# design 1

--- src/rtl/event_capture_pkg.sv ---
// Shared types and constants for the event capture array.
// Holds edge-select encodings, mode constants and the trigger helper.
package event_capture_pkg;

    typedef enum logic [1:0] {
        EDGE_NONE = 2'b00,
        EDGE_RISE = 2'b01,
        EDGE_FALL = 2'b10,
        EDGE_BOTH = 2'b11
    } edge_sel_e;

    localparam logic MODE_L2P = 1'b0;
    localparam logic MODE_P2L = 1'b1;

    function automatic logic edge_trig(
        input edge_sel_e sel,
        input logic      pe,
        input logic      ne
    );
        logic t;
        t = 1'b0;
        case (sel)
            EDGE_NONE: t = 1'b0;
            EDGE_RISE: t = pe;
            EDGE_FALL: t = ne;
            EDGE_BOTH: t = pe | ne;
            default:   t = 1'b0;
        endcase
        return t;
    endfunction

endpackage

--- src/rtl/event_capture_ch.sv ---
// One event channel: synchroniser, edge detect, pulse stretcher,
// sticky flag and (with EVT_CNT_EN defined) a saturating event counter.
// Ports:
//   clk, rst_n            clock, async active-low reset
//   d_in                  asynchronous event input
//   mode                  0 = level->pulse, 1 = pulse->level
//   edge_sel              trigger select (none/rise/fall/both)
//   stretch_len           pulse length, sampled at trigger load
//   clear                 sticky flag clear
//   cnt_clr               counter clear (ignored without EVT_CNT_EN)
//   pos_edge/neg_edge/any_edge  raw one-cycle strobes
//   pulse_out, level_flag  stretched pulse / sticky flag
//   evt_cnt               event count (0 without EVT_CNT_EN)
module event_capture_ch
    import event_capture_pkg::*;
#(
    parameter int SYNC_STAGES = 2,
    parameter int STRETCH_W   = 4,
    parameter int CNT_W       = 8
) (
    input  logic                 clk,
    input  logic                 rst_n,
    input  logic                 d_in,
    input  logic                 mode,
    input  logic [1:0]           edge_sel,
    input  logic [STRETCH_W-1:0] stretch_len,
    input  logic                 clear,
    input  logic                 cnt_clr,
    output logic                 pos_edge,
    output logic                 neg_edge,
    output logic                 any_edge,
    output logic                 pulse_out,
    output logic                 level_flag,
    output logic [CNT_W-1:0]     evt_cnt
);

    logic [SYNC_STAGES-1:0] sync_q;
    logic [SYNC_STAGES-1:0] sync_d;
    logic                   d_s;
    logic                   d_q;
    logic                   mode_q;
    logic                   trig;
    logic [STRETCH_W-1:0]   str_q;
    logic [STRETCH_W-1:0]   str_d;
    logic                   flag_q;
    logic                   flag_d;

    assign sync_d = {sync_q[SYNC_STAGES-2:0], d_in};
    assign d_s    = sync_q[SYNC_STAGES-1];

    always_ff @(posedge clk or negedge rst_n) begin
        if (!rst_n) begin
            sync_q <= '0;
            d_q    <= 1'b0;
            mode_q <= MODE_L2P;
            str_q  <= '0;
            flag_q <= 1'b0;
        end else begin
            sync_q <= sync_d;
            d_q    <= d_s;
            mode_q <= mode;
            str_q  <= str_d;
            flag_q <= flag_d;
        end
    end

    assign pos_edge = d_s & ~d_q;
    assign neg_edge = ~d_s & d_q;
    assign any_edge = pos_edge | neg_edge;
    assign trig     = edge_trig(edge_sel_e'(edge_sel), pos_edge, neg_edge);

    // A pending mode change wipes the output state of both modes; edge
    // history lives in the synchroniser and is left alone.
    always_comb begin
        str_d  = str_q;
        flag_d = flag_q;
        if (str_q != '0) begin
            str_d = str_q - STRETCH_W'(1);
        end
        if (mode_q != mode) begin
            str_d  = '0;
            flag_d = 1'b0;
        end else if (mode_q == MODE_L2P) begin
            flag_d = 1'b0;
            if (trig) begin
                str_d = (stretch_len == '0) ? STRETCH_W'(1) : stretch_len;
            end
        end else begin
            str_d = '0;
            // Set beats clear so a simultaneous event is not lost.
            if (trig) begin
                flag_d = 1'b1;
            end else if (clear) begin
                flag_d = 1'b0;
            end
        end
    end

    assign pulse_out  = (str_q != '0);
    assign level_flag = flag_q;

`ifdef EVT_CNT_EN
    logic [CNT_W-1:0] cnt_q;
    logic [CNT_W-1:0] cnt_d;

    always_comb begin
        cnt_d = cnt_q;
        if (cnt_clr) begin
            cnt_d = trig ? CNT_W'(1) : '0;
        end else if (trig && (cnt_q != '1)) begin
            cnt_d = cnt_q + CNT_W'(1);
        end
    end

    always_ff @(posedge clk or negedge rst_n) begin
        if (!rst_n) begin
            cnt_q <= '0;
        end else begin
            cnt_q <= cnt_d;
        end
    end

    assign evt_cnt = cnt_q;
`else
    logic unused_cnt_clr;
    assign unused_cnt_clr = cnt_clr;
    assign evt_cnt        = '0;
`endif

endmodule

--- src/rtl/event_capture_array.sv ---
// Multi-channel level/pulse event converter with aggregated interrupt.
// Optional counters are built when the EVT_CNT_EN macro is defined.
// Ports:
//   clk, rst_n          clock, async active-low reset
//   d_in[CH]            asynchronous event inputs
//   mode[CH]            per channel 0 = level->pulse, 1 = pulse->level
//   edge_sel[2*CH]      per channel trigger select, 2 bits each
//   stretch_len         global pulse length
//   clear[CH]           per channel sticky flag clear
//   cnt_clr             global counter clear
//   pos_edge/neg_edge/any_edge[CH]  raw edge strobes
//   pulse_out[CH], level_flag[CH]   converted outputs
//   irq                 registered OR of level_flag
//   evt_cnt[CH*CNT_W]   channel n at [n*CNT_W +: CNT_W]
module event_capture_array
    import event_capture_pkg::*;
#(
    parameter int CH          = 4,
    parameter int SYNC_STAGES = 2,
    parameter int STRETCH_W   = 4,
    parameter int CNT_W       = 8
) (
    input  logic                  clk,
    input  logic                  rst_n,
    input  logic [CH-1:0]         d_in,
    input  logic [CH-1:0]         mode,
    input  logic [2*CH-1:0]       edge_sel,
    input  logic [STRETCH_W-1:0]  stretch_len,
    input  logic [CH-1:0]         clear,
    input  logic                  cnt_clr,
    output logic [CH-1:0]         pos_edge,
    output logic [CH-1:0]         neg_edge,
    output logic [CH-1:0]         any_edge,
    output logic [CH-1:0]         pulse_out,
    output logic [CH-1:0]         level_flag,
    output logic                  irq,
    output logic [CH*CNT_W-1:0]   evt_cnt
);

    logic irq_q;
    logic irq_d;

    for (genvar n = 0; n < CH; n++) begin : g_ch
        event_capture_ch #(
            .SYNC_STAGES (SYNC_STAGES),
            .STRETCH_W   (STRETCH_W),
            .CNT_W       (CNT_W)
        ) u_ch (
            .clk         (clk),
            .rst_n       (rst_n),
            .d_in        (d_in[n]),
            .mode        (mode[n]),
            .edge_sel    (edge_sel[2*n +: 2]),
            .stretch_len (stretch_len),
            .clear       (clear[n]),
            .cnt_clr     (cnt_clr),
            .pos_edge    (pos_edge[n]),
            .neg_edge    (neg_edge[n]),
            .any_edge    (any_edge[n]),
            .pulse_out   (pulse_out[n]),
            .level_flag  (level_flag[n]),
            .evt_cnt     (evt_cnt[n*CNT_W +: CNT_W])
        );
    end

    assign irq_d = |level_flag;

    always_ff @(posedge clk or negedge rst_n) begin
        if (!rst_n) begin
            irq_q <= 1'b0;
        end else begin
            irq_q <= irq_d;
        end
    end

    assign irq = irq_q;

endmodule

--- config.mk ---
export PLATFORM = sky130hd
export DESIGN_NAME = event_capture_array
export DESIGN_NICKNAME = d
export VERILOG_FILES = /design/src/rtl/event_capture_pkg.sv /design/src/rtl/event_capture_ch.sv /design/src/rtl/event_capture_array.sv
export SDC_FILE = /design/constraint.sdc
export NUM_CORES = 1
export LEC_CHECK = 0
export CAP_MARGIN = 20
export CELL_PAD_IN_SITES_DETAIL_PLACEMENT = 0
export CELL_PAD_IN_SITES_GLOBAL_PLACEMENT = 2
export CORE_MARGIN = 5
export CORE_UTILIZATION = 29
export CTS_CLUSTER_DIAMETER = 120
export DETAILED_ROUTE_END_ITERATION = 16
export PLACE_DENSITY_LB_ADDON = 0.3
export SYNTH_ARGS = -nofsm -noshare
export SYNTH_HDL_FRONTEND = slang
export SYNTH_SLANG_ARGS = --single-unit
--- constraint.sdc ---
create_clock -name clk -period 2.69 [get_ports clk]
set_input_delay 0.4035 -clock clk [delete_from_list [all_inputs] [get_ports clk]]
set_output_delay 0.4035 -clock clk [all_outputs]
set_load 0.01 [all_outputs]
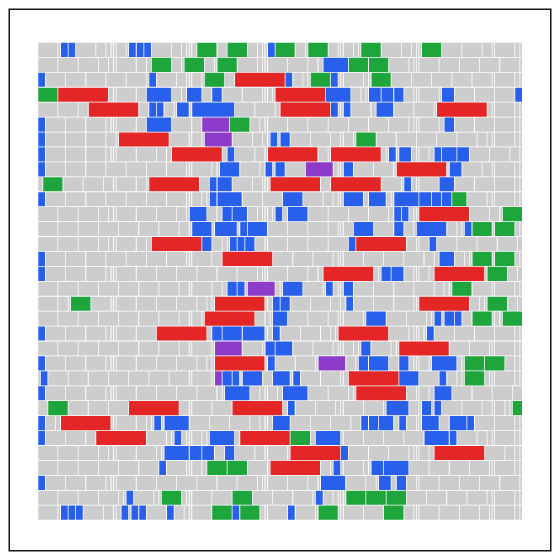
design_1/cell_classes.png
Fill, decap, tap and diode cells in grey.
other buffers and delay cells: marked green, cells 47. flip-flops: marked red, cells 37. all other logic: marked blue, cells 171. clock drivers and dummy loads: marked purple, cells 7.

==> notes.md <==
Status on the layout run. The clock network accounts for a little under 30% of the total power. Number of setup violations in the final report landed at 0. Number of enable flip-flop cells landed at 0. Setup repair after global routing left no endpoint under its margin. For this design, the CTS-stage hold fixing added 0 buffers. Before any placement, the netlist area is recorded as ~2300 µm².

Per the OpenROAD power report, leakage power amounts to 1.226 nW. The share of total power dissipated in sequential elements is 45.5%. Transition time of the tightest slew-check pin landed at between 800 and 900 ps. The root buffer cell chosen for the clock tree is sky130_fd_sc_hd__clkbuf_8.

Met2 track demand over resource in global routing landed at 14.04%. The run finished with clean final reports. STA lists the startpoint of the worst register-to-register path as g_ch[3].u_ch.d_q. The critical path in the final layout is reported with a setup slack of 287.5 ps. Vertical extent of the die landed at 98.40 µm.

# design 2

[src/rtl/fetch_queue.sv]
// In-order DEPTH-entry bundle FIFO between IFU and decode; 1-cycle fetch-to-decode latency, stall asserted while full.
// Optional FETCH_QUEUE_BYPASS_EN forwards an incoming bundle straight to decode when the queue is empty (0-cycle latency).
`ifndef FETCH_WIDTH
`define FETCH_WIDTH 1
`endif
`ifndef INST_ADDR_WIDTH
`define INST_ADDR_WIDTH 32
`endif

module fetch_queue #(
  parameter int FETCH_WIDTH     = `FETCH_WIDTH,
  parameter int INST_ADDR_WIDTH = `INST_ADDR_WIDTH,
  parameter int DEPTH           = 4
) (
  input  logic                             clk,
  input  logic                             reset_n,
  input  logic                             new_valid_inst,
  input  logic [32*FETCH_WIDTH-1:0]        Instruction_Code,
  input  logic [INST_ADDR_WIDTH-1:0]       pc_in,
  input  logic                             seen_last_inst,
  input  logic                             flush,
  output logic                             stall,
  input  logic                             dec_ready,
  output logic                             dec_valid,
  output logic [32*FETCH_WIDTH-1:0]        dec_inst,
  output logic [INST_ADDR_WIDTH-1:0]       dec_pc,
  output logic [$clog2(DEPTH+1)-1:0]       occupancy,
  output logic                             drained
);

  localparam int PW = $clog2(DEPTH);
  localparam int CW = $clog2(DEPTH+1);
  localparam int DW = 32*FETCH_WIDTH;
  localparam logic [31:0]   NOP_WORD   = {25'b0, 7'b0010011};
  localparam logic [DW-1:0] NOP_BUNDLE = {FETCH_WIDTH{NOP_WORD}};
  localparam logic [CW-1:0] FULL_CNT   = CW'(DEPTH);

  typedef enum logic [1:0] {RUN, LAST, DONE} state_t;

  logic [DW-1:0]              inst_mem [DEPTH];
  logic [INST_ADDR_WIDTH-1:0] pc_mem   [DEPTH];
  logic [PW-1:0]              wr_ptr, rd_ptr;
  logic [CW-1:0]              count;
  state_t                     state;

  logic full, empty, accept, bypass, push, pop;

  assign full   = (count == FULL_CNT);
  assign empty  = (count == '0);
  assign accept = new_valid_inst & ~full & ~flush & (state != DONE);
`ifdef FETCH_QUEUE_BYPASS_EN
  assign bypass = accept & empty & dec_ready;
`else
  assign bypass = 1'b0;
`endif
  // A bypassed bundle is consumed directly, so it is neither written nor popped.
  assign push      = accept & ~bypass;
  assign pop       = ~empty & ~flush & dec_ready;
  assign dec_valid = (~empty & ~flush) | bypass;
  assign stall     = full;
  assign occupancy = count;

  always_comb begin
    dec_inst = NOP_BUNDLE;
    dec_pc   = '0;
    if (bypass) begin
      dec_inst = Instruction_Code;
      dec_pc   = pc_in;
    end else if (dec_valid) begin
      dec_inst = inst_mem[rd_ptr];
      dec_pc   = pc_mem[rd_ptr];
    end
  end

  always_ff @(posedge clk) begin
    if (push) begin
      inst_mem[wr_ptr] <= Instruction_Code;
      pc_mem[wr_ptr]   <= pc_in;
    end
  end

  always_ff @(posedge clk or negedge reset_n) begin
    if (!reset_n) begin
      wr_ptr <= '0;
      rd_ptr <= '0;
      count  <= '0;
    end else if (flush) begin
      wr_ptr <= '0;
      rd_ptr <= '0;
      count  <= '0;
    end else begin
      if (push) wr_ptr <= wr_ptr + PW'(1);
      if (pop)  rd_ptr <= rd_ptr + PW'(1);
      case ({push, pop})
        2'b10:   count <= count + CW'(1);
        2'b01:   count <= count - CW'(1);
        default: count <= count;
      endcase
    end
  end

  // End-of-program tracking; LAST ignores flush and waits for an empty, idle cycle.
  always_ff @(posedge clk or negedge reset_n) begin
    if (!reset_n) begin
      state   <= RUN;
      drained <= 1'b0;
    end else begin
      case (state)
        RUN: if (seen_last_inst) state <= LAST;
        LAST: if (empty && !accept) begin
          state   <= DONE;
          drained <= 1'b1;
        end
        DONE: state <= DONE;
        default: state <= RUN;
      endcase
    end
  end

endmodule

[config.mk]
export PLATFORM = sky130hd
export DESIGN_NAME = fetch_queue
export DESIGN_NICKNAME = d
export VERILOG_FILES = /design/src/rtl/fetch_queue.sv
export SDC_FILE = /design/constraint.sdc
export NUM_CORES = 1
export LEC_CHECK = 0
export CAP_MARGIN = 15
export CORE_ASPECT_RATIO = 1.1
export CORE_MARGIN = 3
export CORE_UTILIZATION = 38
export CTS_CLUSTER_DIAMETER = 120
export DETAILED_ROUTE_END_ITERATION = 6
export HOLD_SLACK_MARGIN = 0.03
export SETUP_SLACK_MARGIN = 0.02
export SLEW_MARGIN = 0
export SYNTH_ARGS = -nofsm -noshare
export SYNTH_HDL_FRONTEND = slang
export SYNTH_SLANG_ARGS = --single-unit
[constraint.sdc]
create_clock -name clk -period 3.69 [get_ports clk]
set_input_delay 0.5535 -clock clk [delete_from_list [all_inputs] [get_ports clk]]
set_output_delay 0.5535 -clock clk [all_outputs]
set_load 0.01 [all_outputs]
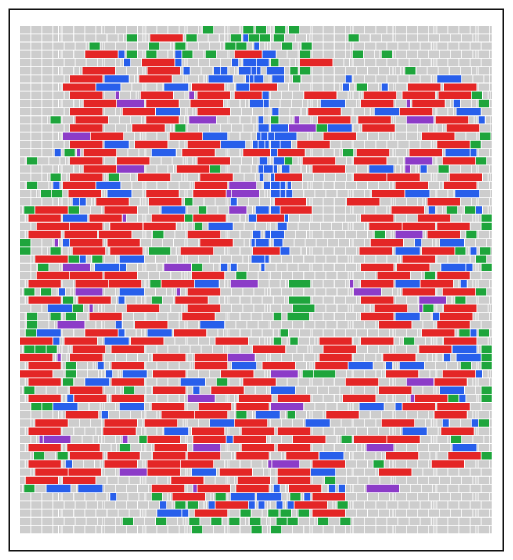
design_2/cell_classes.png
Fill, decap, tap and diode cells in grey.
clock drivers and dummy loads: marked purple, cells 48. all other logic: marked blue, cells 189. other buffers and delay cells: marked green, cells 160. flip-flops: marked red, cells 266.

==> notes.md <==
Status on the layout run. In the detailed route, the total length drawn on met2 is between 10 and 15 mm. In the final timing run, aggregate negative setup slack is 0 ps. The number of global-route vias before repair is roughly 5,500. Sequential cell power landed at ~3.7 mW. Cts-stage hold buffer count landed at 0. Routing usage on met3 landed at 3.420%.

Simple logic cell fraction of the synthesized area landed at 5.272%. The flow ran to the end, and the final reports show no timing, DRC or antenna violations. Per the cell usage report, the commonest logic cells after layout are 256 x sky130_fd_sc_hd__edfxtp_1, 139 x sky130_fd_sc_hd__clkdlybuf4s50_1, 64 x sky130_fd_sc_hd__mux4_2, 62 x sky130_fd_sc_hd__and2_1, 26 x sky130_fd_sc_hd__clkbuf_16.

Number of max-cap violations landed at 0. Number of pins exceeding their max-slew limit in the final report landed at 0. Logic depth of the worst path, buffers included landed at 4. Per the layout report, the design carries 34 clock buffers. Power drawn by the combinational cells landed at 1.54 mW. Fraction of registers with async set or reset after synthesis landed at 3.759%. Proportion of final cell area spent on non-clock buffers landed at roughly an eighth. In this run the tightest slew margin relative to its limit is 42.74%.

After detailed routing, the met3 layer carries 1.178 mm of wire. Number of library cell types mapped by synthesis landed at 38. In the final layout, the fill cell count is roughly 2,200. Number of warning messages in the yosys log landed at 0. Entering global routing, the biggest net connects ~56 pins. Leaving out fill and tap cells, the most frequent cell in the layout is sky130_fd_sc_hd__edfxtp_1. The min-delay analysis places its worst path in the category primary input to async pin. Looking at area per cell type in the netlist, the leader is sky130_fd_sc_hd__edfxtp_1. Worst hold slack after final layout landed at 368.1 ps. By count the netlist is led by 256 x sky130_fd_sc_hd__edfxtp_1, 66 x sky130_fd_sc_hd__and2_1, 64 x sky130_fd_sc_hd__mux4_2. OpenSTA lists the critical path startpoint as rd_ptr[1]. Number of instances resized during post-cts repair landed at 0. Measured in cells, the most critical reg-to-reg path has a length of 7.
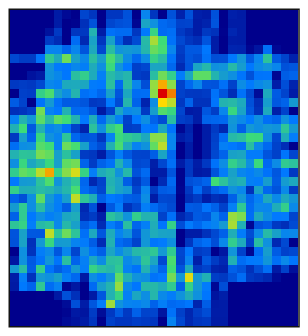
design_2/wire_density.png
The die is cut into 33 by 36 equal tiles; dark blue is low, red is high, scaled to the fullest tile. Values are wire area over tile area, all layers added.
14% of the tiles are nearly empty. The fullest tile reaches 0.48. The densest ninth of the die: left middle. The mean over all tiles is 0.11.


# design 3

--- src/rtl/pipe_mem_arbiter_pkg.sv ---
// pipe_mem_arbiter_pkg: shared owner encoding, default latencies and read tag type
package pipe_mem_arbiter_pkg;

    localparam logic OWN_IF = 1'b0;
    localparam logic OWN_DM = 1'b1;

    localparam int RD_LAT_DEF      = 1;
    localparam int MAX_IF_WAIT_DEF = 3;

    typedef struct packed {
        logic valid;
        logic owner;
    } tag_t;

endpackage

--- src/rtl/pipe_mem_tagq.sv ---
// pipe_mem_tagq: DEPTH-stage shift pipeline carrying read tags to the return cycle
module pipe_mem_tagq
    import pipe_mem_arbiter_pkg::*;
#(
    parameter int DEPTH = RD_LAT_DEF
) (
    input  logic clock,
    input  logic resetn,
    input  tag_t push_i,
    output tag_t tail_o
);

    tag_t tags_q [DEPTH];

    // shift every cycle; reset drops every in-flight tag
    always_ff @(posedge clock or negedge resetn) begin
        if (!resetn) begin
            for (int i = 0; i < DEPTH; i++) tags_q[i] <= '0;
        end else begin
            tags_q[0] <= push_i;
            for (int i = 1; i < DEPTH; i++) tags_q[i] <= tags_q[i-1];
        end
    end

    assign tail_o = tags_q[DEPTH-1];

endmodule

--- src/rtl/pipe_mem_arbiter.sv ---
// pipe_mem_arbiter: single-port memory arbiter between IF fetch and MEM load/store
module pipe_mem_arbiter
    import pipe_mem_arbiter_pkg::*;
#(
    parameter int ADDR_W      = 32,
    parameter int DATA_W      = 32,
    parameter int RD_LAT      = RD_LAT_DEF,
    parameter int MAX_IF_WAIT = MAX_IF_WAIT_DEF
) (
    input  logic              clock,
    input  logic              resetn,
    input  logic              if_req,
    input  logic [ADDR_W-1:0] if_addr,
    output logic              if_gnt,
    output logic              if_valid,
    output logic [DATA_W-1:0] if_rdata,
    output logic              if_stall,
    input  logic              dm_req,
    input  logic              dm_we,
    input  logic [ADDR_W-1:0] dm_addr,
    input  logic [DATA_W-1:0] dm_wdata,
    output logic              dm_gnt,
    output logic              dm_valid,
    output logic [DATA_W-1:0] dm_rdata,
    output logic              dm_stall,
    output logic              mem_en,
    output logic              mem_we,
    output logic [ADDR_W-1:0] mem_addr,
    output logic [DATA_W-1:0] mem_wdata,
    input  logic [DATA_W-1:0] mem_rdata
);

    logic [3:0]        starve_q, starve_d;
    logic [DATA_W-1:0] if_rdata_q, dm_rdata_q;
    tag_t              push, tail;

    // grant, memory drive and tag generation; MEM wins unless IF has waited too long
    always_comb begin
        dm_gnt     = resetn & dm_req & ~(if_req & (starve_q == 4'(MAX_IF_WAIT)));
        if_gnt     = resetn & if_req & ~dm_gnt;
        if_stall   = resetn & if_req & ~if_gnt;
        dm_stall   = resetn & dm_req & ~dm_gnt;
        mem_en     = if_gnt | dm_gnt;
        mem_we     = dm_gnt & dm_we;
        mem_addr   = dm_gnt ? dm_addr : (if_gnt ? if_addr : '0);
        mem_wdata  = dm_gnt ? dm_wdata : '0;
        push.valid = if_gnt | (dm_gnt & ~dm_we);
        push.owner = dm_gnt ? OWN_DM : OWN_IF;
        starve_d   = (if_req & ~if_gnt) ?
                     ((starve_q == 4'(MAX_IF_WAIT)) ? starve_q : starve_q + 4'd1) : 4'd0;
    end

    pipe_mem_tagq #(.DEPTH(RD_LAT)) u_tagq (
        .clock  (clock),
        .resetn (resetn),
        .push_i (push),
        .tail_o (tail)
    );

    // returning read steers mem_rdata to its owner; the other side shows its last data
    always_comb begin
        if_valid = tail.valid & (tail.owner == OWN_IF);
        dm_valid = tail.valid & (tail.owner == OWN_DM);
        if_rdata = if_valid ? mem_rdata : if_rdata_q;
        dm_rdata = dm_valid ? mem_rdata : dm_rdata_q;
    end

    // starve counter and held read data
    always_ff @(posedge clock or negedge resetn) begin
        if (!resetn) begin
            starve_q   <= '0;
            if_rdata_q <= '0;
            dm_rdata_q <= '0;
        end else begin
            starve_q   <= starve_d;
            if_rdata_q <= if_rdata;
            dm_rdata_q <= dm_rdata;
        end
    end

endmodule

--- config.mk ---
export PLATFORM = sky130hd
export DESIGN_NAME = pipe_mem_arbiter
export DESIGN_NICKNAME = d
export VERILOG_FILES = /design/src/rtl/pipe_mem_arbiter_pkg.sv /design/src/rtl/pipe_mem_tagq.sv /design/src/rtl/pipe_mem_arbiter.sv
export SDC_FILE = /design/constraint.sdc
export NUM_CORES = 1
export LEC_CHECK = 0
export ABC_CLOCK_PERIOD_IN_PS = 2300
export CORE_AREA = 2 2 103 105
export CTS_CLUSTER_DIAMETER = 80
export CTS_CLUSTER_SIZE = 25
export DETAILED_ROUTE_END_ITERATION = 8
export DIE_AREA = 0 0 105 107
export GPL_ROUTABILITY_DRIVEN = 1
export PLACE_DENSITY = 0.8
export SYNTH_ARGS = -nofsm -noshare
export SYNTH_HDL_FRONTEND = slang
export SYNTH_SLANG_ARGS = --single-unit
export TNS_END_PERCENT = 1
--- constraint.sdc ---
create_clock -name clock -period 2.3 [get_ports clock]
set_input_delay 0.46 -clock clock [delete_from_list [all_inputs] [get_ports clock]]
set_output_delay 0.46 -clock clock [all_outputs]
set_load 0.01 [all_outputs]
==> notes.md <==
Status on the layout run. Fraction of power spent switching nets landed at roughly 28%. Routing usage on met3 landed at 5.593%. The layout has 2 inverters outside the clock class.

Number of antenna violations at the first check in global routing landed at 0. Power of the clock network landed at ~1.1 mW. Looking at the worst setup and hold paths, the clock pins of their registers show a slew of 80 ps.

Endpoints with negative setup slack in the final report add up to 68. Weighted congestion at the end of routability-driven global placement landed at a little over 0.8. In the final routed layout, each cell accounts on average for 19.46 µm. Including well taps, the total number of placed cells is 652. Post-synthesis share of cell area spent on full adders, half adders and majority gates landed at less than 1%.

The layout has 10 clock buffers. Power drawn by the combinational cells landed at approximately 1.4 mW. Per the OpenROAD timing report, the critical path contains 8 cells. Setup slack on the critical path of the routed design comes to -300.9 ps.

In this design, the largest share of critical-path delay is due to buffers and inverters. For this design the top-level I/O count stands at around 270. The detailed router put a total of slightly below 5 mm of wire on met1. The flow ran to the end, but the final reports show violations. The checks that failed: setup timing. STA lists the endpoint of the worst register-to-register path as starve_q[0].
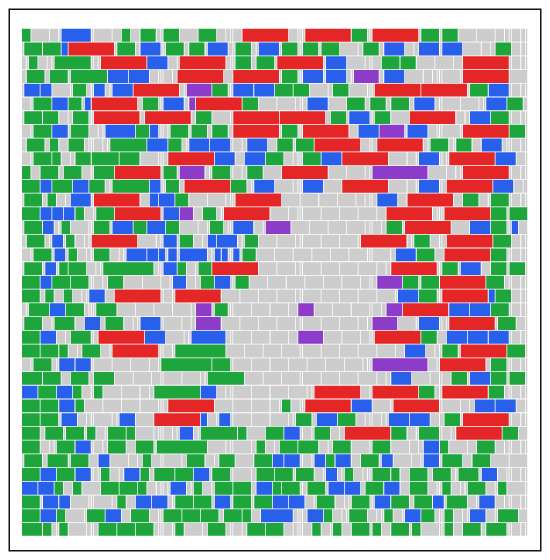
design_3/cell_classes.png
Fill, decap, tap and diode cells in grey.
flip-flops: marked red, cells 70. all other logic: marked blue, cells 160. clock drivers and dummy loads: marked purple, cells 16. other buffers and delay cells: marked green, cells 300.


# design 4

File: config.mk
export PLATFORM = sky130hd
export DESIGN_NAME = timer_irq_ctrl_flat
export DESIGN_NICKNAME = d
export VERILOG_FILES = /design/src/rtl/timer_irq_ctrl_if.sv /design/src/rtl/timer_irq_ctrl.sv /design/src/flat_wrapper.sv
export SDC_FILE = /design/constraint.sdc
export NUM_CORES = 1
export LEC_CHECK = 0
export CELL_PAD_IN_SITES_DETAIL_PLACEMENT = 2
export CELL_PAD_IN_SITES_GLOBAL_PLACEMENT = 2
export CORE_MARGIN = 3
export CORE_UTILIZATION = 30
export CTS_CLUSTER_DIAMETER = 120
export CTS_CLUSTER_SIZE = 12
export DETAILED_ROUTE_END_ITERATION = 12
export PLACE_DENSITY_LB_ADDON = 0.1
export SLEW_MARGIN = 20
export SYNTH_ARGS = -nofsm -noshare
export SYNTH_HDL_FRONTEND = slang
export SYNTH_SLANG_ARGS = --single-unit
export TNS_END_PERCENT = 100
File: constraint.sdc
create_clock -name clk -period 5 [get_ports clk]
set_input_delay 1 -clock clk [delete_from_list [all_inputs] [get_ports clk]]
set_output_delay 1 -clock clk [all_outputs]
set_load 0.01 [all_outputs]
File: src/rtl/timer_irq_ctrl_if.sv
// Memory-mapped bus between the MEM stage and timer_irq_ctrl.
// rdata is driven combinationally by the slave.
interface timer_irq_ctrl_if;
  logic [31:0] addr;
  logic [31:0] wdata;
  logic        we;
  logic        re;
  logic [31:0] rdata;

  modport master (output addr, output wdata, output we, output re, input rdata);
  modport slave  (input addr, input wdata, input we, input re, output rdata);
endinterface

File: src/rtl/timer_irq_ctrl.sv
// Interval timer (TH/TL/TCON) with an IRQ handshake FSM for the pipelined MIPS core.
// Optional prescaler register PRESC at BASE_ADDR+12 when TIMER_PRESCALE_EN is defined.
module timer_irq_ctrl #(
  parameter logic [31:0] BASE_ADDR = 32'h4000_0000,
  parameter int          PRESC_W   = 8
) (
  input  logic             clk,
  input  logic             reset,
  timer_irq_ctrl_if.slave  bus,
  input  logic             pc_31,
  input  logic             irq_ack,
  output logic             irq,
  output logic             tl_ovf
);

  typedef enum logic [1:0] {IDLE, PENDING, ENTER, KERNEL} state_e;

  state_e      state_q, state_d;
  logic [31:0] th_q, th_d, tl_q, tl_d;
  logic        run_q, run_d, en_q, en_d, status_q, status_d;
  logic        irq_q, irq_d;
  logic        selTh, selTl, selTcon, wrTh, wrTl, wrTcon;
  logic        tick, cntEn, ovf;

  assign selTh   = (bus.addr == BASE_ADDR);
  assign selTl   = (bus.addr == BASE_ADDR + 32'd4);
  assign selTcon = (bus.addr == BASE_ADDR + 32'd8);
  assign wrTh    = bus.we & selTh;
  assign wrTl    = bus.we & selTl;
  assign wrTcon  = bus.we & selTcon;

`ifdef TIMER_PRESCALE_EN
  logic [PRESC_W-1:0] presc_q, presc_d, div_q, div_d;
  logic               selPresc;

  assign selPresc = (bus.addr == BASE_ADDR + 32'd12);
  assign tick     = (div_q == presc_q);

  always_comb begin
    presc_d = presc_q;
    div_d   = tick ? '0 : div_q + 1'b1;
    if (bus.we & selPresc) begin
      presc_d = bus.wdata[PRESC_W-1:0];
      div_d   = '0;
    end
  end

  always_ff @(posedge clk) begin
    if (!reset) begin
      presc_q <= '0;
      div_q   <= '0;
    end else begin
      presc_q <= presc_d;
      div_q   <= div_d;
    end
  end
`else
  assign tick = (PRESC_W > 0);
`endif

  assign cntEn  = run_q & tick;
  assign ovf    = cntEn & (tl_q == 32'hFFFF_FFFF);
  assign tl_ovf = ovf;

  // Bus writes win over count/reload; an overflow set of status wins over a clear.
  always_comb begin
    th_d     = wrTh ? bus.wdata : th_q;
    tl_d     = tl_q;
    run_d    = run_q;
    en_d     = en_q;
    status_d = status_q;
    if (ovf)        tl_d = th_q;
    else if (cntEn) tl_d = tl_q + 32'd1;
    if (wrTl)       tl_d = bus.wdata;
    if (wrTcon) begin
      run_d = bus.wdata[0];
      en_d  = bus.wdata[1];
      if (!bus.wdata[2]) status_d = 1'b0;
    end
    if (ovf && en_q) status_d = 1'b1;
  end

  always_comb begin
    state_d = state_q;
    unique case (state_q)
      IDLE:    if (status_q && en_q) state_d = PENDING;
      PENDING: if (irq_ack)          state_d = ENTER;
               else if (!en_q)     state_d = IDLE;
      ENTER:   if (pc_31)            state_d = KERNEL;
      KERNEL:  if (!pc_31)           state_d = IDLE;
      default:                       state_d = IDLE;
    endcase
    irq_d = (state_d == PENDING);
  end

  // Registered request, masked live while the core is in kernel mode.
  assign irq = irq_q & ~pc_31;

  always_ff @(posedge clk) begin
    if (!reset) begin
      state_q  <= IDLE;
      irq_q    <= 1'b0;
      th_q     <= '0;
      tl_q     <= '0;
      run_q    <= 1'b0;
      en_q     <= 1'b0;
      status_q <= 1'b0;
    end else begin
      state_q  <= state_d;
      irq_q    <= irq_d;
      th_q     <= th_d;
      tl_q     <= tl_d;
      run_q    <= run_d;
      en_q     <= en_d;
      status_q <= status_d;
    end
  end

  always_comb begin
    bus.rdata = '0;
    if (bus.re) begin
      if (selTh)        bus.rdata = th_q;
      else if (selTl)   bus.rdata = tl_q;
      else if (selTcon) bus.rdata = {29'b0, status_q, en_q, run_q};
`ifdef TIMER_PRESCALE_EN
      else if (selPresc) bus.rdata = 32'(presc_q);
`endif
    end
  end

endmodule

File: src/flat_wrapper.sv
// flat-port wrapper written by rule: the top's interface ports become plain ports
module timer_irq_ctrl_flat 
#(
  parameter logic [31:0] BASE_ADDR = 32'h4000_0000,
  parameter int          PRESC_W   = 8
)
  (clk, reset, pc_31, irq_ack, irq, tl_ovf, bus_addr, bus_wdata, bus_we, bus_re, bus_rdata);
  timer_irq_ctrl_if bus_i ();
  input  logic clk;
  input  logic reset;
  input  logic pc_31;
  input  logic irq_ack;
  output logic irq;
  output logic tl_ovf;
  input wire logic [$bits(bus_i.addr)-1:0] bus_addr;
  input wire logic [$bits(bus_i.wdata)-1:0] bus_wdata;
  input wire logic [$bits(bus_i.we)-1:0] bus_we;
  input wire logic [$bits(bus_i.re)-1:0] bus_re;
  output wire logic [$bits(bus_i.rdata)-1:0] bus_rdata;
  assign bus_i.addr = bus_addr;
  assign bus_i.wdata = bus_wdata;
  assign bus_i.we = bus_we;
  assign bus_i.re = bus_re;
  assign bus_rdata = bus_i.rdata;
  timer_irq_ctrl #(.BASE_ADDR(BASE_ADDR), .PRESC_W(PRESC_W)) u_core (.clk(clk), .reset(reset), .bus(bus_i), .pc_31(pc_31), .irq_ack(irq_ack), .irq(irq), .tl_ovf(tl_ovf));
endmodule
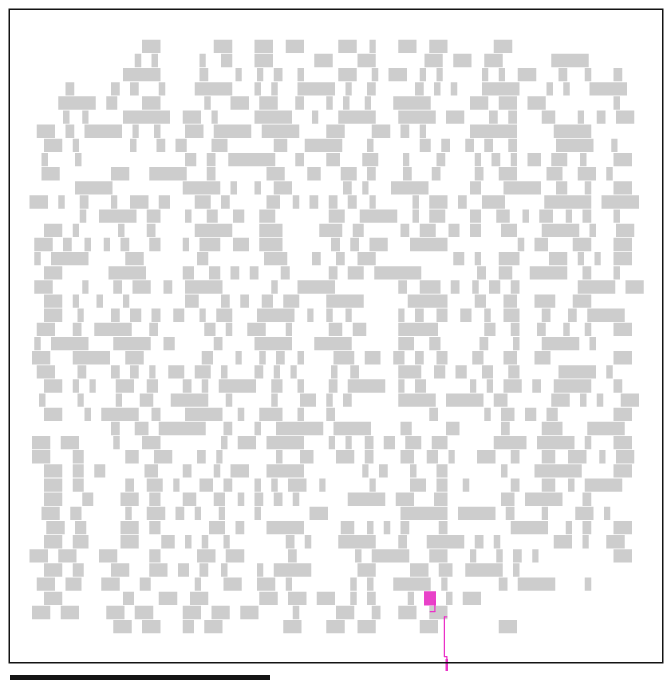
design_4/port_nets.png
The bar under the picture is 50 µm long.
`irq`: marked magenta, direction output, edge bottom, end cells 1, buffers 1, wire 12.2 µm.

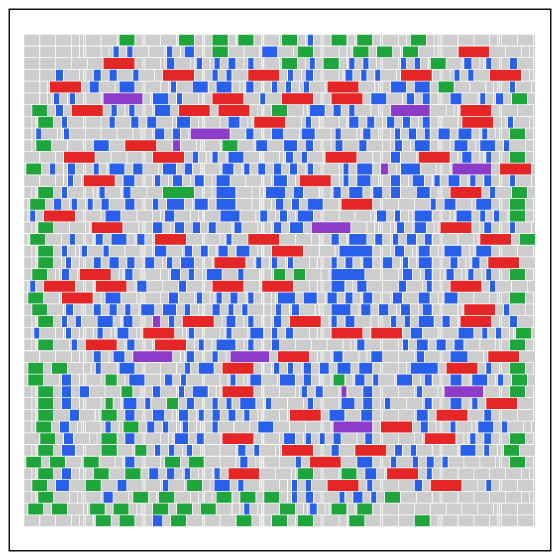
design_4/cell_classes.png
Fill, decap, tap and diode cells in grey.
flip-flops: marked red, cells 70. all other logic: marked blue, cells 463. clock drivers and dummy loads: marked purple, cells 13. other buffers and delay cells: marked green, cells 111.

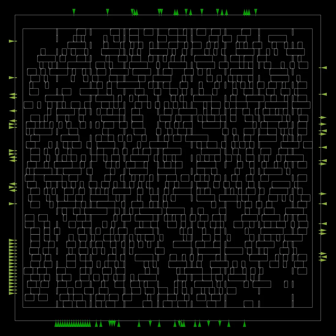
design_4/final_placement.png
count of flip-flops and latches: 70
Seq area share: 24.73%
non-filler instance count after layout: 833
Final Util: 41.80%
Tap Count: 176

==> notes.md <==
Status on the layout run. The flow ran to the end, and the final reports show no timing, DRC or antenna violations. The synthesis report names the predominant flop master as sky130_fd_sc_hd__dfxtp_1. Part of the cycle the worst path needs landed at 90.17%.

Global-route usage over all layers landed at 22.21%. For the worst setup path, the data required time is 4000 ps. Final-layout clock buffer total landed at 10.

In the final design, more cell area goes to logic gates than to any other class. Highest clock frequency the design can meet landed at approximately 0.22 GHz. Setup repair after global routing left no endpoint under its margin. For this design the static power due to leakage is 1.909 nW.

Buffers inserted during post-CTS setup optimization landed at 0. Share of power burned in the clock network landed at 46.3%. Routed length per placed instance landed at 20.74 µm. The first global-routing pass estimated about 28 mm of wire. STA classifies the critical path startpoint as a primary input.

# design 5

design_5/cell_classes.png
Fill, decap, tap and diode cells in grey.
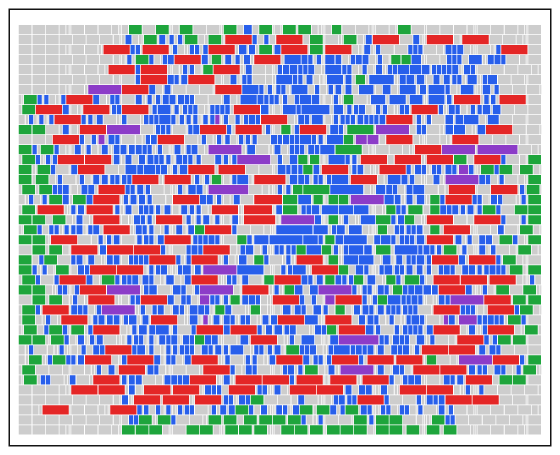
design_5/final_placement.png
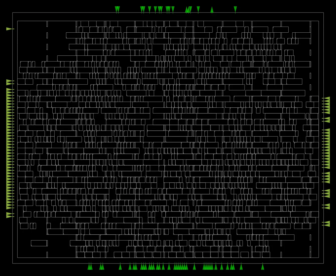
**src/rtl/perf_tx_pkg.sv**
```systemverilog
// Shared types and frame constants for the performance-counter UART reporter.
package perf_tx_pkg;

   typedef enum logic [1:0] {
      ST_IDLE  = 2'd0,
      ST_START = 2'd1,
      ST_DATA  = 2'd2,
      ST_STOP  = 2'd3
   } perf_tx_state_e;

   localparam logic [7:0] PERF_TX_HEADER     = 8'hA5;
   localparam int         PERF_TX_DATA_BYTES = 16;

   // Header plus four 32-bit counters; the checksum build adds one trailing byte.
   localparam int PERF_TX_FRAME_BYTES      = 1 + PERF_TX_DATA_BYTES;
   localparam int PERF_TX_FRAME_BYTES_CSUM = PERF_TX_FRAME_BYTES + 1;

endpackage

```
**src/rtl/perf_count_uart_tx_uart_tx_byte.sv**
```systemverilog
// Byte-level 8N1 serializer: baud down-counter plus shift register.
//
// state    | meaning
// ---------+-------------------------------------------------
// ST_IDLE  | line high, waiting for start
// ST_START | driving the start bit (0)
// ST_DATA  | driving data bits, LSB first
// ST_STOP  | driving the stop bit (1); done pulses on its last cycle
//
// done is combinational so the byte sequencer can chain the next byte on the
// same edge that ends the stop bit, leaving no idle gap between bytes.
module uart_tx_byte #(
   parameter int CLKS_PER_BIT = 868
) (
   input  logic       clk,
   input  logic       reset,
   input  logic       clk_en,
   input  logic       start,
   input  logic [7:0] data,
   output logic       tx,
   output logic       done
);
   import perf_tx_pkg::*;

   localparam int             BW        = $clog2(CLKS_PER_BIT);
   localparam logic [BW-1:0]  BAUD_LOAD = BW'(CLKS_PER_BIT - 1);

   perf_tx_state_e  state_q, state_d;
   logic [BW-1:0]   baud_q, baud_d;
   logic [2:0]      bit_q, bit_d;
   logic [7:0]      shift_q, shift_d;
   logic            tx_q, tx_d;
   logic            bit_end;

   assign bit_end = clk_en && (baud_q == '0);
   assign done    = bit_end && (state_q == ST_STOP);
   assign tx      = tx_q;

   // State register with synchronous active-low reset.
   always_ff @(posedge clk) begin
      if (!reset) begin
         state_q <= ST_IDLE;
         baud_q  <= '0;
         bit_q   <= '0;
         shift_q <= '0;
         tx_q    <= 1'b1;
      end else begin
         state_q <= state_d;
         baud_q  <= baud_d;
         bit_q   <= bit_d;
         shift_q <= shift_d;
         tx_q    <= tx_d;
      end
   end

   // Next-state, baud timing and line value; everything holds while clk_en is low.
   always_comb begin
      state_d = state_q;
      baud_d  = baud_q;
      bit_d   = bit_q;
      shift_d = shift_q;
      tx_d    = tx_q;
      if (clk_en) begin
         if (state_q != ST_IDLE && !bit_end) begin
            baud_d = baud_q - 1'b1;
         end
         case (state_q)
            ST_IDLE: begin
               if (start) begin
                  state_d = ST_START;
                  tx_d    = 1'b0;
                  shift_d = data;
                  baud_d  = BAUD_LOAD;
               end
            end
            ST_START: begin
               if (bit_end) begin
                  state_d = ST_DATA;
                  tx_d    = shift_q[0];
                  shift_d = shift_q >> 1;
                  bit_d   = 3'd7;
                  baud_d  = BAUD_LOAD;
               end
            end
            ST_DATA: begin
               if (bit_end) begin
                  baud_d = BAUD_LOAD;
                  if (bit_q == 3'd0) begin
                     state_d = ST_STOP;
                     tx_d    = 1'b1;
                  end else begin
                     bit_d   = bit_q - 1'b1;
                     tx_d    = shift_q[0];
                     shift_d = shift_q >> 1;
                  end
               end
            end
            ST_STOP: begin
               if (bit_end) begin
                  if (start) begin
                     state_d = ST_START;
                     tx_d    = 1'b0;
                     shift_d = data;
                     baud_d  = BAUD_LOAD;
                  end else begin
                     state_d = ST_IDLE;
                     tx_d    = 1'b1;
                     baud_d  = '0;
                  end
               end
            end
            default: state_d = ST_IDLE;
         endcase
      end
   end

endmodule

```
**src/rtl/perf_count_uart_tx.sv**
```systemverilog
// Snapshots the four core performance counters on send and streams them as an
// 8N1 frame: header 0xA5, then 16 counter bytes (MSB byte of each word first).
// Build option PERF_TX_CHECKSUM_EN appends the XOR of the 16 data bytes.
module perf_count_uart_tx #(
   parameter int CLKS_PER_BIT = 868
) (
   input  logic        clk,
   input  logic        reset,
   input  logic        clk_en,
   input  logic [31:0] cycle_count,
   input  logic [31:0] instr_count,
   input  logic [31:0] load_stall_count,
   input  logic [31:0] branch_stall_count,
   input  logic        send,
   output logic        tx,
   output logic        busy,
   output logic        frame_done
);
   import perf_tx_pkg::*;

`ifdef PERF_TX_CHECKSUM_EN
   localparam int FRAME_BYTES = PERF_TX_FRAME_BYTES_CSUM;
`else
   localparam int FRAME_BYTES = PERF_TX_FRAME_BYTES;
`endif
   localparam logic [4:0] LAST_IDX = 5'(FRAME_BYTES - 1);

   logic [127:0] shadow_q, shadow_d;
   logic [4:0]   byte_idx_q, byte_idx_d;
   logic         busy_q, busy_d;
   logic         frame_done_q, frame_done_d;
   logic         accept;
   logic         byte_start;
   logic [7:0]   byte_data;
   logic         byte_done;
   logic [4:0]   next_idx;
   logic [7:0]   next_byte;

   assign accept     = send && !busy_q && clk_en;
   assign next_idx   = byte_idx_q + 5'd1;
   assign busy       = busy_q;
   assign frame_done = frame_done_q;

`ifdef PERF_TX_CHECKSUM_EN
   logic [7:0] csum;

   // Checksum over the frozen snapshot, so it always matches the sent bytes.
   always_comb begin
      csum = '0;
      for (int i = 0; i < PERF_TX_DATA_BYTES; i++) begin
         csum = csum ^ shadow_q[8*i +: 8];
      end
   end
`endif

   // Byte that follows the current one; index 1 is the MSB of cycle_count.
   always_comb begin
      next_byte = PERF_TX_HEADER;
      for (int i = 0; i < PERF_TX_DATA_BYTES; i++) begin
         if (next_idx == 5'(i + 1)) begin
            next_byte = shadow_q[8*(PERF_TX_DATA_BYTES-1-i) +: 8];
         end
      end
`ifdef PERF_TX_CHECKSUM_EN
      if (next_idx == 5'(PERF_TX_DATA_BYTES + 1)) begin
         next_byte = csum;
      end
`endif
   end

   // Frame sequencing: accept/snapshot, chain bytes, finish with frame_done.
   always_comb begin
      shadow_d     = shadow_q;
      byte_idx_d   = byte_idx_q;
      busy_d       = busy_q;
      frame_done_d = 1'b0;
      byte_start   = 1'b0;
      byte_data    = PERF_TX_HEADER;
      if (accept) begin
         shadow_d   = {cycle_count, instr_count, load_stall_count, branch_stall_count};
         byte_idx_d = '0;
         busy_d     = 1'b1;
         byte_start = 1'b1;
      end else if (busy_q && byte_done) begin
         if (byte_idx_q == LAST_IDX) begin
            busy_d       = 1'b0;
            byte_idx_d   = '0;
            frame_done_d = 1'b1;
         end else begin
            byte_idx_d = next_idx;
            byte_start = 1'b1;
            byte_data  = next_byte;
         end
      end
   end

   // Sequencer registers with synchronous active-low reset; reset aborts a frame.
   always_ff @(posedge clk) begin
      if (!reset) begin
         shadow_q     <= '0;
         byte_idx_q   <= '0;
         busy_q       <= 1'b0;
         frame_done_q <= 1'b0;
      end else begin
         shadow_q     <= shadow_d;
         byte_idx_q   <= byte_idx_d;
         busy_q       <= busy_d;
         frame_done_q <= frame_done_d;
      end
   end

   uart_tx_byte #(
      .CLKS_PER_BIT (CLKS_PER_BIT)
   ) u_tx_byte (
      .clk    (clk),
      .reset  (reset),
      .clk_en (clk_en),
      .start  (byte_start),
      .data   (byte_data),
      .tx     (tx),
      .done   (byte_done)
   );

endmodule

```
**config.mk**
```make
export PLATFORM = sky130hd
export DESIGN_NAME = perf_count_uart_tx
export DESIGN_NICKNAME = d
export VERILOG_FILES = /design/src/rtl/perf_tx_pkg.sv /design/src/rtl/perf_count_uart_tx_uart_tx_byte.sv /design/src/rtl/perf_count_uart_tx.sv
export SDC_FILE = /design/constraint.sdc
export NUM_CORES = 1
export LEC_CHECK = 0
export ABC_AREA = 1
export CAP_MARGIN = 20
export CORE_ASPECT_RATIO = 0.8
export CORE_MARGIN = 2
export CORE_UTILIZATION = 48
export CTS_CLUSTER_DIAMETER = 150
export DETAILED_ROUTE_END_ITERATION = 6
export PLACE_DENSITY = 0.75
export SLEW_MARGIN = 25
export SYNTH_ARGS = -nofsm -noshare
export SYNTH_HDL_FRONTEND = slang
export SYNTH_HIERARCHICAL = 1
export SYNTH_SLANG_ARGS = --single-unit
```
**constraint.sdc**
```tcl
create_clock -name clk -period 2.7 [get_ports clk]
set_input_delay 0.405 -clock clk [delete_from_list [all_inputs] [get_ports clk]]
set_output_delay 0.405 -clock clk [all_outputs]
set_load 0.005 [all_outputs]
```
==> notes.md <==
Status on the layout run. TritonRoute output was used to compute an average wire per cell of 14.02 µm. Setup slack of the critical path after layout landed at -10.42 ps. For this run, the final setup violation count is recorded as 1. Data required time of the critical path landed at approximately 3100 ps. Logic depth of the worst path, buffers included landed at 26. After layout, the setup clock skew is reported as 13.22 ps. The worst VDD IR drop from the latest analysis is 0.0003899 V. Multiplexer cells account for 0% of the synthesized area.

Fraction of registers with async set or reset after synthesis landed at 0%. shadow_q holds more flip-flops than any other register. In the final timing run, aggregate negative setup slack is -10.42 ps.

The flow ran to the end, but the final reports show violations. The count of nets left with antenna violations once routing finished came out at 0. The checks that failed: setup timing. After synthesis, flip-flops and latches occupy 40.68% of the total area. Detailed-route vias per instance landed at approximately 5.1. Highest clock frequency the design can meet landed at 0.3689 GHz. Wire segments on met3 add up to 1.408 mm in the final route. The worst setup path is launched from a flip-flop. The pin closest to its max-slew limit shows a slew of 683.2 ps. Number of inserted filler cells in the final layout landed at 1,399. The design draws 6.808 mW. Sequential cell area landed at 3193 µm². Yosys reports that the leading cell type by area covers 40.68% of the netlist area.
About design_5/cell_classes.png:
flip-flops: marked red, cells 159. other buffers and delay cells: marked green, cells 188. all other logic: marked blue, cells 940. clock drivers and dummy loads: marked purple, cells 30.

About design_5/final_placement.png:
Tap Count: 215
standard-cell rows: 41
count of flip-flops and latches: 159
Final Util: 65.73%
Seq area share: 30.65%


# design 6

<file path="config.mk">
export PLATFORM = sky130hd
export DESIGN_NAME = regfile_write_sequencer
export DESIGN_NICKNAME = d
export VERILOG_FILES = /design/src/rtl/regfile_pkg.sv /design/src/rtl/regfile_write_sequencer_rr_arbiter.sv /design/src/rtl/regfile_write_sequencer.sv
export SDC_FILE = /design/constraint.sdc
export NUM_CORES = 1
export LEC_CHECK = 0
export CORE_AREA = 2 2 101 103
export DETAILED_ROUTE_END_ITERATION = 8
export DIE_AREA = 0 0 103 105
export PLACE_DENSITY = 0.78
export SLEW_MARGIN = 20
export SYNTH_ARGS = -nofsm -noshare
export SYNTH_HDL_FRONTEND = slang
export SYNTH_SLANG_ARGS = --single-unit
</file>
<file path="constraint.sdc">
create_clock -name clk -period 4.4 [get_ports clk]
set_input_delay 0.44 -clock clk [delete_from_list [all_inputs] [get_ports clk]]
set_output_delay 0.44 -clock clk [all_outputs]
set_load 0.1 [all_outputs]
</file>
<file path="src/rtl/regfile_pkg.sv">
// Shared constants and state encoding for the register-file write path.
package regfile_pkg;

  localparam int RF_ADDR_W    = 8;
  localparam int RF_DATA_W    = 32;
  localparam int RF_DEPTH     = 1 << RF_ADDR_W;
  localparam int RF_ZERO_ADDR = 0;

  typedef enum logic {
    ST_CLEAR = 1'b0,
    ST_RUN   = 1'b1
  } seq_state_e;

endpackage

</file>
<file path="src/rtl/regfile_write_sequencer_rr_arbiter.sv">
// Combinational round-robin arbiter: first asserted request at or after ptr, wrapping.
module rr_arbiter #(
  parameter int N = 4
) (
  input  logic [N-1:0]         req,
  input  logic [$clog2(N)-1:0] ptr,
  output logic [N-1:0]         gnt,
  output logic [$clog2(N)-1:0] gnt_idx,
  output logic                 any
);

  localparam int IDX_W = $clog2(N);

  logic [IDX_W-1:0] cand;

  // N is a power of two, so the index addition wraps by truncation.
  always_comb begin
    gnt     = '0;
    gnt_idx = '0;
    any     = 1'b0;
    cand    = '0;
    for (int k = 0; k < N; k++) begin
      cand = ptr + IDX_W'(k);
      if (!any && req[cand]) begin
        gnt[cand] = 1'b1;
        gnt_idx   = cand;
        any       = 1'b1;
      end else begin
        any = any;
      end
    end
  end

endmodule

</file>
<file path="src/rtl/regfile_write_sequencer.sv">
// Write-port controller: zero-fills the register file, then round-robins the
// single write port between NUM_REQ valid/ready requesters.
module regfile_write_sequencer
  import regfile_pkg::*;
#(
  parameter int NUM_REQ = 4,
  parameter int ADDR_W  = RF_ADDR_W,
  parameter int DATA_W  = RF_DATA_W
) (
  input  logic                         clk,
  input  logic                         rst,
  input  logic                         clear_req,
  output logic                         busy,
  input  logic [NUM_REQ-1:0]           req_valid,
  output logic [NUM_REQ-1:0]           req_ready,
  input  logic [NUM_REQ*ADDR_W-1:0]    req_addr,
  input  logic [NUM_REQ*DATA_W-1:0]    req_data,
  output logic                         rf_we,
  output logic [ADDR_W-1:0]            rf_addr_wr,
  output logic [DATA_W-1:0]            rf_data_in,
  output logic [$clog2(NUM_REQ)-1:0]   last_grant
);

  localparam int                IDX_W     = $clog2(NUM_REQ);
  localparam logic [ADDR_W-1:0] ADDR_ONE  = ADDR_W'(1);
  localparam logic [ADDR_W-1:0] ADDR_LAST = {ADDR_W{1'b1}};
  localparam logic [ADDR_W-1:0] ADDR_ZERO = ADDR_W'(RF_ZERO_ADDR);
  localparam logic [IDX_W-1:0]  IDX_ONE   = IDX_W'(1);

  seq_state_e        state_q, state_d;
  logic [ADDR_W-1:0] clr_addr_q, clr_addr_d;
  logic [IDX_W-1:0]  rr_ptr_q, rr_ptr_d;
  logic [IDX_W-1:0]  last_grant_q, last_grant_d;
  logic              rf_we_q, rf_we_d;
  logic [ADDR_W-1:0] rf_addr_q, rf_addr_d;
  logic [DATA_W-1:0] rf_data_q, rf_data_d;

  logic [NUM_REQ-1:0] arb_req;
  logic [NUM_REQ-1:0] gnt;
  logic [IDX_W-1:0]   gnt_idx;
  logic               gnt_any;

  logic [ADDR_W-1:0] addr_slice [NUM_REQ];
  logic [DATA_W-1:0] data_slice [NUM_REQ];

  for (genvar g = 0; g < NUM_REQ; g++) begin : g_slice
    assign addr_slice[g] = req_addr[g*ADDR_W +: ADDR_W];
    assign data_slice[g] = req_data[g*DATA_W +: DATA_W];
  end

  // A pending clear pulse masks every grant in the cycle it is seen.
  assign arb_req = (state_q == ST_RUN && !clear_req) ? req_valid : '0;

  rr_arbiter #(.N(NUM_REQ)) u_arb (
    .req     (arb_req),
    .ptr     (rr_ptr_q),
    .gnt     (gnt),
    .gnt_idx (gnt_idx),
    .any     (gnt_any)
  );

  assign req_ready  = gnt;
  assign busy       = (state_q == ST_CLEAR);
  assign rf_we      = rf_we_q;
  assign rf_addr_wr = rf_addr_q;
  assign rf_data_in = rf_data_q;
  assign last_grant = last_grant_q;

  always_ff @(posedge clk or posedge rst) begin
    if (rst) begin
      state_q      <= ST_CLEAR;
      clr_addr_q   <= ADDR_ONE;
      rr_ptr_q     <= '0;
      last_grant_q <= '0;
      rf_we_q      <= 1'b0;
      rf_addr_q    <= '0;
      rf_data_q    <= '0;
    end else begin
      state_q      <= state_d;
      clr_addr_q   <= clr_addr_d;
      rr_ptr_q     <= rr_ptr_d;
      last_grant_q <= last_grant_d;
      rf_we_q      <= rf_we_d;
      rf_addr_q    <= rf_addr_d;
      rf_data_q    <= rf_data_d;
    end
  end

  always_comb begin
    state_d    = state_q;
    clr_addr_d = clr_addr_q;
    case (state_q)
      ST_CLEAR: begin
        if (clr_addr_q == ADDR_LAST) begin
          state_d    = ST_RUN;
          clr_addr_d = ADDR_ONE;
        end else begin
          clr_addr_d = clr_addr_q + ADDR_ONE;
        end
      end
      ST_RUN: begin
        if (clear_req) begin
          state_d = ST_CLEAR;
        end else begin
          state_d = ST_RUN;
        end
      end
      default: begin
        state_d    = ST_CLEAR;
        clr_addr_d = ADDR_ONE;
      end
    endcase
  end

  // Address-0 requests are accepted but never raise the write enable.
  always_comb begin
    rf_we_d      = 1'b0;
    rf_addr_d    = rf_addr_q;
    rf_data_d    = rf_data_q;
    rr_ptr_d     = rr_ptr_q;
    last_grant_d = last_grant_q;
    case (state_q)
      ST_CLEAR: begin
        rf_we_d   = 1'b1;
        rf_addr_d = clr_addr_q;
        rf_data_d = '0;
      end
      ST_RUN: begin
        if (gnt_any) begin
          rf_addr_d    = addr_slice[gnt_idx];
          rf_data_d    = data_slice[gnt_idx];
          rf_we_d      = (addr_slice[gnt_idx] != ADDR_ZERO);
          rr_ptr_d     = gnt_idx + IDX_ONE;
          last_grant_d = gnt_idx;
        end else begin
          rf_we_d = 1'b0;
        end
      end
      default: begin
        rf_we_d = 1'b0;
      end
    endcase
  end

endmodule

</file>
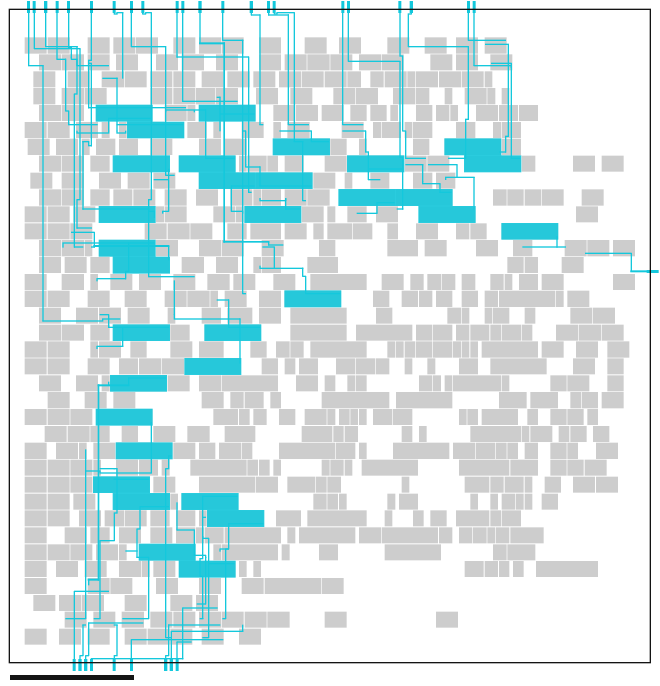
design_6/port_nets.png
The bar under the picture is 20 µm long.
`rf_data_in`: marked cyan, direction output, edge 22 top, 9 bottom, 1 right, end cells 32, buffers 32, wire 1,550 µm.
number of port buffers: 214
I/O pin cnt: 215

==> notes.md <==
Status on the layout run. The run finished with clean final reports. Of all power groups, the one with the highest power is combinational logic. Number of setup violations in the final report landed at 0. Floorplan core area landed at 9639 µm². Number of enable flip-flop cells landed at 0. Fraction of registers with async set or reset after synthesis landed at 100.0%. Number of nets in the finished design landed at 759. STA classifies the critical path endpoint as a flip-flop. In the per-layer breakdown of the detailed-route log, met1 shows 5.225 mm. Routed length on met2 landed at 6.889 mm. Number of max-cap violations landed at 0. Once layout is done, the placed cells without fillers occupy 6043 µm². The synthesis report names the predominant flop master as sky130_fd_sc_hd__dfrtp_1.

Share of power burned in the clock network landed at 19.7%. Met2 track demand over resource in global routing landed at roughly two fifths. The die covers 10,820 µm². Total grt overflow landed at 0. Worst hold slack after final layout landed at 463.7 ps. The layout report gives the multi-input gate share of total cell area as 35.61%. Data required time of the critical path landed at 4620 ps. Cell count in the Yosys report landed at around 390. In this design, the critical path's most frequently occurring cell is sky130_fd_sc_hd__inv_1. Proportion of final cell area spent on non-clock buffers landed at 36.89%. Per the post-synthesis report, the number of cells in the design is 386.
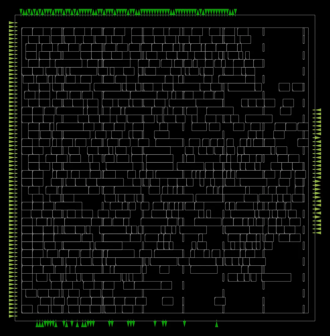
design_6/final_placement.png
number of filler cells placed in the layout: 840
Seq area share: 22.38%


# design 7

design_7/pdn.png
The bar under the picture is 20 µm long. Pins as bars on the die edge. Tap cells in grey.
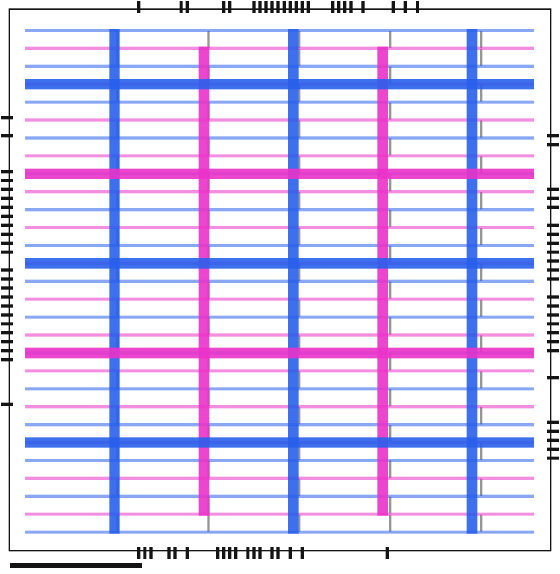
## config.mk

```make
export PLATFORM = sky130hd
export DESIGN_NAME = colpar_slice_writer
export DESIGN_NICKNAME = d
export VERILOG_FILES = /design/src/rtl/colpar_slice_writer.sv
export SDC_FILE = /design/constraint.sdc
export NUM_CORES = 1
export LEC_CHECK = 0
export ABC_AREA = 1
export CORE_MARGIN = 2
export CORE_UTILIZATION = 46
export CTS_CLUSTER_SIZE = 14
export DETAILED_ROUTE_END_ITERATION = 10
export GPL_ROUTABILITY_DRIVEN = 0
export PLACE_DENSITY = 0.84
export SLEW_MARGIN = 30
export SYNTH_ARGS = -nofsm -noshare
export SYNTH_HDL_FRONTEND = slang
export SYNTH_SLANG_ARGS = --single-unit
```

## constraint.sdc

```tcl
create_clock -name clk -period 1.4 [get_ports clk]
set_input_delay 0.14 -clock clk [delete_from_list [all_inputs] [get_ports clk]]
set_output_delay 0.14 -clock clk [all_outputs]
set_load 0.01 [all_outputs]
```

## src/rtl/colpar_slice_writer.sv

```systemverilog
// Write-side controller for the column-parity core: takes processed 25-bit slices over
// valid/ready, writes them in order to the slice memory and keeps an XOR checksum.
module colpar_slice_writer #(
    parameter int SLICE_W  = 25,
    parameter int N_SLICES = 64,
    parameter int ADDR_W   = 6
) (
    input  logic               clk,
    input  logic               rst,
    input  logic               start,
    input  logic               in_valid,
    input  logic [SLICE_W-1:0] in_slice,
    output logic               in_ready,
    output logic               mem_we,
    output logic [ADDR_W-1:0]  mem_addr,
    output logic [SLICE_W-1:0] mem_wdata,
    input  logic               mem_ack,
    output logic [SLICE_W-1:0] checksum,
    output logic               ready,
    output logic               done
);

    typedef enum logic [2:0] {
        S_IDLE  = 3'd0,
        S_ARM   = 3'd1,
        S_RECV  = 3'd2,
        S_WRITE = 3'd3,
        S_DONE  = 3'd4
    } state_t;

    localparam logic [ADDR_W-1:0] LAST_IDX = ADDR_W'(N_SLICES - 1);

    state_t             state;
    logic [ADDR_W-1:0]  slice_cnt;
    logic [SLICE_W-1:0] capture;

    // Address and data come straight from the counter and capture register, so they
    // cannot move while a write is waiting for its acknowledge.
    assign mem_addr  = slice_cnt;
    assign mem_wdata = capture;

    // Moore flags are registered: each branch loads the flags of the state it enters.
    always_ff @(posedge clk or negedge rst) begin
        if (!rst) begin
            state     <= S_IDLE;
            slice_cnt <= '0;
            capture   <= '0;
            checksum  <= '0;
            ready     <= 1'b1;
            in_ready  <= 1'b0;
            mem_we    <= 1'b0;
            done      <= 1'b0;
        end else begin
            ready    <= 1'b0;
            in_ready <= 1'b0;
            mem_we   <= 1'b0;
            done     <= 1'b0;
            case (state)
                S_IDLE: begin
                    if (start) begin
                        state <= S_ARM;
                    end else begin
                        ready <= 1'b1;
                    end
                end
                S_ARM: begin
                    slice_cnt <= '0;
                    checksum  <= '0;
                    if (!start) begin
                        state    <= S_RECV;
                        in_ready <= 1'b1;
                    end
                end
                S_RECV: begin
                    if (in_valid) begin
                        capture <= in_slice;
                        state   <= S_WRITE;
                        mem_we  <= 1'b1;
                    end else begin
                        in_ready <= 1'b1;
                    end
                end
                S_WRITE: begin
                    if (mem_ack) begin
                        checksum <= checksum ^ capture;
                        if (slice_cnt == LAST_IDX) begin
                            state <= S_DONE;
                            done  <= 1'b1;
                        end else begin
                            slice_cnt <= slice_cnt + ADDR_W'(1);
                            state     <= S_RECV;
                            in_ready  <= 1'b1;
                        end
                    end else begin
                        mem_we <= 1'b1;
                    end
                end
                S_DONE: begin
                    state <= S_IDLE;
                    ready <= 1'b1;
                end
                default: begin
                    state <= S_IDLE;
                    ready <= 1'b1;
                end
            endcase
        end
    end

endmodule

```

==> notes.md <==
Status on the layout run. The run finished with clean final reports. Power of the clock network landed at roughly 1.6 mW. The report lists the power per cell area as 2010 nW/µm².

The biggest area contributor in the post-synthesis netlist is sky130_fd_sc_hd__dfrtp_1. On the worst path, the slowest cell contributes a delay of 530 ps. Per the STA report, the cell with the highest stage delay on the worst path is sky130_fd_sc_hd__clkdlybuf4s50_1. met2 is the most crowded layer. Yosys attributes the largest share of cell area to sky130_fd_sc_hd__dfrtp_1 55%, sky130_fd_sc_hd__nand2_1 13%, sky130_fd_sc_hd__nand3_1 11%. The floorplan step defined a die boundary enclosing 6722 µm². Later-pin clock latency in the skew report landed at 330 ps.

Prior to clock tree synthesis, the placed netlist has a worst setup slack of -24.48 ps. Area fraction in mux cells landed at 0%. Reg-to-reg setup timing slack landed at 60 ps. Per the post-synthesis report, the nets total 360. Total I/O pin count landed at 90. Per the post-synthesis report, the number of cells in the design is about 330. STA classifies the critical path endpoint as a primary output. Cell leakage power landed at 2.364 nW. Worst hold slack after final layout landed at 352.6 ps. Summing all multi-input logic gate instances after layout gives about 1100 µm².
## Picture notes: design_7/pdn.png
VDD: marked magenta. VSS: marked blue.
75 tap cells. 5 straps on met4. 29 met1 rails follow the rows. 5 straps on met5. The core has 28 rows.
Max VDD drop: 0.001104 V
total core area: 5886 µm²
vertical die size: 81.99 µm
die boundary width: 81.99 µm


# design 8

design_8/pdn.png
The bar under the picture is 50 µm long. Pins as bars on the die edge. Tap cells in grey.
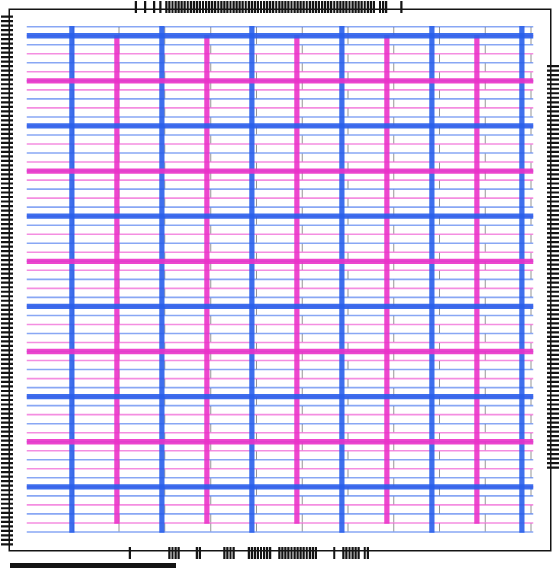
design_8/cell_classes.png
Fill, decap, tap and diode cells in grey.
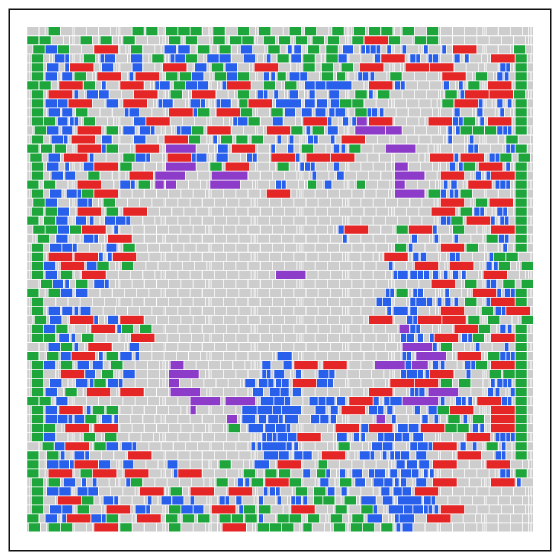
design_8/final_placement.png
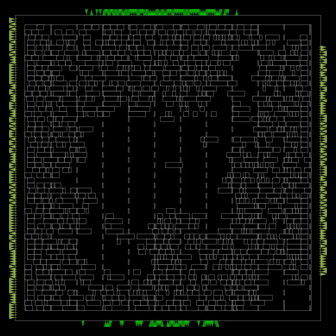
<file path="src/rtl/dispatch_if.sv">
// Rename-to-dispatch and dispatch-to-reservation-station signal bundle.
// slave is the dispatch unit's view, master is the rename/RS side.
interface dispatch_if;
   logic        in_valid;
   logic        in_ready;
   logic [5:0]  in_physical_rd;
   logic [5:0]  in_physical_rs1;
   logic [5:0]  in_physical_rs2;
   logic        in_rs1_ready;
   logic        in_rs2_ready;
   logic [31:0] in_rs1_value;
   logic [31:0] in_rs2_value;
   logic [3:0]  in_ALUControl;
   logic [31:0] in_imm;
   logic        in_LoadStore;
   logic        in_ALUSrc;
   logic        in_RegWrite;
   logic        in_BMS;
   logic        cdb_valid;
   logic [5:0]  cdb_tag;
   logic [31:0] cdb_value;
   logic [1:0]  rs_release_count;
   logic [1:0]  rob_retire_count;
   logic        flush;
   logic [5:0]  flush_rob_tail;
   logic        disp_valid;
   logic [5:0]  physical_rd;
   logic [5:0]  physical_rs1;
   logic [5:0]  physical_rs2;
   logic        rs1_ready;
   logic        rs2_ready;
   logic [31:0] rs1_value;
   logic [31:0] rs2_value;
   logic [5:0]  ROB_num;
   logic [3:0]  ALUControl;
   logic [31:0] imm;
   logic        LoadStore;
   logic        ALUSrc;
   logic        RegWrite;
   logic        BMS;
   logic [1:0]  FU_num;
   logic [6:0]  rs_credit;
   logic [6:0]  rob_count;
   logic        credit_err;

   modport slave (
      input  in_valid, in_physical_rd, in_physical_rs1, in_physical_rs2,
             in_rs1_ready, in_rs2_ready, in_rs1_value, in_rs2_value,
             in_ALUControl, in_imm, in_LoadStore, in_ALUSrc, in_RegWrite, in_BMS,
             cdb_valid, cdb_tag, cdb_value, rs_release_count, rob_retire_count,
             flush, flush_rob_tail,
      output in_ready, disp_valid, physical_rd, physical_rs1, physical_rs2,
             rs1_ready, rs2_ready, rs1_value, rs2_value, ROB_num, ALUControl, imm,
             LoadStore, ALUSrc, RegWrite, BMS, FU_num, rs_credit, rob_count, credit_err
   );

   modport master (
      output in_valid, in_physical_rd, in_physical_rs1, in_physical_rs2,
             in_rs1_ready, in_rs2_ready, in_rs1_value, in_rs2_value,
             in_ALUControl, in_imm, in_LoadStore, in_ALUSrc, in_RegWrite, in_BMS,
             cdb_valid, cdb_tag, cdb_value, rs_release_count, rob_retire_count,
             flush, flush_rob_tail,
      input  in_ready, disp_valid, physical_rd, physical_rs1, physical_rs2,
             rs1_ready, rs2_ready, rs1_value, rs2_value, ROB_num, ALUControl, imm,
             LoadStore, ALUSrc, RegWrite, BMS, FU_num, rs_credit, rob_count, credit_err
   );
endinterface

</file>
<file path="src/rtl/dispatch_unit.sv">
// Dispatch stage: ROB/FU assignment, RS/ROB credit tracking and same-cycle CDB forward
// into a registered one-cycle reservation-station write.
module dispatch_unit #(
   parameter int RS_SIZE    = 64,
   parameter int ROB_SIZE   = 64,
   parameter int NUM_ALU_FU = 3
) (
   input  logic     clk,
   input  logic     reset,
   dispatch_if.slave bus
);
   localparam logic signed [8:0] RS_MAX  = 9'(RS_SIZE);
   localparam logic signed [8:0] ROB_MAX = 9'(ROB_SIZE);
   localparam logic [1:0]        LS_FU   = 2'd2;
   localparam logic [1:0]        RR_LAST = 2'(NUM_ALU_FU - 1);

   logic        r_disp_valid;
   logic [5:0]  r_physical_rd, r_physical_rs1, r_physical_rs2;
   logic        r_rs1_ready, r_rs2_ready;
   logic [31:0] r_rs1_value, r_rs2_value;
   logic [5:0]  r_rob_num;
   logic [3:0]  r_alu_control;
   logic [31:0] r_imm;
   logic        r_load_store, r_alu_src, r_reg_write, r_bms;
   logic [1:0]  r_fu_num;
   logic [5:0]  r_rob_tail;
   logic [1:0]  r_rr_ptr;
   logic [6:0]  r_rs_credit, r_rob_count;
   logic        r_credit_err;

   logic               w_in_ready, w_accept, w_ovf;
   logic [32:0]        w_rs1_fwd, w_rs2_fwd;
   logic [1:0]         w_fu_num;
   logic signed [8:0]  w_rs_sum, w_rob_sum;
   logic [6:0]         w_rs_next, w_rob_next;

   // {ready, value}: tag 0 is the hardwired zero register, else snoop the CDB
   function automatic logic [32:0] fwd(input logic [5:0] tag, input logic rdy,
                                       input logic [31:0] val, input logic cv,
                                       input logic [5:0] ct, input logic [31:0] cval);
      logic [32:0] res;
      res = {rdy, val};
      if (tag == 6'd0)
         res = {1'b1, 32'd0};
      else if (!rdy && cv && (ct == tag))
         res = {1'b1, cval};
      return res;
   endfunction

   always_comb begin
      w_in_ready = !reset && !bus.flush && (r_rs_credit != 7'd0)
                   && (r_rob_count != 7'(ROB_SIZE));
      w_accept   = bus.in_valid && w_in_ready;
      w_rs1_fwd  = fwd(bus.in_physical_rs1, bus.in_rs1_ready, bus.in_rs1_value,
                       bus.cdb_valid, bus.cdb_tag, bus.cdb_value);
      w_rs2_fwd  = fwd(bus.in_physical_rs2, bus.in_rs2_ready, bus.in_rs2_value,
                       bus.cdb_valid, bus.cdb_tag, bus.cdb_value);
      w_fu_num   = bus.in_LoadStore ? LS_FU : r_rr_ptr;
   end

   // Credit arithmetic in 9-bit signed so both over- and under-flow are visible
   always_comb begin
      w_rs_sum  = $signed({2'b00, r_rs_credit}) - $signed({8'd0, w_accept})
                  + $signed({7'd0, bus.rs_release_count});
      w_rob_sum = $signed({2'b00, r_rob_count}) + $signed({8'd0, w_accept})
                  - $signed({7'd0, bus.rob_retire_count});
      w_ovf      = 1'b0;
      w_rs_next  = w_rs_sum[6:0];
      w_rob_next = w_rob_sum[6:0];
      if (w_rs_sum > RS_MAX) begin
         w_rs_next = 7'(RS_SIZE);
         w_ovf     = 1'b1;
      end else if (w_rs_sum[8]) begin
         w_rs_next = 7'd0;
         w_ovf     = 1'b1;
      end
      if (w_rob_sum > ROB_MAX) begin
         w_rob_next = 7'(ROB_SIZE);
         w_ovf      = 1'b1;
      end else if (w_rob_sum[8]) begin
         w_rob_next = 7'd0;
         w_ovf      = 1'b1;
      end
   end

   always_ff @(posedge clk) begin
      if (reset) begin
         r_disp_valid   <= 1'b0;
         r_physical_rd  <= '0;
         r_physical_rs1 <= '0;
         r_physical_rs2 <= '0;
         r_rs1_ready    <= 1'b0;
         r_rs2_ready    <= 1'b0;
         r_rs1_value    <= '0;
         r_rs2_value    <= '0;
         r_rob_num      <= '0;
         r_alu_control  <= '0;
         r_imm          <= '0;
         r_load_store   <= 1'b0;
         r_alu_src      <= 1'b0;
         r_reg_write    <= 1'b0;
         r_bms          <= 1'b0;
         r_fu_num       <= '0;
         r_rob_tail     <= '0;
         r_rr_ptr       <= '0;
         r_rs_credit    <= 7'(RS_SIZE);
         r_rob_count    <= '0;
         r_credit_err   <= 1'b0;
      end else if (bus.flush) begin
         r_disp_valid <= 1'b0;
         r_rob_tail   <= bus.flush_rob_tail;
         r_rr_ptr     <= '0;
         r_rob_count  <= '0;
         r_rs_credit  <= 7'(RS_SIZE);
      end else begin
         r_disp_valid <= w_accept;
         r_rs_credit  <= w_rs_next;
         r_rob_count  <= w_rob_next;
         if (w_ovf)
            r_credit_err <= 1'b1;
         if (w_accept) begin
            r_physical_rd  <= bus.in_physical_rd;
            r_physical_rs1 <= bus.in_physical_rs1;
            r_physical_rs2 <= bus.in_physical_rs2;
            r_rs1_ready    <= w_rs1_fwd[32];
            r_rs1_value    <= w_rs1_fwd[31:0];
            r_rs2_ready    <= w_rs2_fwd[32];
            r_rs2_value    <= w_rs2_fwd[31:0];
            r_alu_control  <= bus.in_ALUControl;
            r_imm          <= bus.in_imm;
            r_load_store   <= bus.in_LoadStore;
            r_alu_src      <= bus.in_ALUSrc;
            r_reg_write    <= bus.in_RegWrite;
            r_bms          <= bus.in_BMS;
            r_fu_num       <= w_fu_num;
            r_rob_num      <= r_rob_tail;
            r_rob_tail     <= r_rob_tail + 6'd1;
            if (!bus.in_LoadStore)
               r_rr_ptr <= (r_rr_ptr == RR_LAST) ? 2'd0 : r_rr_ptr + 2'd1;
         end
      end
   end

   assign bus.in_ready     = w_in_ready;
   assign bus.disp_valid   = r_disp_valid;
   assign bus.physical_rd  = r_physical_rd;
   assign bus.physical_rs1 = r_physical_rs1;
   assign bus.physical_rs2 = r_physical_rs2;
   assign bus.rs1_ready    = r_rs1_ready;
   assign bus.rs2_ready    = r_rs2_ready;
   assign bus.rs1_value    = r_rs1_value;
   assign bus.rs2_value    = r_rs2_value;
   assign bus.ROB_num      = r_rob_num;
   assign bus.ALUControl   = r_alu_control;
   assign bus.imm          = r_imm;
   assign bus.LoadStore    = r_load_store;
   assign bus.ALUSrc       = r_alu_src;
   assign bus.RegWrite     = r_reg_write;
   assign bus.BMS          = r_bms;
   assign bus.FU_num       = r_fu_num;
   assign bus.rs_credit    = r_rs_credit;
   assign bus.rob_count    = r_rob_count;
   assign bus.credit_err   = r_credit_err;
endmodule

</file>
<file path="src/flat_wrapper.sv">
// flat-port wrapper written by rule: the top's interface ports become plain ports
module dispatch_unit_flat 
#(
   parameter int RS_SIZE    = 64,
   parameter int ROB_SIZE   = 64,
   parameter int NUM_ALU_FU = 3
)
  (clk, reset, bus_in_valid, bus_in_physical_rd, bus_in_physical_rs1, bus_in_physical_rs2, bus_in_rs1_ready, bus_in_rs2_ready, bus_in_rs1_value, bus_in_rs2_value, bus_in_ALUControl, bus_in_imm, bus_in_LoadStore, bus_in_ALUSrc, bus_in_RegWrite, bus_in_BMS, bus_cdb_valid, bus_cdb_tag, bus_cdb_value, bus_rs_release_count, bus_rob_retire_count, bus_flush, bus_flush_rob_tail, bus_in_ready, bus_disp_valid, bus_physical_rd, bus_physical_rs1, bus_physical_rs2, bus_rs1_ready, bus_rs2_ready, bus_rs1_value, bus_rs2_value, bus_ROB_num, bus_ALUControl, bus_imm, bus_LoadStore, bus_ALUSrc, bus_RegWrite, bus_BMS, bus_FU_num, bus_rs_credit, bus_rob_count, bus_credit_err);
  dispatch_if bus_i ();
  input  logic clk;
  input  logic reset;
  input wire logic [$bits(bus_i.in_valid)-1:0] bus_in_valid;
  input wire logic [$bits(bus_i.in_physical_rd)-1:0] bus_in_physical_rd;
  input wire logic [$bits(bus_i.in_physical_rs1)-1:0] bus_in_physical_rs1;
  input wire logic [$bits(bus_i.in_physical_rs2)-1:0] bus_in_physical_rs2;
  input wire logic [$bits(bus_i.in_rs1_ready)-1:0] bus_in_rs1_ready;
  input wire logic [$bits(bus_i.in_rs2_ready)-1:0] bus_in_rs2_ready;
  input wire logic [$bits(bus_i.in_rs1_value)-1:0] bus_in_rs1_value;
  input wire logic [$bits(bus_i.in_rs2_value)-1:0] bus_in_rs2_value;
  input wire logic [$bits(bus_i.in_ALUControl)-1:0] bus_in_ALUControl;
  input wire logic [$bits(bus_i.in_imm)-1:0] bus_in_imm;
  input wire logic [$bits(bus_i.in_LoadStore)-1:0] bus_in_LoadStore;
  input wire logic [$bits(bus_i.in_ALUSrc)-1:0] bus_in_ALUSrc;
  input wire logic [$bits(bus_i.in_RegWrite)-1:0] bus_in_RegWrite;
  input wire logic [$bits(bus_i.in_BMS)-1:0] bus_in_BMS;
  input wire logic [$bits(bus_i.cdb_valid)-1:0] bus_cdb_valid;
  input wire logic [$bits(bus_i.cdb_tag)-1:0] bus_cdb_tag;
  input wire logic [$bits(bus_i.cdb_value)-1:0] bus_cdb_value;
  input wire logic [$bits(bus_i.rs_release_count)-1:0] bus_rs_release_count;
  input wire logic [$bits(bus_i.rob_retire_count)-1:0] bus_rob_retire_count;
  input wire logic [$bits(bus_i.flush)-1:0] bus_flush;
  input wire logic [$bits(bus_i.flush_rob_tail)-1:0] bus_flush_rob_tail;
  output wire logic [$bits(bus_i.in_ready)-1:0] bus_in_ready;
  output wire logic [$bits(bus_i.disp_valid)-1:0] bus_disp_valid;
  output wire logic [$bits(bus_i.physical_rd)-1:0] bus_physical_rd;
  output wire logic [$bits(bus_i.physical_rs1)-1:0] bus_physical_rs1;
  output wire logic [$bits(bus_i.physical_rs2)-1:0] bus_physical_rs2;
  output wire logic [$bits(bus_i.rs1_ready)-1:0] bus_rs1_ready;
  output wire logic [$bits(bus_i.rs2_ready)-1:0] bus_rs2_ready;
  output wire logic [$bits(bus_i.rs1_value)-1:0] bus_rs1_value;
  output wire logic [$bits(bus_i.rs2_value)-1:0] bus_rs2_value;
  output wire logic [$bits(bus_i.ROB_num)-1:0] bus_ROB_num;
  output wire logic [$bits(bus_i.ALUControl)-1:0] bus_ALUControl;
  output wire logic [$bits(bus_i.imm)-1:0] bus_imm;
  output wire logic [$bits(bus_i.LoadStore)-1:0] bus_LoadStore;
  output wire logic [$bits(bus_i.ALUSrc)-1:0] bus_ALUSrc;
  output wire logic [$bits(bus_i.RegWrite)-1:0] bus_RegWrite;
  output wire logic [$bits(bus_i.BMS)-1:0] bus_BMS;
  output wire logic [$bits(bus_i.FU_num)-1:0] bus_FU_num;
  output wire logic [$bits(bus_i.rs_credit)-1:0] bus_rs_credit;
  output wire logic [$bits(bus_i.rob_count)-1:0] bus_rob_count;
  output wire logic [$bits(bus_i.credit_err)-1:0] bus_credit_err;
  assign bus_i.in_valid = bus_in_valid;
  assign bus_i.in_physical_rd = bus_in_physical_rd;
  assign bus_i.in_physical_rs1 = bus_in_physical_rs1;
  assign bus_i.in_physical_rs2 = bus_in_physical_rs2;
  assign bus_i.in_rs1_ready = bus_in_rs1_ready;
  assign bus_i.in_rs2_ready = bus_in_rs2_ready;
  assign bus_i.in_rs1_value = bus_in_rs1_value;
  assign bus_i.in_rs2_value = bus_in_rs2_value;
  assign bus_i.in_ALUControl = bus_in_ALUControl;
  assign bus_i.in_imm = bus_in_imm;
  assign bus_i.in_LoadStore = bus_in_LoadStore;
  assign bus_i.in_ALUSrc = bus_in_ALUSrc;
  assign bus_i.in_RegWrite = bus_in_RegWrite;
  assign bus_i.in_BMS = bus_in_BMS;
  assign bus_i.cdb_valid = bus_cdb_valid;
  assign bus_i.cdb_tag = bus_cdb_tag;
  assign bus_i.cdb_value = bus_cdb_value;
  assign bus_i.rs_release_count = bus_rs_release_count;
  assign bus_i.rob_retire_count = bus_rob_retire_count;
  assign bus_i.flush = bus_flush;
  assign bus_i.flush_rob_tail = bus_flush_rob_tail;
  assign bus_in_ready = bus_i.in_ready;
  assign bus_disp_valid = bus_i.disp_valid;
  assign bus_physical_rd = bus_i.physical_rd;
  assign bus_physical_rs1 = bus_i.physical_rs1;
  assign bus_physical_rs2 = bus_i.physical_rs2;
  assign bus_rs1_ready = bus_i.rs1_ready;
  assign bus_rs2_ready = bus_i.rs2_ready;
  assign bus_rs1_value = bus_i.rs1_value;
  assign bus_rs2_value = bus_i.rs2_value;
  assign bus_ROB_num = bus_i.ROB_num;
  assign bus_ALUControl = bus_i.ALUControl;
  assign bus_imm = bus_i.imm;
  assign bus_LoadStore = bus_i.LoadStore;
  assign bus_ALUSrc = bus_i.ALUSrc;
  assign bus_RegWrite = bus_i.RegWrite;
  assign bus_BMS = bus_i.BMS;
  assign bus_FU_num = bus_i.FU_num;
  assign bus_rs_credit = bus_i.rs_credit;
  assign bus_rob_count = bus_i.rob_count;
  assign bus_credit_err = bus_i.credit_err;
  dispatch_unit #(.RS_SIZE(RS_SIZE), .ROB_SIZE(ROB_SIZE), .NUM_ALU_FU(NUM_ALU_FU)) u_core (.clk(clk), .reset(reset), .bus(bus_i));
endmodule
</file>
<file path="config.mk">
export PLATFORM = sky130hd
export DESIGN_NAME = dispatch_unit_flat
export DESIGN_NICKNAME = d
export VERILOG_FILES = /design/src/rtl/dispatch_if.sv /design/src/rtl/dispatch_unit.sv /design/src/flat_wrapper.sv
export SDC_FILE = /design/constraint.sdc
export NUM_CORES = 1
export LEC_CHECK = 0
export CAP_MARGIN = 30
export CORE_MARGIN = 5
export CORE_UTILIZATION = 30
export CTS_CLUSTER_SIZE = 16
export DETAILED_ROUTE_END_ITERATION = 8
export MAX_ROUTING_LAYER = met4
export PLACE_DENSITY = 0.66
export SLEW_MARGIN = 20
export SYNTH_ARGS = -nofsm -noshare
export SYNTH_HDL_FRONTEND = slang
export SYNTH_SLANG_ARGS = --single-unit
</file>
<file path="constraint.sdc">
create_clock -name clk -period 10.1 [get_ports clk]
set_clock_uncertainty 0.1 [all_clocks]
set_input_delay 2.02 -clock clk [delete_from_list [all_inputs] [get_ports clk]]
set_output_delay 2.02 -clock clk [all_outputs]
set_load 0.02 [all_outputs]
</file>
==> notes.md <==
Status on the layout run. The run finished with clean final reports. The transition time recorded at the tightest slew-check pin is 868.2 ps. Buffers added to address setup during post-CTS repair amount to 0. Looking at the power breakdown, the clock network takes 41.8% of the total.

Number of max-cap violations landed at 0. Fraction of layout cells with a size suffix above 1 landed at 4.603%. Data required time of the critical path landed at 10,290 ps. Floorplan net count landed at 984.

In the final design database the tool counted 1,283 nets. Per STA, the library cell used most along the worst path is sky130_fd_sc_hd__ha_1. Clock cells make up under 10% of the layout cell area. Count of input and output buffers landed at 325. Number of cells traversed by the worst hold path landed at 2. The H-tree was split into 4 levels. Total half-perimeter wirelength after legalization and detailed placement landed at 16.83 mm. Final antenna-violating net count landed at 0. Number of warning messages in the yosys log landed at 0. Multi-input combinational gate total landed at approximately 570.
## Picture notes: design_8/pdn.png
VSS: marked blue. VDD: marked magenta.
319 tap cells. 326 signal pins sit on the boundary. 11 straps on met4. The core has 56 rows. 11 straps on met5.
die boundary width: 162.8 µm
vertical die size: 162.8 µm
Max VDD drop: 0.00009080 V

## Picture notes: design_8/cell_classes.png
clock drivers and dummy loads: marked purple, cells 32. other buffers and delay cells: marked green, cells 333. flip-flops: marked red, cells 156. all other logic: marked blue, cells 587.

## Picture notes: design_8/final_placement.png
total core area: 23,260 µm²
non-filler instance count after layout: 1,427
standard-cell rows: 56
Tap Count: 319
number of filler cells placed in the layout: 2,301


# design 9

[src/rtl/updown_counter_mod.sv]
// Parametrised up/down counter with modulus, parallel load, wrap/saturate and terminal-count pulse.
// Optional sticky overflow flag (ports ovf_clr/ovf_sticky) when COUNTER_OVF_STICKY_EN is defined.
module updown_counter_mod #(
  parameter int unsigned WIDTH    = 4,
  parameter int unsigned MAX_VAL  = (2**WIDTH) - 1,
  parameter bit          SATURATE = 1'b0
) (
  input  logic             clk,
  input  logic             reset,
  input  logic             en,
  input  logic             up_dn,
  input  logic             load,
  input  logic [WIDTH-1:0] load_val,
`ifdef COUNTER_OVF_STICKY_EN
  input  logic             ovf_clr,
  output logic             ovf_sticky,
`endif
  output logic [WIDTH-1:0] count,
  output logic             tc,
  output logic             at_max,
  output logic             at_zero
);

  localparam int unsigned EXT_W = WIDTH + 1;
  localparam logic [EXT_W-1:0] MAX_EXT = EXT_W'(MAX_VAL);
  localparam logic [WIDTH-1:0] MAX_CNT = WIDTH'(MAX_VAL);

  logic [WIDTH-1:0] r_count;
  logic             r_tc;
  logic [WIDTH-1:0] w_count_nxt;
  logic             w_tc_nxt;
  logic [EXT_W-1:0] w_inc_ext;
  logic             w_top;
  logic             w_bottom;
  logic [WIDTH-1:0] w_load_clamped;

  // Increment is evaluated one bit wider so MAX_VAL = 2**WIDTH-1 cannot overflow the compare.
  assign w_inc_ext      = {1'b0, r_count} + EXT_W'(1);
  assign w_top          = (w_inc_ext > MAX_EXT);
  assign w_bottom       = (r_count == '0);
  assign w_load_clamped = ({1'b0, load_val} > MAX_EXT) ? MAX_CNT : load_val;

  always_comb begin
    w_count_nxt = r_count;
    w_tc_nxt    = 1'b0;
    if (load) begin
      w_count_nxt = w_load_clamped;
    end else if (en) begin
      if (up_dn) begin
        if (w_top) begin
          w_tc_nxt    = 1'b1;
          w_count_nxt = SATURATE ? r_count : '0;
        end else begin
          w_count_nxt = w_inc_ext[WIDTH-1:0];
        end
      end else begin
        if (w_bottom) begin
          w_tc_nxt    = 1'b1;
          w_count_nxt = SATURATE ? r_count : MAX_CNT;
        end else begin
          w_count_nxt = r_count - WIDTH'(1);
        end
      end
    end
  end

  always_ff @(posedge clk) begin
    if (reset) begin
      r_count <= '0;
      r_tc    <= 1'b0;
    end else begin
      r_count <= w_count_nxt;
      r_tc    <= w_tc_nxt;
    end
  end

  assign count   = r_count;
  assign tc      = r_tc;
  assign at_max  = (r_count == MAX_CNT);
  assign at_zero = w_bottom;

`ifdef COUNTER_OVF_STICKY_EN
  logic r_ovf_sticky;

  // A new terminal-count event beats a simultaneous clear.
  always_ff @(posedge clk) begin
    if (reset) begin
      r_ovf_sticky <= 1'b0;
    end else if (w_tc_nxt) begin
      r_ovf_sticky <= 1'b1;
    end else if (ovf_clr) begin
      r_ovf_sticky <= 1'b0;
    end
  end

  assign ovf_sticky = r_ovf_sticky;
`endif

endmodule

[config.mk]
export PLATFORM = sky130hd
export DESIGN_NAME = updown_counter_mod
export DESIGN_NICKNAME = d
export VERILOG_FILES = /design/src/rtl/updown_counter_mod.sv
export SDC_FILE = /design/constraint.sdc
export NUM_CORES = 1
export LEC_CHECK = 0
export ABC_AREA = 1
export CAP_MARGIN = 20
export CORE_AREA = 2 2 48 50
export CTS_BUF_LIST = sky130_fd_sc_hd__clkbuf_4
export DETAILED_ROUTE_END_ITERATION = 8
export DIE_AREA = 0 0 50 52
export GPL_TIMING_DRIVEN = 0
export PLACE_DENSITY = 0.53
export SYNTH_ARGS = -nofsm -noshare
export SYNTH_HDL_FRONTEND = slang
export SYNTH_SLANG_ARGS = --single-unit
[constraint.sdc]
create_clock -name clk -period 2.2 [get_ports clk]
set_input_delay 0.55 -clock clk [delete_from_list [all_inputs] [get_ports clk]]
set_output_delay 0.55 -clock clk [all_outputs]
set_load 0.01 [all_outputs]
==> notes.md <==
Status on the layout run. The fraction of final cell area spent on clock buffers and inverters in this run is 4.248%. The flow ran to the end, and the final reports show no timing, DRC or antenna violations. Sequential cells placed in the final layout were counted as 5. Sorting the Yosys area breakdown by cell type puts at the top sky130_fd_sc_hd__dfxtp_1. The number of cells on the worst reg-to-reg path is 6. For this design, Yosys synthesis ends with a cell count of 81.

The wire length recorded after detailed routing is ~1.2 mm. Sequential cell area landed at 107.6 µm². Registers represent a cell area share of 15.22%. Total internal power landed at 241.7 µW. STA classifies the critical path endpoint as a primary output. Per the layout area report, the combinational gate area comes to 337.8 µm².

Share of total power in combinational logic landed at 36.5%. Power of the clock network landed at roughly 110 µW. For this design, the sink count on the clock tree is 5.

Non-clock inverter instance count of the final layout landed at 10. Starting density of the core landed at 22.99%. Clock skew on the completed layout was measured at roughly 0.86 ps. Routed length on met3 landed at 34 µm.

The largest share of the power goes to combinational logic. The routed wirelength on the met1 layer is recorded as approximately 600 µm. Routing usage on met3 landed at 2.011%. The detailed router placed 534 vias in this run. Met2 track demand over resource in global routing landed at 14.91%. Counting the warning lines in the Yosys log gives 0.
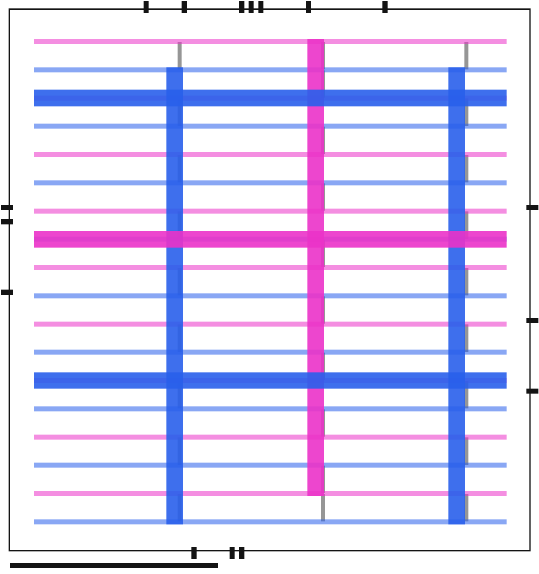
design_9/pdn.png
The bar under the picture is 20 µm long. Pins as bars on the die edge. Tap cells in grey.
VSS: marked blue. VDD: marked magenta.
3 straps on met4. 18 met1 rails follow the rows. 16 signal pins sit on the boundary. 3 straps on met5. 28 tap cells.
Max VDD drop: 0.0001406 V
die boundary width: 50 µm
vertical die size: 52 µm
total core area: 2106 µm²

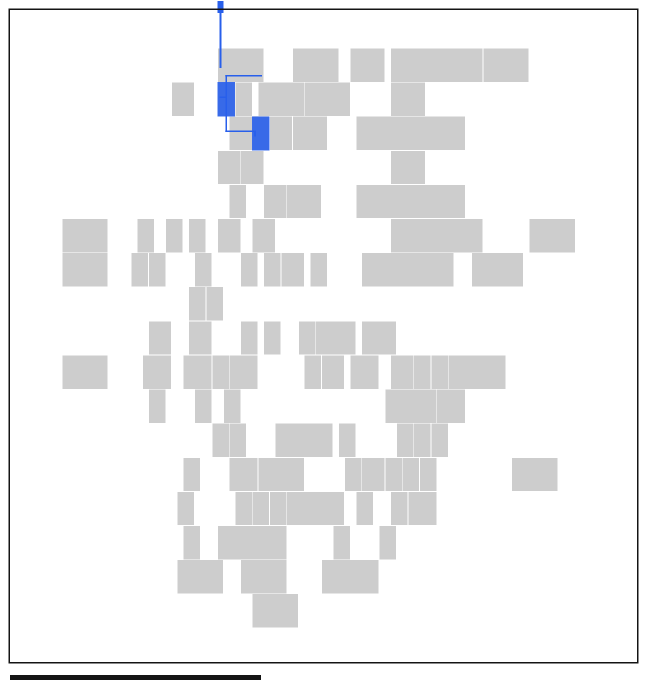
design_9/port_nets.png
The bar under the picture is 20 µm long.
`en`: marked blue, direction input, edge top, end cells 2, buffers 1, wire 14.6 µm.
I/O pin cnt: 16
number of port buffers: 14


# design 10

### src/rtl/mem_burst_master.sv
// mem_burst_master
//   Initiator for the byte-wide RAM access interface. Moves a burst of
//   'length' bytes either from a valid/ready input stream into RAM
//   (dir=0) or from RAM out to a valid/ready output stream (dir=1).
//   Each RAM access is paced by the RAM's done flags and guarded by a
//   timeout.
//
// Ports
//   clk, RST             clock / synchronous active-low reset
//   start, dir           command strobe (sampled in IDLE) and direction
//   base_addr, length    burst start address and byte count
//   busy, done, error    burst status (done pulses once, error is sticky)
//   in_data/valid/ready  write-direction byte stream (master is sink)
//   out_data/valid/ready read-direction byte stream (master is source)
//   mem_address, mem_data, mem_read_signal, mem_write_signal
//                        RAM request side
//   mem_dataout, mem_doneRead, mem_doneWrite
//                        RAM response side
module mem_burst_master #(
  parameter int ADDR_W    = 16,
  parameter int DATA_W    = 8,
  parameter int MEM_DEPTH = 32768,
  parameter int TIMEOUT   = 15
) (
  input  logic              clk,
  input  logic              RST,
  input  logic              start,
  input  logic              dir,
  input  logic [ADDR_W-1:0] base_addr,
  input  logic [ADDR_W-1:0] length,
  output logic              busy,
  output logic              done,
  output logic              error,
  input  logic [DATA_W-1:0] in_data,
  input  logic              in_valid,
  output logic              in_ready,
  output logic [DATA_W-1:0] out_data,
  output logic              out_valid,
  input  logic              out_ready,
  output logic [ADDR_W-1:0] mem_address,
  output logic [DATA_W-1:0] mem_data,
  output logic              mem_read_signal,
  output logic              mem_write_signal,
  input  logic [DATA_W-1:0] mem_dataout,
  input  logic              mem_doneRead,
  input  logic              mem_doneWrite
);

  localparam int TMO_W = $clog2(TIMEOUT + 1);
  // One extra bit so base+length can be compared against the depth without wrapping.
  localparam logic [ADDR_W:0] DEPTH_LIM = (ADDR_W + 1)'(MEM_DEPTH);

  typedef enum logic [2:0] {
    S_IDLE, S_CHECK, S_FETCH, S_WREQ, S_RREQ, S_RSEND, S_FINISH
  } state_t;

  state_t            state_reg, state_next;
  logic              dir_reg;
  logic [ADDR_W-1:0] base_reg, len_reg, cnt_reg;
  logic [DATA_W-1:0] wbyte_reg, rbyte_reg;
  logic              error_reg;
  logic [TMO_W-1:0]  tmo_reg;

  logic [ADDR_W:0]   span;
  logic              range_fault;
  logic [ADDR_W-1:0] cnt_inc;
  logic              last_byte;
  logic              tmo_expired;

  assign span        = {1'b0, base_reg} + {1'b0, len_reg};
  assign range_fault = span > DEPTH_LIM;
  assign cnt_inc     = cnt_reg + ADDR_W'(1);
  assign last_byte   = cnt_inc == len_reg;
  // The request has then been held for TIMEOUT cycles without a done.
  assign tmo_expired = tmo_reg == TMO_W'(TIMEOUT - 1);

  // State register
  always_ff @(posedge clk) begin
    if (!RST) state_reg <= S_IDLE;
    else      state_reg <= state_next;
  end

  // Next-state logic
  always_comb begin
    state_next = state_reg;
    case (state_reg)
      S_IDLE:   if (start) state_next = S_CHECK;
      S_CHECK: begin
        if (len_reg == '0 || range_fault) state_next = S_FINISH;
        else if (dir_reg)                 state_next = S_RREQ;
        else                              state_next = S_FETCH;
      end
      S_FETCH:  if (in_valid) state_next = S_WREQ;
      S_WREQ: begin
        if (mem_doneWrite)    state_next = last_byte ? S_FINISH : S_FETCH;
        else if (tmo_expired) state_next = S_FINISH;
      end
      S_RREQ: begin
        if (mem_doneRead)     state_next = S_RSEND;
        else if (tmo_expired) state_next = S_FINISH;
      end
      S_RSEND:  if (out_ready) state_next = last_byte ? S_FINISH : S_RREQ;
      S_FINISH: state_next = S_IDLE;
      default:  state_next = S_IDLE;
    endcase
  end

  // Burst datapath: command capture, byte counter, data latches, timeout, error
  always_ff @(posedge clk) begin
    if (!RST) begin
      dir_reg   <= 1'b0;
      base_reg  <= '0;
      len_reg   <= '0;
      cnt_reg   <= '0;
      wbyte_reg <= '0;
      rbyte_reg <= '0;
      error_reg <= 1'b0;
      tmo_reg   <= '0;
    end else begin
      tmo_reg <= '0;
      case (state_reg)
        S_IDLE: begin
          if (start) begin
            dir_reg   <= dir;
            base_reg  <= base_addr;
            len_reg   <= length;
            cnt_reg   <= '0;
            error_reg <= 1'b0;
          end
        end
        S_CHECK: if (len_reg != '0 && range_fault) error_reg <= 1'b1;
        S_FETCH: if (in_valid) wbyte_reg <= in_data;
        S_WREQ: begin
          if (mem_doneWrite)    cnt_reg   <= cnt_inc;
          else if (tmo_expired) error_reg <= 1'b1;
          else                  tmo_reg   <= tmo_reg + TMO_W'(1);
        end
        S_RREQ: begin
          if (mem_doneRead)     rbyte_reg <= mem_dataout;
          else if (tmo_expired) error_reg <= 1'b1;
          else                  tmo_reg   <= tmo_reg + TMO_W'(1);
        end
        S_RSEND: if (out_ready) cnt_reg <= cnt_inc;
        default: ;
      endcase
    end
  end

  // Outputs decoded from state; address/data are zeroed outside a request
  always_comb begin
    busy             = state_reg != S_IDLE;
    done             = state_reg == S_FINISH;
    error            = error_reg;
    in_ready         = state_reg == S_FETCH;
    out_valid        = state_reg == S_RSEND;
    out_data         = rbyte_reg;
    mem_write_signal = state_reg == S_WREQ;
    mem_read_signal  = state_reg == S_RREQ;
    mem_address      = '0;
    mem_data         = '0;
    if (state_reg == S_WREQ || state_reg == S_RREQ) mem_address = base_reg + cnt_reg;
    if (state_reg == S_WREQ) mem_data = wbyte_reg;
  end

endmodule

### config.mk
export PLATFORM = sky130hd
export DESIGN_NAME = mem_burst_master
export DESIGN_NICKNAME = d
export VERILOG_FILES = /design/src/rtl/mem_burst_master.sv
export SDC_FILE = /design/constraint.sdc
export NUM_CORES = 1
export LEC_CHECK = 0
export CAP_MARGIN = 20
export CORE_ASPECT_RATIO = 1.4
export CORE_MARGIN = 2
export CORE_UTILIZATION = 35
export CTS_BUF_LIST = sky130_fd_sc_hd__clkbuf_16
export CTS_CLUSTER_SIZE = 25
export DETAILED_ROUTE_END_ITERATION = 16
export GPL_TIMING_DRIVEN = 0
export PLACE_DENSITY = 0.59
export SLEW_MARGIN = 20
export SYNTH_ARGS = -nofsm -noshare
export SYNTH_HDL_FRONTEND = slang
export SYNTH_SLANG_ARGS = --single-unit
### constraint.sdc
create_clock -name clk -period 6.4 [get_ports clk]
set_input_delay 0.64 -clock clk [delete_from_list [all_inputs] [get_ports clk]]
set_output_delay 0.64 -clock clk [all_outputs]
set_load 0.02 [all_outputs]
==> notes.md <==
Status on the layout run. The synthesized netlist devotes 24.35% of its cell area to compound gates. Part of the cycle the worst path needs landed at ~67%. H-tree level count landed at 3. The flow ran to the end, and the final reports show no timing, DRC or antenna violations. The sequential power reported by the tool is 574 µW. For this run, combinational gates with multiple inputs come to 565. The layer flagged by global routing as most heavily used is met2.

In the layout the commonest cells are 93 x sky130_fd_sc_hd__clkdlybuf4s50_1, 91 x sky130_fd_sc_hd__nand2_1, 73 x sky130_fd_sc_hd__dfxtp_1, 72 x sky130_fd_sc_hd__a21oi_1, 46 x sky130_fd_sc_hd__nor2_1. Routed length per placed instance landed at 16.47 µm. Area of the multi-input gates landed at 3696 µm². The share of the Yosys chip area taken by registers is 26.93%. Clock network area share landed at 4.819%.

Across all hold checks on the routed design, the worst slack comes to 474.7 ps. Clock transition at the registers of the reported paths landed at 60 ps. Setup repair after global routing left no endpoint under its margin.
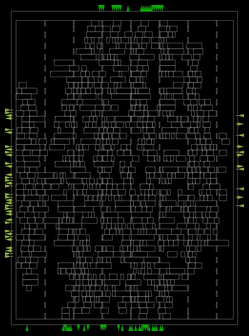
design_10/final_placement.png
total core area: 15,120 µm²
Seq area share: 21.08%
non-filler instance count after layout: 995
Final Util: 45.85%
count of flip-flops and latches: 73

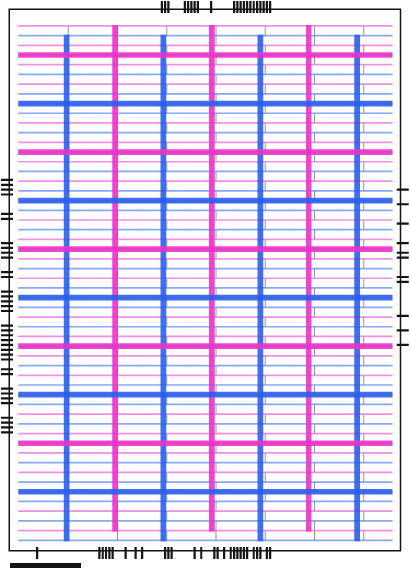
design_10/pdn.png
The bar under the picture is 20 µm long. Pins as bars on the die edge. Tap cells in grey.
VDD: marked magenta. VSS: marked blue.
54 met1 rails follow the rows. The core has 53 rows. 10 straps on met5. 7 straps on met4.
Max VDD drop: 0.0001379 V
vertical die size: 151.3 µm
die boundary width: 109.2 µm


# design 11

**src/rtl/mem_arb_pkg.sv**
```systemverilog
// Shared types and constants for the data-memory port arbiter.
//   arb_state_e : transaction FSM states (idle, memory held, ack)
//   REQ_*       : requester indices; lower index = higher fixed priority
//   *_W         : address / data / byte-enable widths of one requester slice
//   idx_w()     : index width helper that never returns zero
package mem_arb_pkg;

  typedef enum logic [1:0] {
    StIdle,
    StBusy,
    StDone
  } arb_state_e;

  localparam int unsigned REQ_DCACHE = 0;
  localparam int unsigned REQ_ICACHE = 1;
  localparam int unsigned REQ_SB     = 2;

  localparam int unsigned ADDR_W = 32;
  localparam int unsigned DATA_W = 32;
  localparam int unsigned BE_W   = 4;

  function automatic int unsigned idx_w(input int unsigned n);
    return (n > 1) ? $clog2(n) : 1;
  endfunction

endpackage

```
**src/rtl/mem_arb_picker.sv**
```systemverilog
// Combinational winner selection for the data-memory port arbiter.
// Build option MEM_ARB_RR_EN: round-robin search starting after last_i.
// Default build: lowest index wins unless promote_i forces requester NREQ-1.
// Ports:
//   req_i     : per-requester request vector
//   last_i    : index of the previous grant (round-robin build only)
//   promote_i : aged requester NREQ-1 must win (fixed-priority build only)
//   gnt_o     : one-hot winner, all zero when no request
module mem_arb_picker
  import mem_arb_pkg::*;
#(
  parameter int unsigned NREQ = 3
) (
  input  logic [NREQ-1:0]            req_i,
`ifdef MEM_ARB_RR_EN
  input  logic [idx_w(NREQ)-1:0]     last_i,
`else
  input  logic                       promote_i,
`endif
  output logic [NREQ-1:0]            gnt_o
);

`ifdef MEM_ARB_RR_EN
  // Walk offsets 1..NREQ after the last winner; the first requester hit wins.
  int unsigned cand;
  logic        found;

  always_comb begin
    gnt_o = '0;
    found = 1'b0;
    cand  = 0;
    for (int unsigned k = 1; k <= NREQ; k++) begin
      cand = 32'(last_i) + k;
      if (cand >= NREQ) cand = cand - NREQ;
      for (int unsigned i = 0; i < NREQ; i++) begin
        if (!found && (cand == i) && req_i[i]) begin
          gnt_o[i] = 1'b1;
          found    = 1'b1;
        end
      end
    end
  end
`else
  always_comb begin
    gnt_o = '0;
    if (promote_i) begin
      gnt_o[NREQ-1] = 1'b1;
    end else begin
      // Descending scan so the lowest requesting index is written last.
      for (int i = int'(NREQ) - 1; i >= 0; i--) begin
        if (req_i[i]) begin
          gnt_o    = '0;
          gnt_o[i] = 1'b1;
        end
      end
    end
  end
`endif

endmodule

```
**src/rtl/mem_port_arbiter.sv**
```systemverilog
// Shares the single data_memory port among NREQ requesters (0 dcache, 1 icache,
// 2 store buffer), one transaction at a time, holding memory MEM_LATENCY cycles.
// Build option MEM_ARB_RR_EN selects round-robin; otherwise fixed priority with
// requester NREQ-1 promoted after AGE_MAX lost arbitrations.
// Ports:
//   clk_i, rst_ni           : clock, asynchronous active-low reset
//   req_i / req_we_i        : per-requester request and write flag
//   req_addr_i/wdata_i/be_i : flattened per-requester address, data, byte enables
//   ack_o                   : one-hot one-cycle completion pulse
//   rdata_o                 : read data, valid in the ack cycle, held otherwise
//   grant_o / busy_o        : owner of the in-flight transaction / in flight
//   mem_*                   : data_memory interface
module mem_port_arbiter
  import mem_arb_pkg::*;
#(
  parameter int unsigned NREQ        = 3,
  parameter int unsigned MEM_LATENCY = 2,
  parameter int unsigned AGE_MAX     = 8
) (
  input  logic                   clk_i,
  input  logic                   rst_ni,
  input  logic [NREQ-1:0]        req_i,
  input  logic [NREQ-1:0]        req_we_i,
  input  logic [ADDR_W*NREQ-1:0] req_addr_i,
  input  logic [DATA_W*NREQ-1:0] req_wdata_i,
  input  logic [BE_W*NREQ-1:0]   req_be_i,
  output logic [NREQ-1:0]        ack_o,
  output logic [DATA_W-1:0]      rdata_o,
  output logic [NREQ-1:0]        grant_o,
  output logic                   busy_o,
  output logic                   mem_read_en_o,
  output logic                   mem_write_en_o,
  output logic [ADDR_W-1:0]      mem_addr_o,
  output logic [DATA_W-1:0]      mem_wdata_o,
  output logic [BE_W-1:0]        mem_byte_en_o,
  input  logic [DATA_W-1:0]      mem_rdata_i
);

  localparam int unsigned CntW = idx_w(MEM_LATENCY);

  arb_state_e          state_q, state_d;
  logic [CntW-1:0]     cnt_q, cnt_d;
  logic [NREQ-1:0]     grant_q, grant_d;
  logic                we_q, we_d;
  logic [ADDR_W-1:0]   addr_q, addr_d;
  logic [DATA_W-1:0]   wdata_q, wdata_d;
  logic [BE_W-1:0]     be_q, be_d;
  logic [DATA_W-1:0]   rdata_q, rdata_d;
  logic [NREQ-1:0]     pick_gnt;
  logic                arb_now;

  // An arbitration happens only in an idle cycle with at least one request.
  assign arb_now = (state_q == StIdle) && (|req_i);

`ifdef MEM_ARB_RR_EN
  localparam int unsigned PtrW = idx_w(NREQ);
  logic [PtrW-1:0] last_q, last_d, win_idx;

  always_comb begin
    win_idx = last_q;
    for (int i = 0; i < int'(NREQ); i++) begin
      if (pick_gnt[i]) win_idx = PtrW'(i);
    end
    last_d = arb_now ? win_idx : last_q;
  end

  // Reset to NREQ-1 so the first search starts at requester 0.
  always_ff @(posedge clk_i or negedge rst_ni) begin
    if (!rst_ni) last_q <= PtrW'(NREQ - 1);
    else         last_q <= last_d;
  end
`else
  localparam int unsigned AgeW = idx_w(AGE_MAX + 1);
  logic [AgeW-1:0] age_q, age_d;
  logic            promote;

  assign promote = (age_q == AgeW'(AGE_MAX)) && req_i[NREQ-1];

  // Counts lost idle arbitrations of requester NREQ-1, saturating at AGE_MAX.
  always_comb begin
    age_d = age_q;
    if (!req_i[NREQ-1]) begin
      age_d = '0;
    end else if (arb_now) begin
      if (pick_gnt[NREQ-1])               age_d = '0;
      else if (age_q != AgeW'(AGE_MAX))   age_d = age_q + AgeW'(1);
    end
  end

  always_ff @(posedge clk_i or negedge rst_ni) begin
    if (!rst_ni) age_q <= '0;
    else         age_q <= age_d;
  end
`endif

  mem_arb_picker #(
    .NREQ (NREQ)
  ) u_picker (
    .req_i     (req_i),
`ifdef MEM_ARB_RR_EN
    .last_i    (last_q),
`else
    .promote_i (promote),
`endif
    .gnt_o     (pick_gnt)
  );

  always_comb begin
    state_d = state_q;
    cnt_d   = cnt_q;
    grant_d = grant_q;
    we_d    = we_q;
    addr_d  = addr_q;
    wdata_d = wdata_q;
    be_d    = be_q;
    rdata_d = rdata_q;
    case (state_q)
      StIdle: begin
        if (arb_now) begin
          grant_d = pick_gnt;
          for (int i = 0; i < int'(NREQ); i++) begin
            if (pick_gnt[i]) begin
              we_d    = req_we_i[i];
              addr_d  = req_addr_i[ADDR_W*i +: ADDR_W];
              wdata_d = req_wdata_i[DATA_W*i +: DATA_W];
              be_d    = req_be_i[BE_W*i +: BE_W];
            end
          end
          cnt_d   = CntW'(MEM_LATENCY - 1);
          state_d = StBusy;
        end
      end
      StBusy: begin
        if (cnt_q == '0) begin
          if (!we_q) rdata_d = mem_rdata_i;
          state_d = StDone;
        end else begin
          cnt_d = cnt_q - CntW'(1);
        end
      end
      StDone: begin
        grant_d = '0;
        state_d = StIdle;
      end
      default: state_d = StIdle;
    endcase
  end

  always_ff @(posedge clk_i or negedge rst_ni) begin
    if (!rst_ni) begin
      state_q <= StIdle;
      cnt_q   <= '0;
      grant_q <= '0;
      we_q    <= 1'b0;
      addr_q  <= '0;
      wdata_q <= '0;
      be_q    <= '0;
      rdata_q <= '0;
    end else begin
      state_q <= state_d;
      cnt_q   <= cnt_d;
      grant_q <= grant_d;
      we_q    <= we_d;
      addr_q  <= addr_d;
      wdata_q <= wdata_d;
      be_q    <= be_d;
      rdata_q <= rdata_d;
    end
  end

  // Outputs decode from state only, so an async reset drops every enable at once.
  assign busy_o         = (state_q != StIdle);
  assign grant_o        = grant_q;
  assign ack_o          = (state_q == StDone) ? grant_q : '0;
  assign rdata_o        = rdata_q;
  assign mem_read_en_o  = (state_q == StBusy) && !we_q;
  assign mem_write_en_o = (state_q == StBusy) && we_q && (cnt_q == '0);
  assign mem_addr_o     = (state_q == StBusy) ? addr_q  : '0;
  assign mem_wdata_o    = (state_q == StBusy) ? wdata_q : '0;
  assign mem_byte_en_o  = (state_q == StBusy) ? be_q    : '0;

endmodule

```
**config.mk**
```make
export PLATFORM = sky130hd
export DESIGN_NAME = mem_port_arbiter
export DESIGN_NICKNAME = d
export VERILOG_FILES = /design/src/rtl/mem_arb_pkg.sv /design/src/rtl/mem_arb_picker.sv /design/src/rtl/mem_port_arbiter.sv
export SDC_FILE = /design/constraint.sdc
export NUM_CORES = 1
export LEC_CHECK = 0
export ABC_CLOCK_PERIOD_IN_PS = 1650
export CORE_ASPECT_RATIO = 0.9
export CORE_MARGIN = 4
export CORE_UTILIZATION = 35
export DETAILED_ROUTE_END_ITERATION = 8
export PLACE_DENSITY = 0.9
export SYNTH_ARGS = -nofsm -noshare
export SYNTH_HDL_FRONTEND = slang
export SYNTH_SLANG_ARGS = --single-unit
```
**constraint.sdc**
```tcl
create_clock -name clk_i -period 1.65 [get_ports clk_i]
set_clock_uncertainty 0.15 [all_clocks]
set_input_delay 0.2475 -clock clk_i [delete_from_list [all_inputs] [get_ports clk_i]]
set_output_delay 0.2475 -clock clk_i [all_outputs]
set_load 0.02 [all_outputs]
```
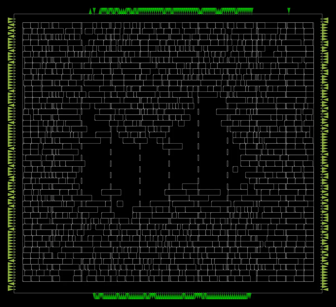
design_11/final_placement.png
Final Util: 71.36%
Tap Count: 211

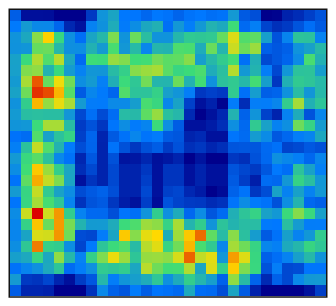
design_11/wire_density.png
The die is cut into 29 by 26 equal tiles; dark blue is low, red is high, scaled to the fullest tile. Values are wire area over tile area, all layers added.
The densest ninth of the die: bottom middle. 18% of the tiles are over half the peak. The mean over all tiles is 0.25.

==> notes.md <==
Status on the layout run. The run finished, with violations left. The checks that failed: setup timing. Per the post-synthesis report, the number of cells in the design is 652. OpenROAD emitted warnings numbering 30. Sequential-to-total area share from yosys stat landed at 46.51%. Ranked by power, first place goes to combinational logic. The end-of-flow timing check tallies setup violations at 182. Highest clock frequency the design can meet landed at 0.5106 GHz. Setup slack of the critical path after layout landed at -308.5 ps.

Wire segments on met3 add up to 2.506 mm in the final route. In this run the worst setup path begins at state_q[0]. Of the total synthesized cell area, the portion taken by XOR and XNOR cells is 0%. The synthesis run shows the most used standard cells to be 111 x sky130_fd_sc_hd__dfrtp_1, 86 x sky130_fd_sc_hd__o21ai_0, 73 x sky130_fd_sc_hd__and2_1.

Highest cell delay on the worst timing path landed at 390 ps. In this run the critical path is formed by nor2b_4 -> buf_8 -> buf_12 -> buf_4 -> and2_4 -> buf_6. Per the final report, max-transition violations number 0.

# design 12

design_12/cell_classes.png
Fill, decap, tap and diode cells in grey.
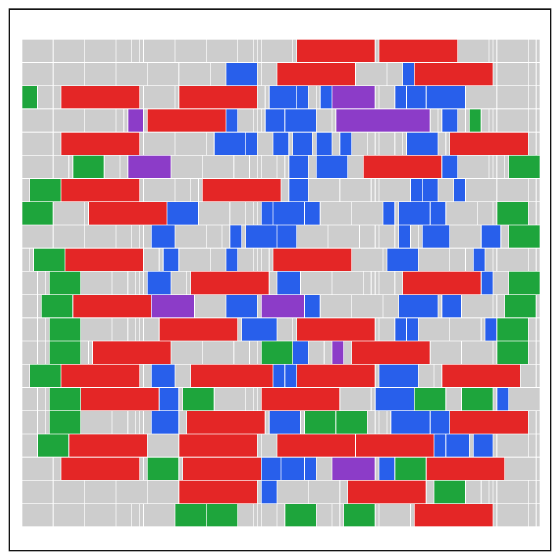
### src/rtl/fifo_burst_arbiter_pkg.sv
// Shared types and default constants for the two-FIFO burst arbiter.
package fifo_burst_arbiter_pkg;

    typedef enum logic [1:0] {
        ST_IDLE  = 2'd0,
        ST_GRANT = 2'd1,
        ST_XFER  = 2'd2,
        ST_DONE  = 2'd3
    } arb_state_e;

    localparam int unsigned NUM_W_DEF     = 11;
    localparam int unsigned BURST_LEN_DEF = 256;
    localparam int unsigned HI_MARK_DEF   = 1000;
    localparam int unsigned LO_MARK_DEF   = 900;

endpackage

### src/rtl/fifo_burst_arbiter_afull.sv
// Registered almost-full flag with set/clear hysteresis on one sampled fill count.
module afull_hyst #(
    parameter int unsigned NUM_W   = 11,
    parameter int unsigned HI_MARK = 1000,
    parameter int unsigned LO_MARK = 900
) (
    input  logic             clk,
    input  logic             reset_n,
    input  logic [NUM_W-1:0] num,
    output logic             afull
);

    localparam logic [NUM_W-1:0] HI_C = NUM_W'(HI_MARK);
    localparam logic [NUM_W-1:0] LO_C = NUM_W'(LO_MARK);

    logic afull_r;
    logic afull_next_s;

    // Between the two marks the flag keeps its previous value.
    always_comb begin
        afull_next_s = afull_r;
        if (num > HI_C) begin
            afull_next_s = 1'b1;
        end else if (num < LO_C) begin
            afull_next_s = 1'b0;
        end else begin
            afull_next_s = afull_r;
        end
    end

    // Flag register.
    always_ff @(posedge clk or negedge reset_n) begin
        if (!reset_n) begin
            afull_r <= 1'b0;
        end else begin
            afull_r <= afull_next_s;
        end
    end

    assign afull = afull_r;

endmodule

### src/rtl/fifo_burst_arbiter.sv
// Round-robin fixed-length burst scheduler from two host FIFOs onto one
// downstream program datapath, with hysteretic almost-full flags per FIFO.
module fifo_burst_arbiter
    import fifo_burst_arbiter_pkg::*;
#(
    parameter int unsigned NUM_W     = NUM_W_DEF,
    parameter int unsigned BURST_LEN = BURST_LEN_DEF,
    parameter int unsigned HI_MARK   = HI_MARK_DEF,
    parameter int unsigned LO_MARK   = LO_MARK_DEF
) (
    input  logic             clk,
    input  logic             reset_n,
    input  logic [NUM_W-1:0] fifo0_num,
    input  logic [NUM_W-1:0] fifo1_num,
    input  logic             dn_ready,
    output logic             fifo0_rd_en,
    output logic             fifo1_rd_en,
    output logic             dn_valid,
    output logic             dn_sel,
    output logic             burst_start,
    output logic             burst_done,
    output logic             busy,
    output logic             fifo0_afull,
    output logic             fifo1_afull
);

    localparam logic [NUM_W-1:0] BURST_C    = NUM_W'(BURST_LEN);
    localparam logic [NUM_W-1:0] BURST_M1_C = NUM_W'(BURST_LEN - 1);

    arb_state_e       state_r, state_next_s;
    logic [NUM_W-1:0] num0_r, num1_r;
    logic [NUM_W-1:0] cnt_r, cnt_next_s;
    logic             sel_r, sel_next_s;
    logic             last_served_r, last_served_next_s;
    logic             dn_valid_r;
    logic             elig0_s, elig1_s;
    logic             rd_en_s;

    assign elig0_s = (num0_r >= BURST_C);
    assign elig1_s = (num1_r >= BURST_C);
    assign rd_en_s = (state_r == ST_XFER) & dn_ready;

    // Next-state, counter and grant selection.
    always_comb begin
        state_next_s       = state_r;
        cnt_next_s         = cnt_r;
        sel_next_s         = sel_r;
        last_served_next_s = last_served_r;
        case (state_r)
            ST_IDLE: begin
                if (elig0_s && elig1_s) begin
                    state_next_s = ST_GRANT;
                    sel_next_s   = ~last_served_r;
                end else if (elig0_s) begin
                    state_next_s = ST_GRANT;
                    sel_next_s   = 1'b0;
                end else if (elig1_s) begin
                    state_next_s = ST_GRANT;
                    sel_next_s   = 1'b1;
                end else begin
                    state_next_s = ST_IDLE;
                end
            end
            ST_GRANT: begin
                cnt_next_s   = '0;
                state_next_s = ST_XFER;
            end
            ST_XFER: begin
                if (rd_en_s) begin
                    cnt_next_s = cnt_r + NUM_W'(1);
                    if (cnt_r == BURST_M1_C) begin
                        state_next_s = ST_DONE;
                    end else begin
                        state_next_s = ST_XFER;
                    end
                end else begin
                    state_next_s = ST_XFER;
                end
            end
            ST_DONE: begin
                last_served_next_s = sel_r;
                state_next_s       = ST_IDLE;
            end
            default: begin
                state_next_s = ST_IDLE;
            end
        endcase
    end

    // State, counter, count samples and the dn_valid pipeline stage.
    always_ff @(posedge clk or negedge reset_n) begin
        if (!reset_n) begin
            state_r       <= ST_IDLE;
            cnt_r         <= '0;
            sel_r         <= 1'b0;
            last_served_r <= 1'b1;
            num0_r        <= '0;
            num1_r        <= '0;
            dn_valid_r    <= 1'b0;
        end else begin
            state_r       <= state_next_s;
            cnt_r         <= cnt_next_s;
            sel_r         <= sel_next_s;
            last_served_r <= last_served_next_s;
            num0_r        <= fifo0_num;
            num1_r        <= fifo1_num;
            dn_valid_r    <= rd_en_s;
        end
    end

    afull_hyst #(.NUM_W(NUM_W), .HI_MARK(HI_MARK), .LO_MARK(LO_MARK)) u_afull0 (
        .clk     (clk),
        .reset_n (reset_n),
        .num     (num0_r),
        .afull   (fifo0_afull)
    );

    afull_hyst #(.NUM_W(NUM_W), .HI_MARK(HI_MARK), .LO_MARK(LO_MARK)) u_afull1 (
        .clk     (clk),
        .reset_n (reset_n),
        .num     (num1_r),
        .afull   (fifo1_afull)
    );

    // Read strobes follow dn_ready directly so reads pace with backpressure.
    assign fifo0_rd_en = rd_en_s & ~sel_r;
    assign fifo1_rd_en = rd_en_s &  sel_r;
    assign dn_valid    = dn_valid_r;
    assign dn_sel      = sel_r;
    assign burst_start = (state_r == ST_GRANT);
    assign burst_done  = (state_r == ST_DONE);
    assign busy        = (state_r != ST_IDLE);

endmodule

### config.mk
export PLATFORM = sky130hd
export DESIGN_NAME = fifo_burst_arbiter
export DESIGN_NICKNAME = d
export VERILOG_FILES = /design/src/rtl/fifo_burst_arbiter_pkg.sv /design/src/rtl/fifo_burst_arbiter_afull.sv /design/src/rtl/fifo_burst_arbiter.sv
export SDC_FILE = /design/constraint.sdc
export NUM_CORES = 1
export LEC_CHECK = 0
export CAP_MARGIN = 20
export CORE_UTILIZATION = 40
export CTS_CLUSTER_SIZE = 30
export DETAILED_ROUTE_END_ITERATION = 10
export PLACE_DENSITY = 0.66
export RECOVER_POWER = 100
export SYNTH_ARGS = -nofsm -noshare
export SYNTH_HDL_FRONTEND = slang
export SYNTH_SLANG_ARGS = --single-unit
export TNS_END_PERCENT = 50
### constraint.sdc
create_clock -name clk -period 2.37 [get_ports clk]
set_input_delay 0.474 -clock clk [delete_from_list [all_inputs] [get_ports clk]]
set_output_delay 0.474 -clock clk [all_outputs]
set_load 0.02 [all_outputs]
==> notes.md <==
Status on the layout run. Cell row count landed at 21. Count of input and output buffers landed at 33. Met1 demand-to-capacity share in global routing landed at 16.37%. Sequential power share landed at 53.7%. The analysis reports a worst IR drop on VDD of 0.0003356 V. Area of the multi-input gates landed at approximately 470 µm². Cell count in the Yosys report landed at 117.

The most critical setup path has its startpoint at state_r[0]. The run finished with clean final reports. Overall via count from detail_route landed at about 1,000. The logs give a warning total of 29. Weighted congestion at the end of routability-driven global placement landed at slightly above 0.7. After detailed routing, the met3 layer carries 121 µm of wire. Counting cells, the worst reg-to-reg path comes to 7.

The area growth from synthesis to layout is 32.33%. Number of warning messages in the yosys log landed at 0. The critical path is of the flip-flop to primary output type.
## Picture notes: design_12/cell_classes.png
all other logic: marked blue, cells 75. clock drivers and dummy loads: marked purple, cells 8. other buffers and delay cells: marked green, cells 34. flip-flops: marked red, cells 40.



==> layout pictures side by side <==
Cell placement.
picture 1
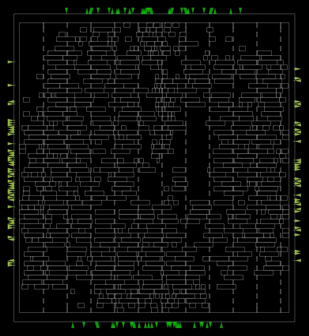
picture 2
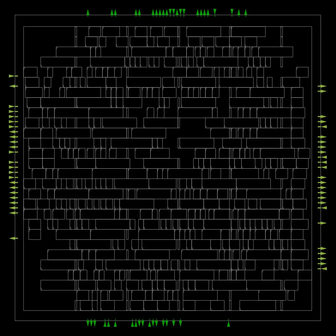
picture 3
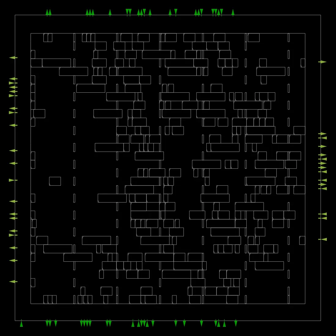
picture 4
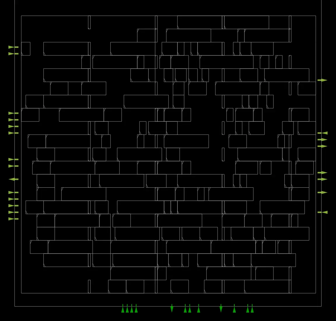
picture 5
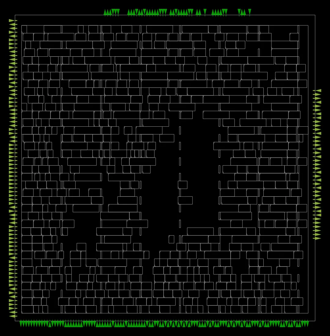
picture 6
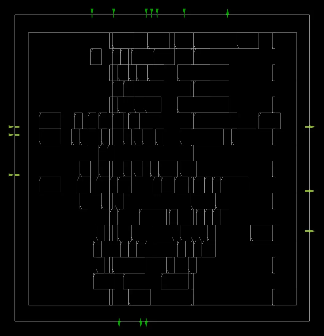
picture 2 -> design 7
picture 3 -> design 1
picture 4 -> design 12
picture 1 -> design 2
picture 5 -> design 3
picture 6 -> design 9


==> gallery <==
Supply network.
shot_01.png
The bar under the picture is 20 µm long. Pins as bars on the die edge. Tap cells in grey.
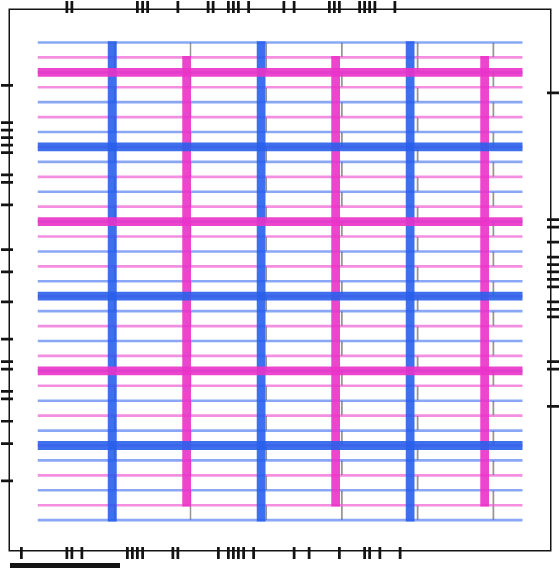
shot_02.png
The bar under the picture is 50 µm long. Pins as bars on the die edge. Tap cells in grey.
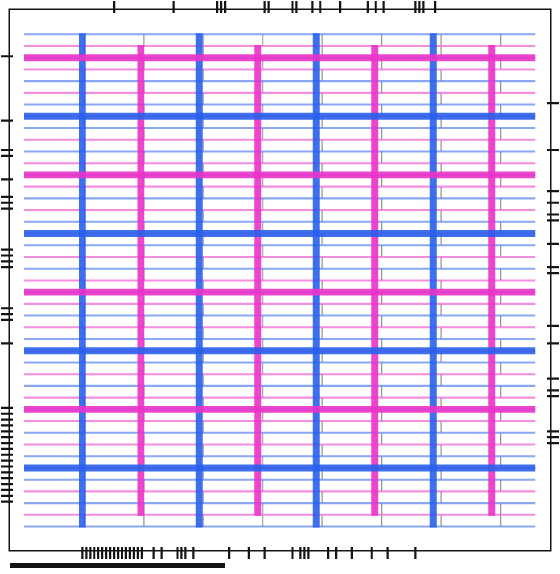
shot_03.png
The bar under the picture is 20 µm long. Pins as bars on the die edge. Tap cells in grey.
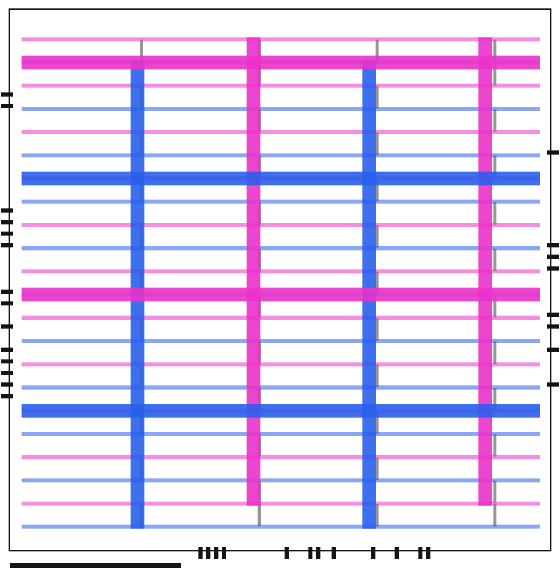
shot_04.png
The bar under the picture is 50 µm long. Pins as bars on the die edge. Tap cells in grey.
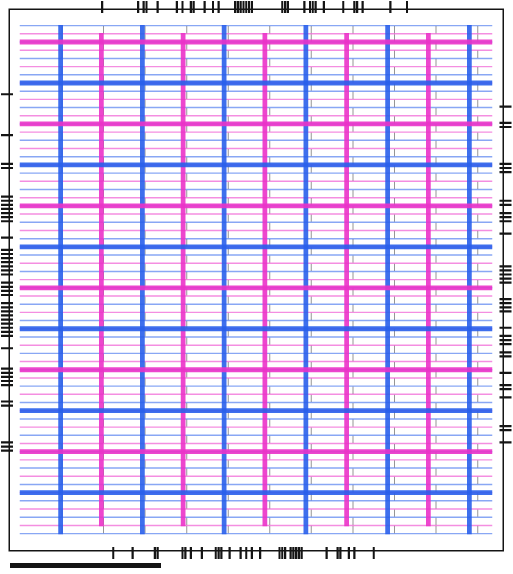
shot_05.png
The bar under the picture is 50 µm long. Pins as bars on the die edge. Tap cells in grey.
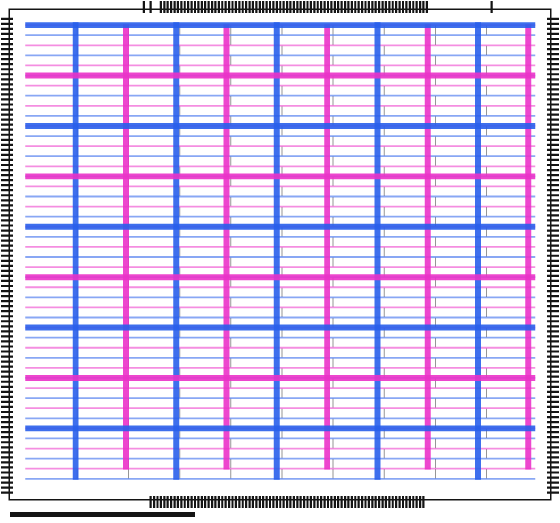
shot_06.png
The bar under the picture is 50 µm long. Pins as bars on the die edge. Tap cells in grey.
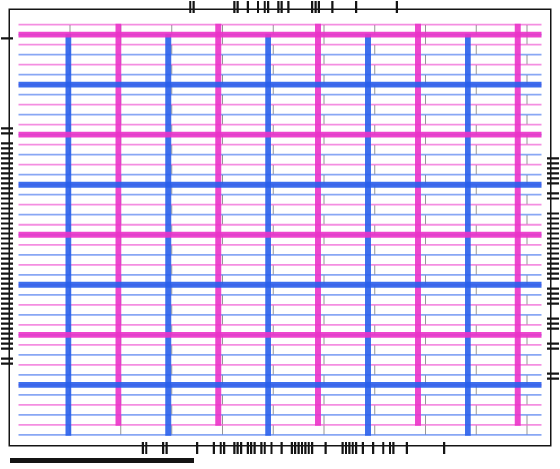
| picture | from |
|---|---|
| shot_04.png | design 2 |
| shot_06.png | design 5 |
| shot_01.png | design 1 |
| shot_05.png | design 11 |
| shot_03.png | design 12 |
| shot_02.png | design 4 |
The one with the smallest die is shot_03.png.

Power is estimated from default activity; no workload was simulated.
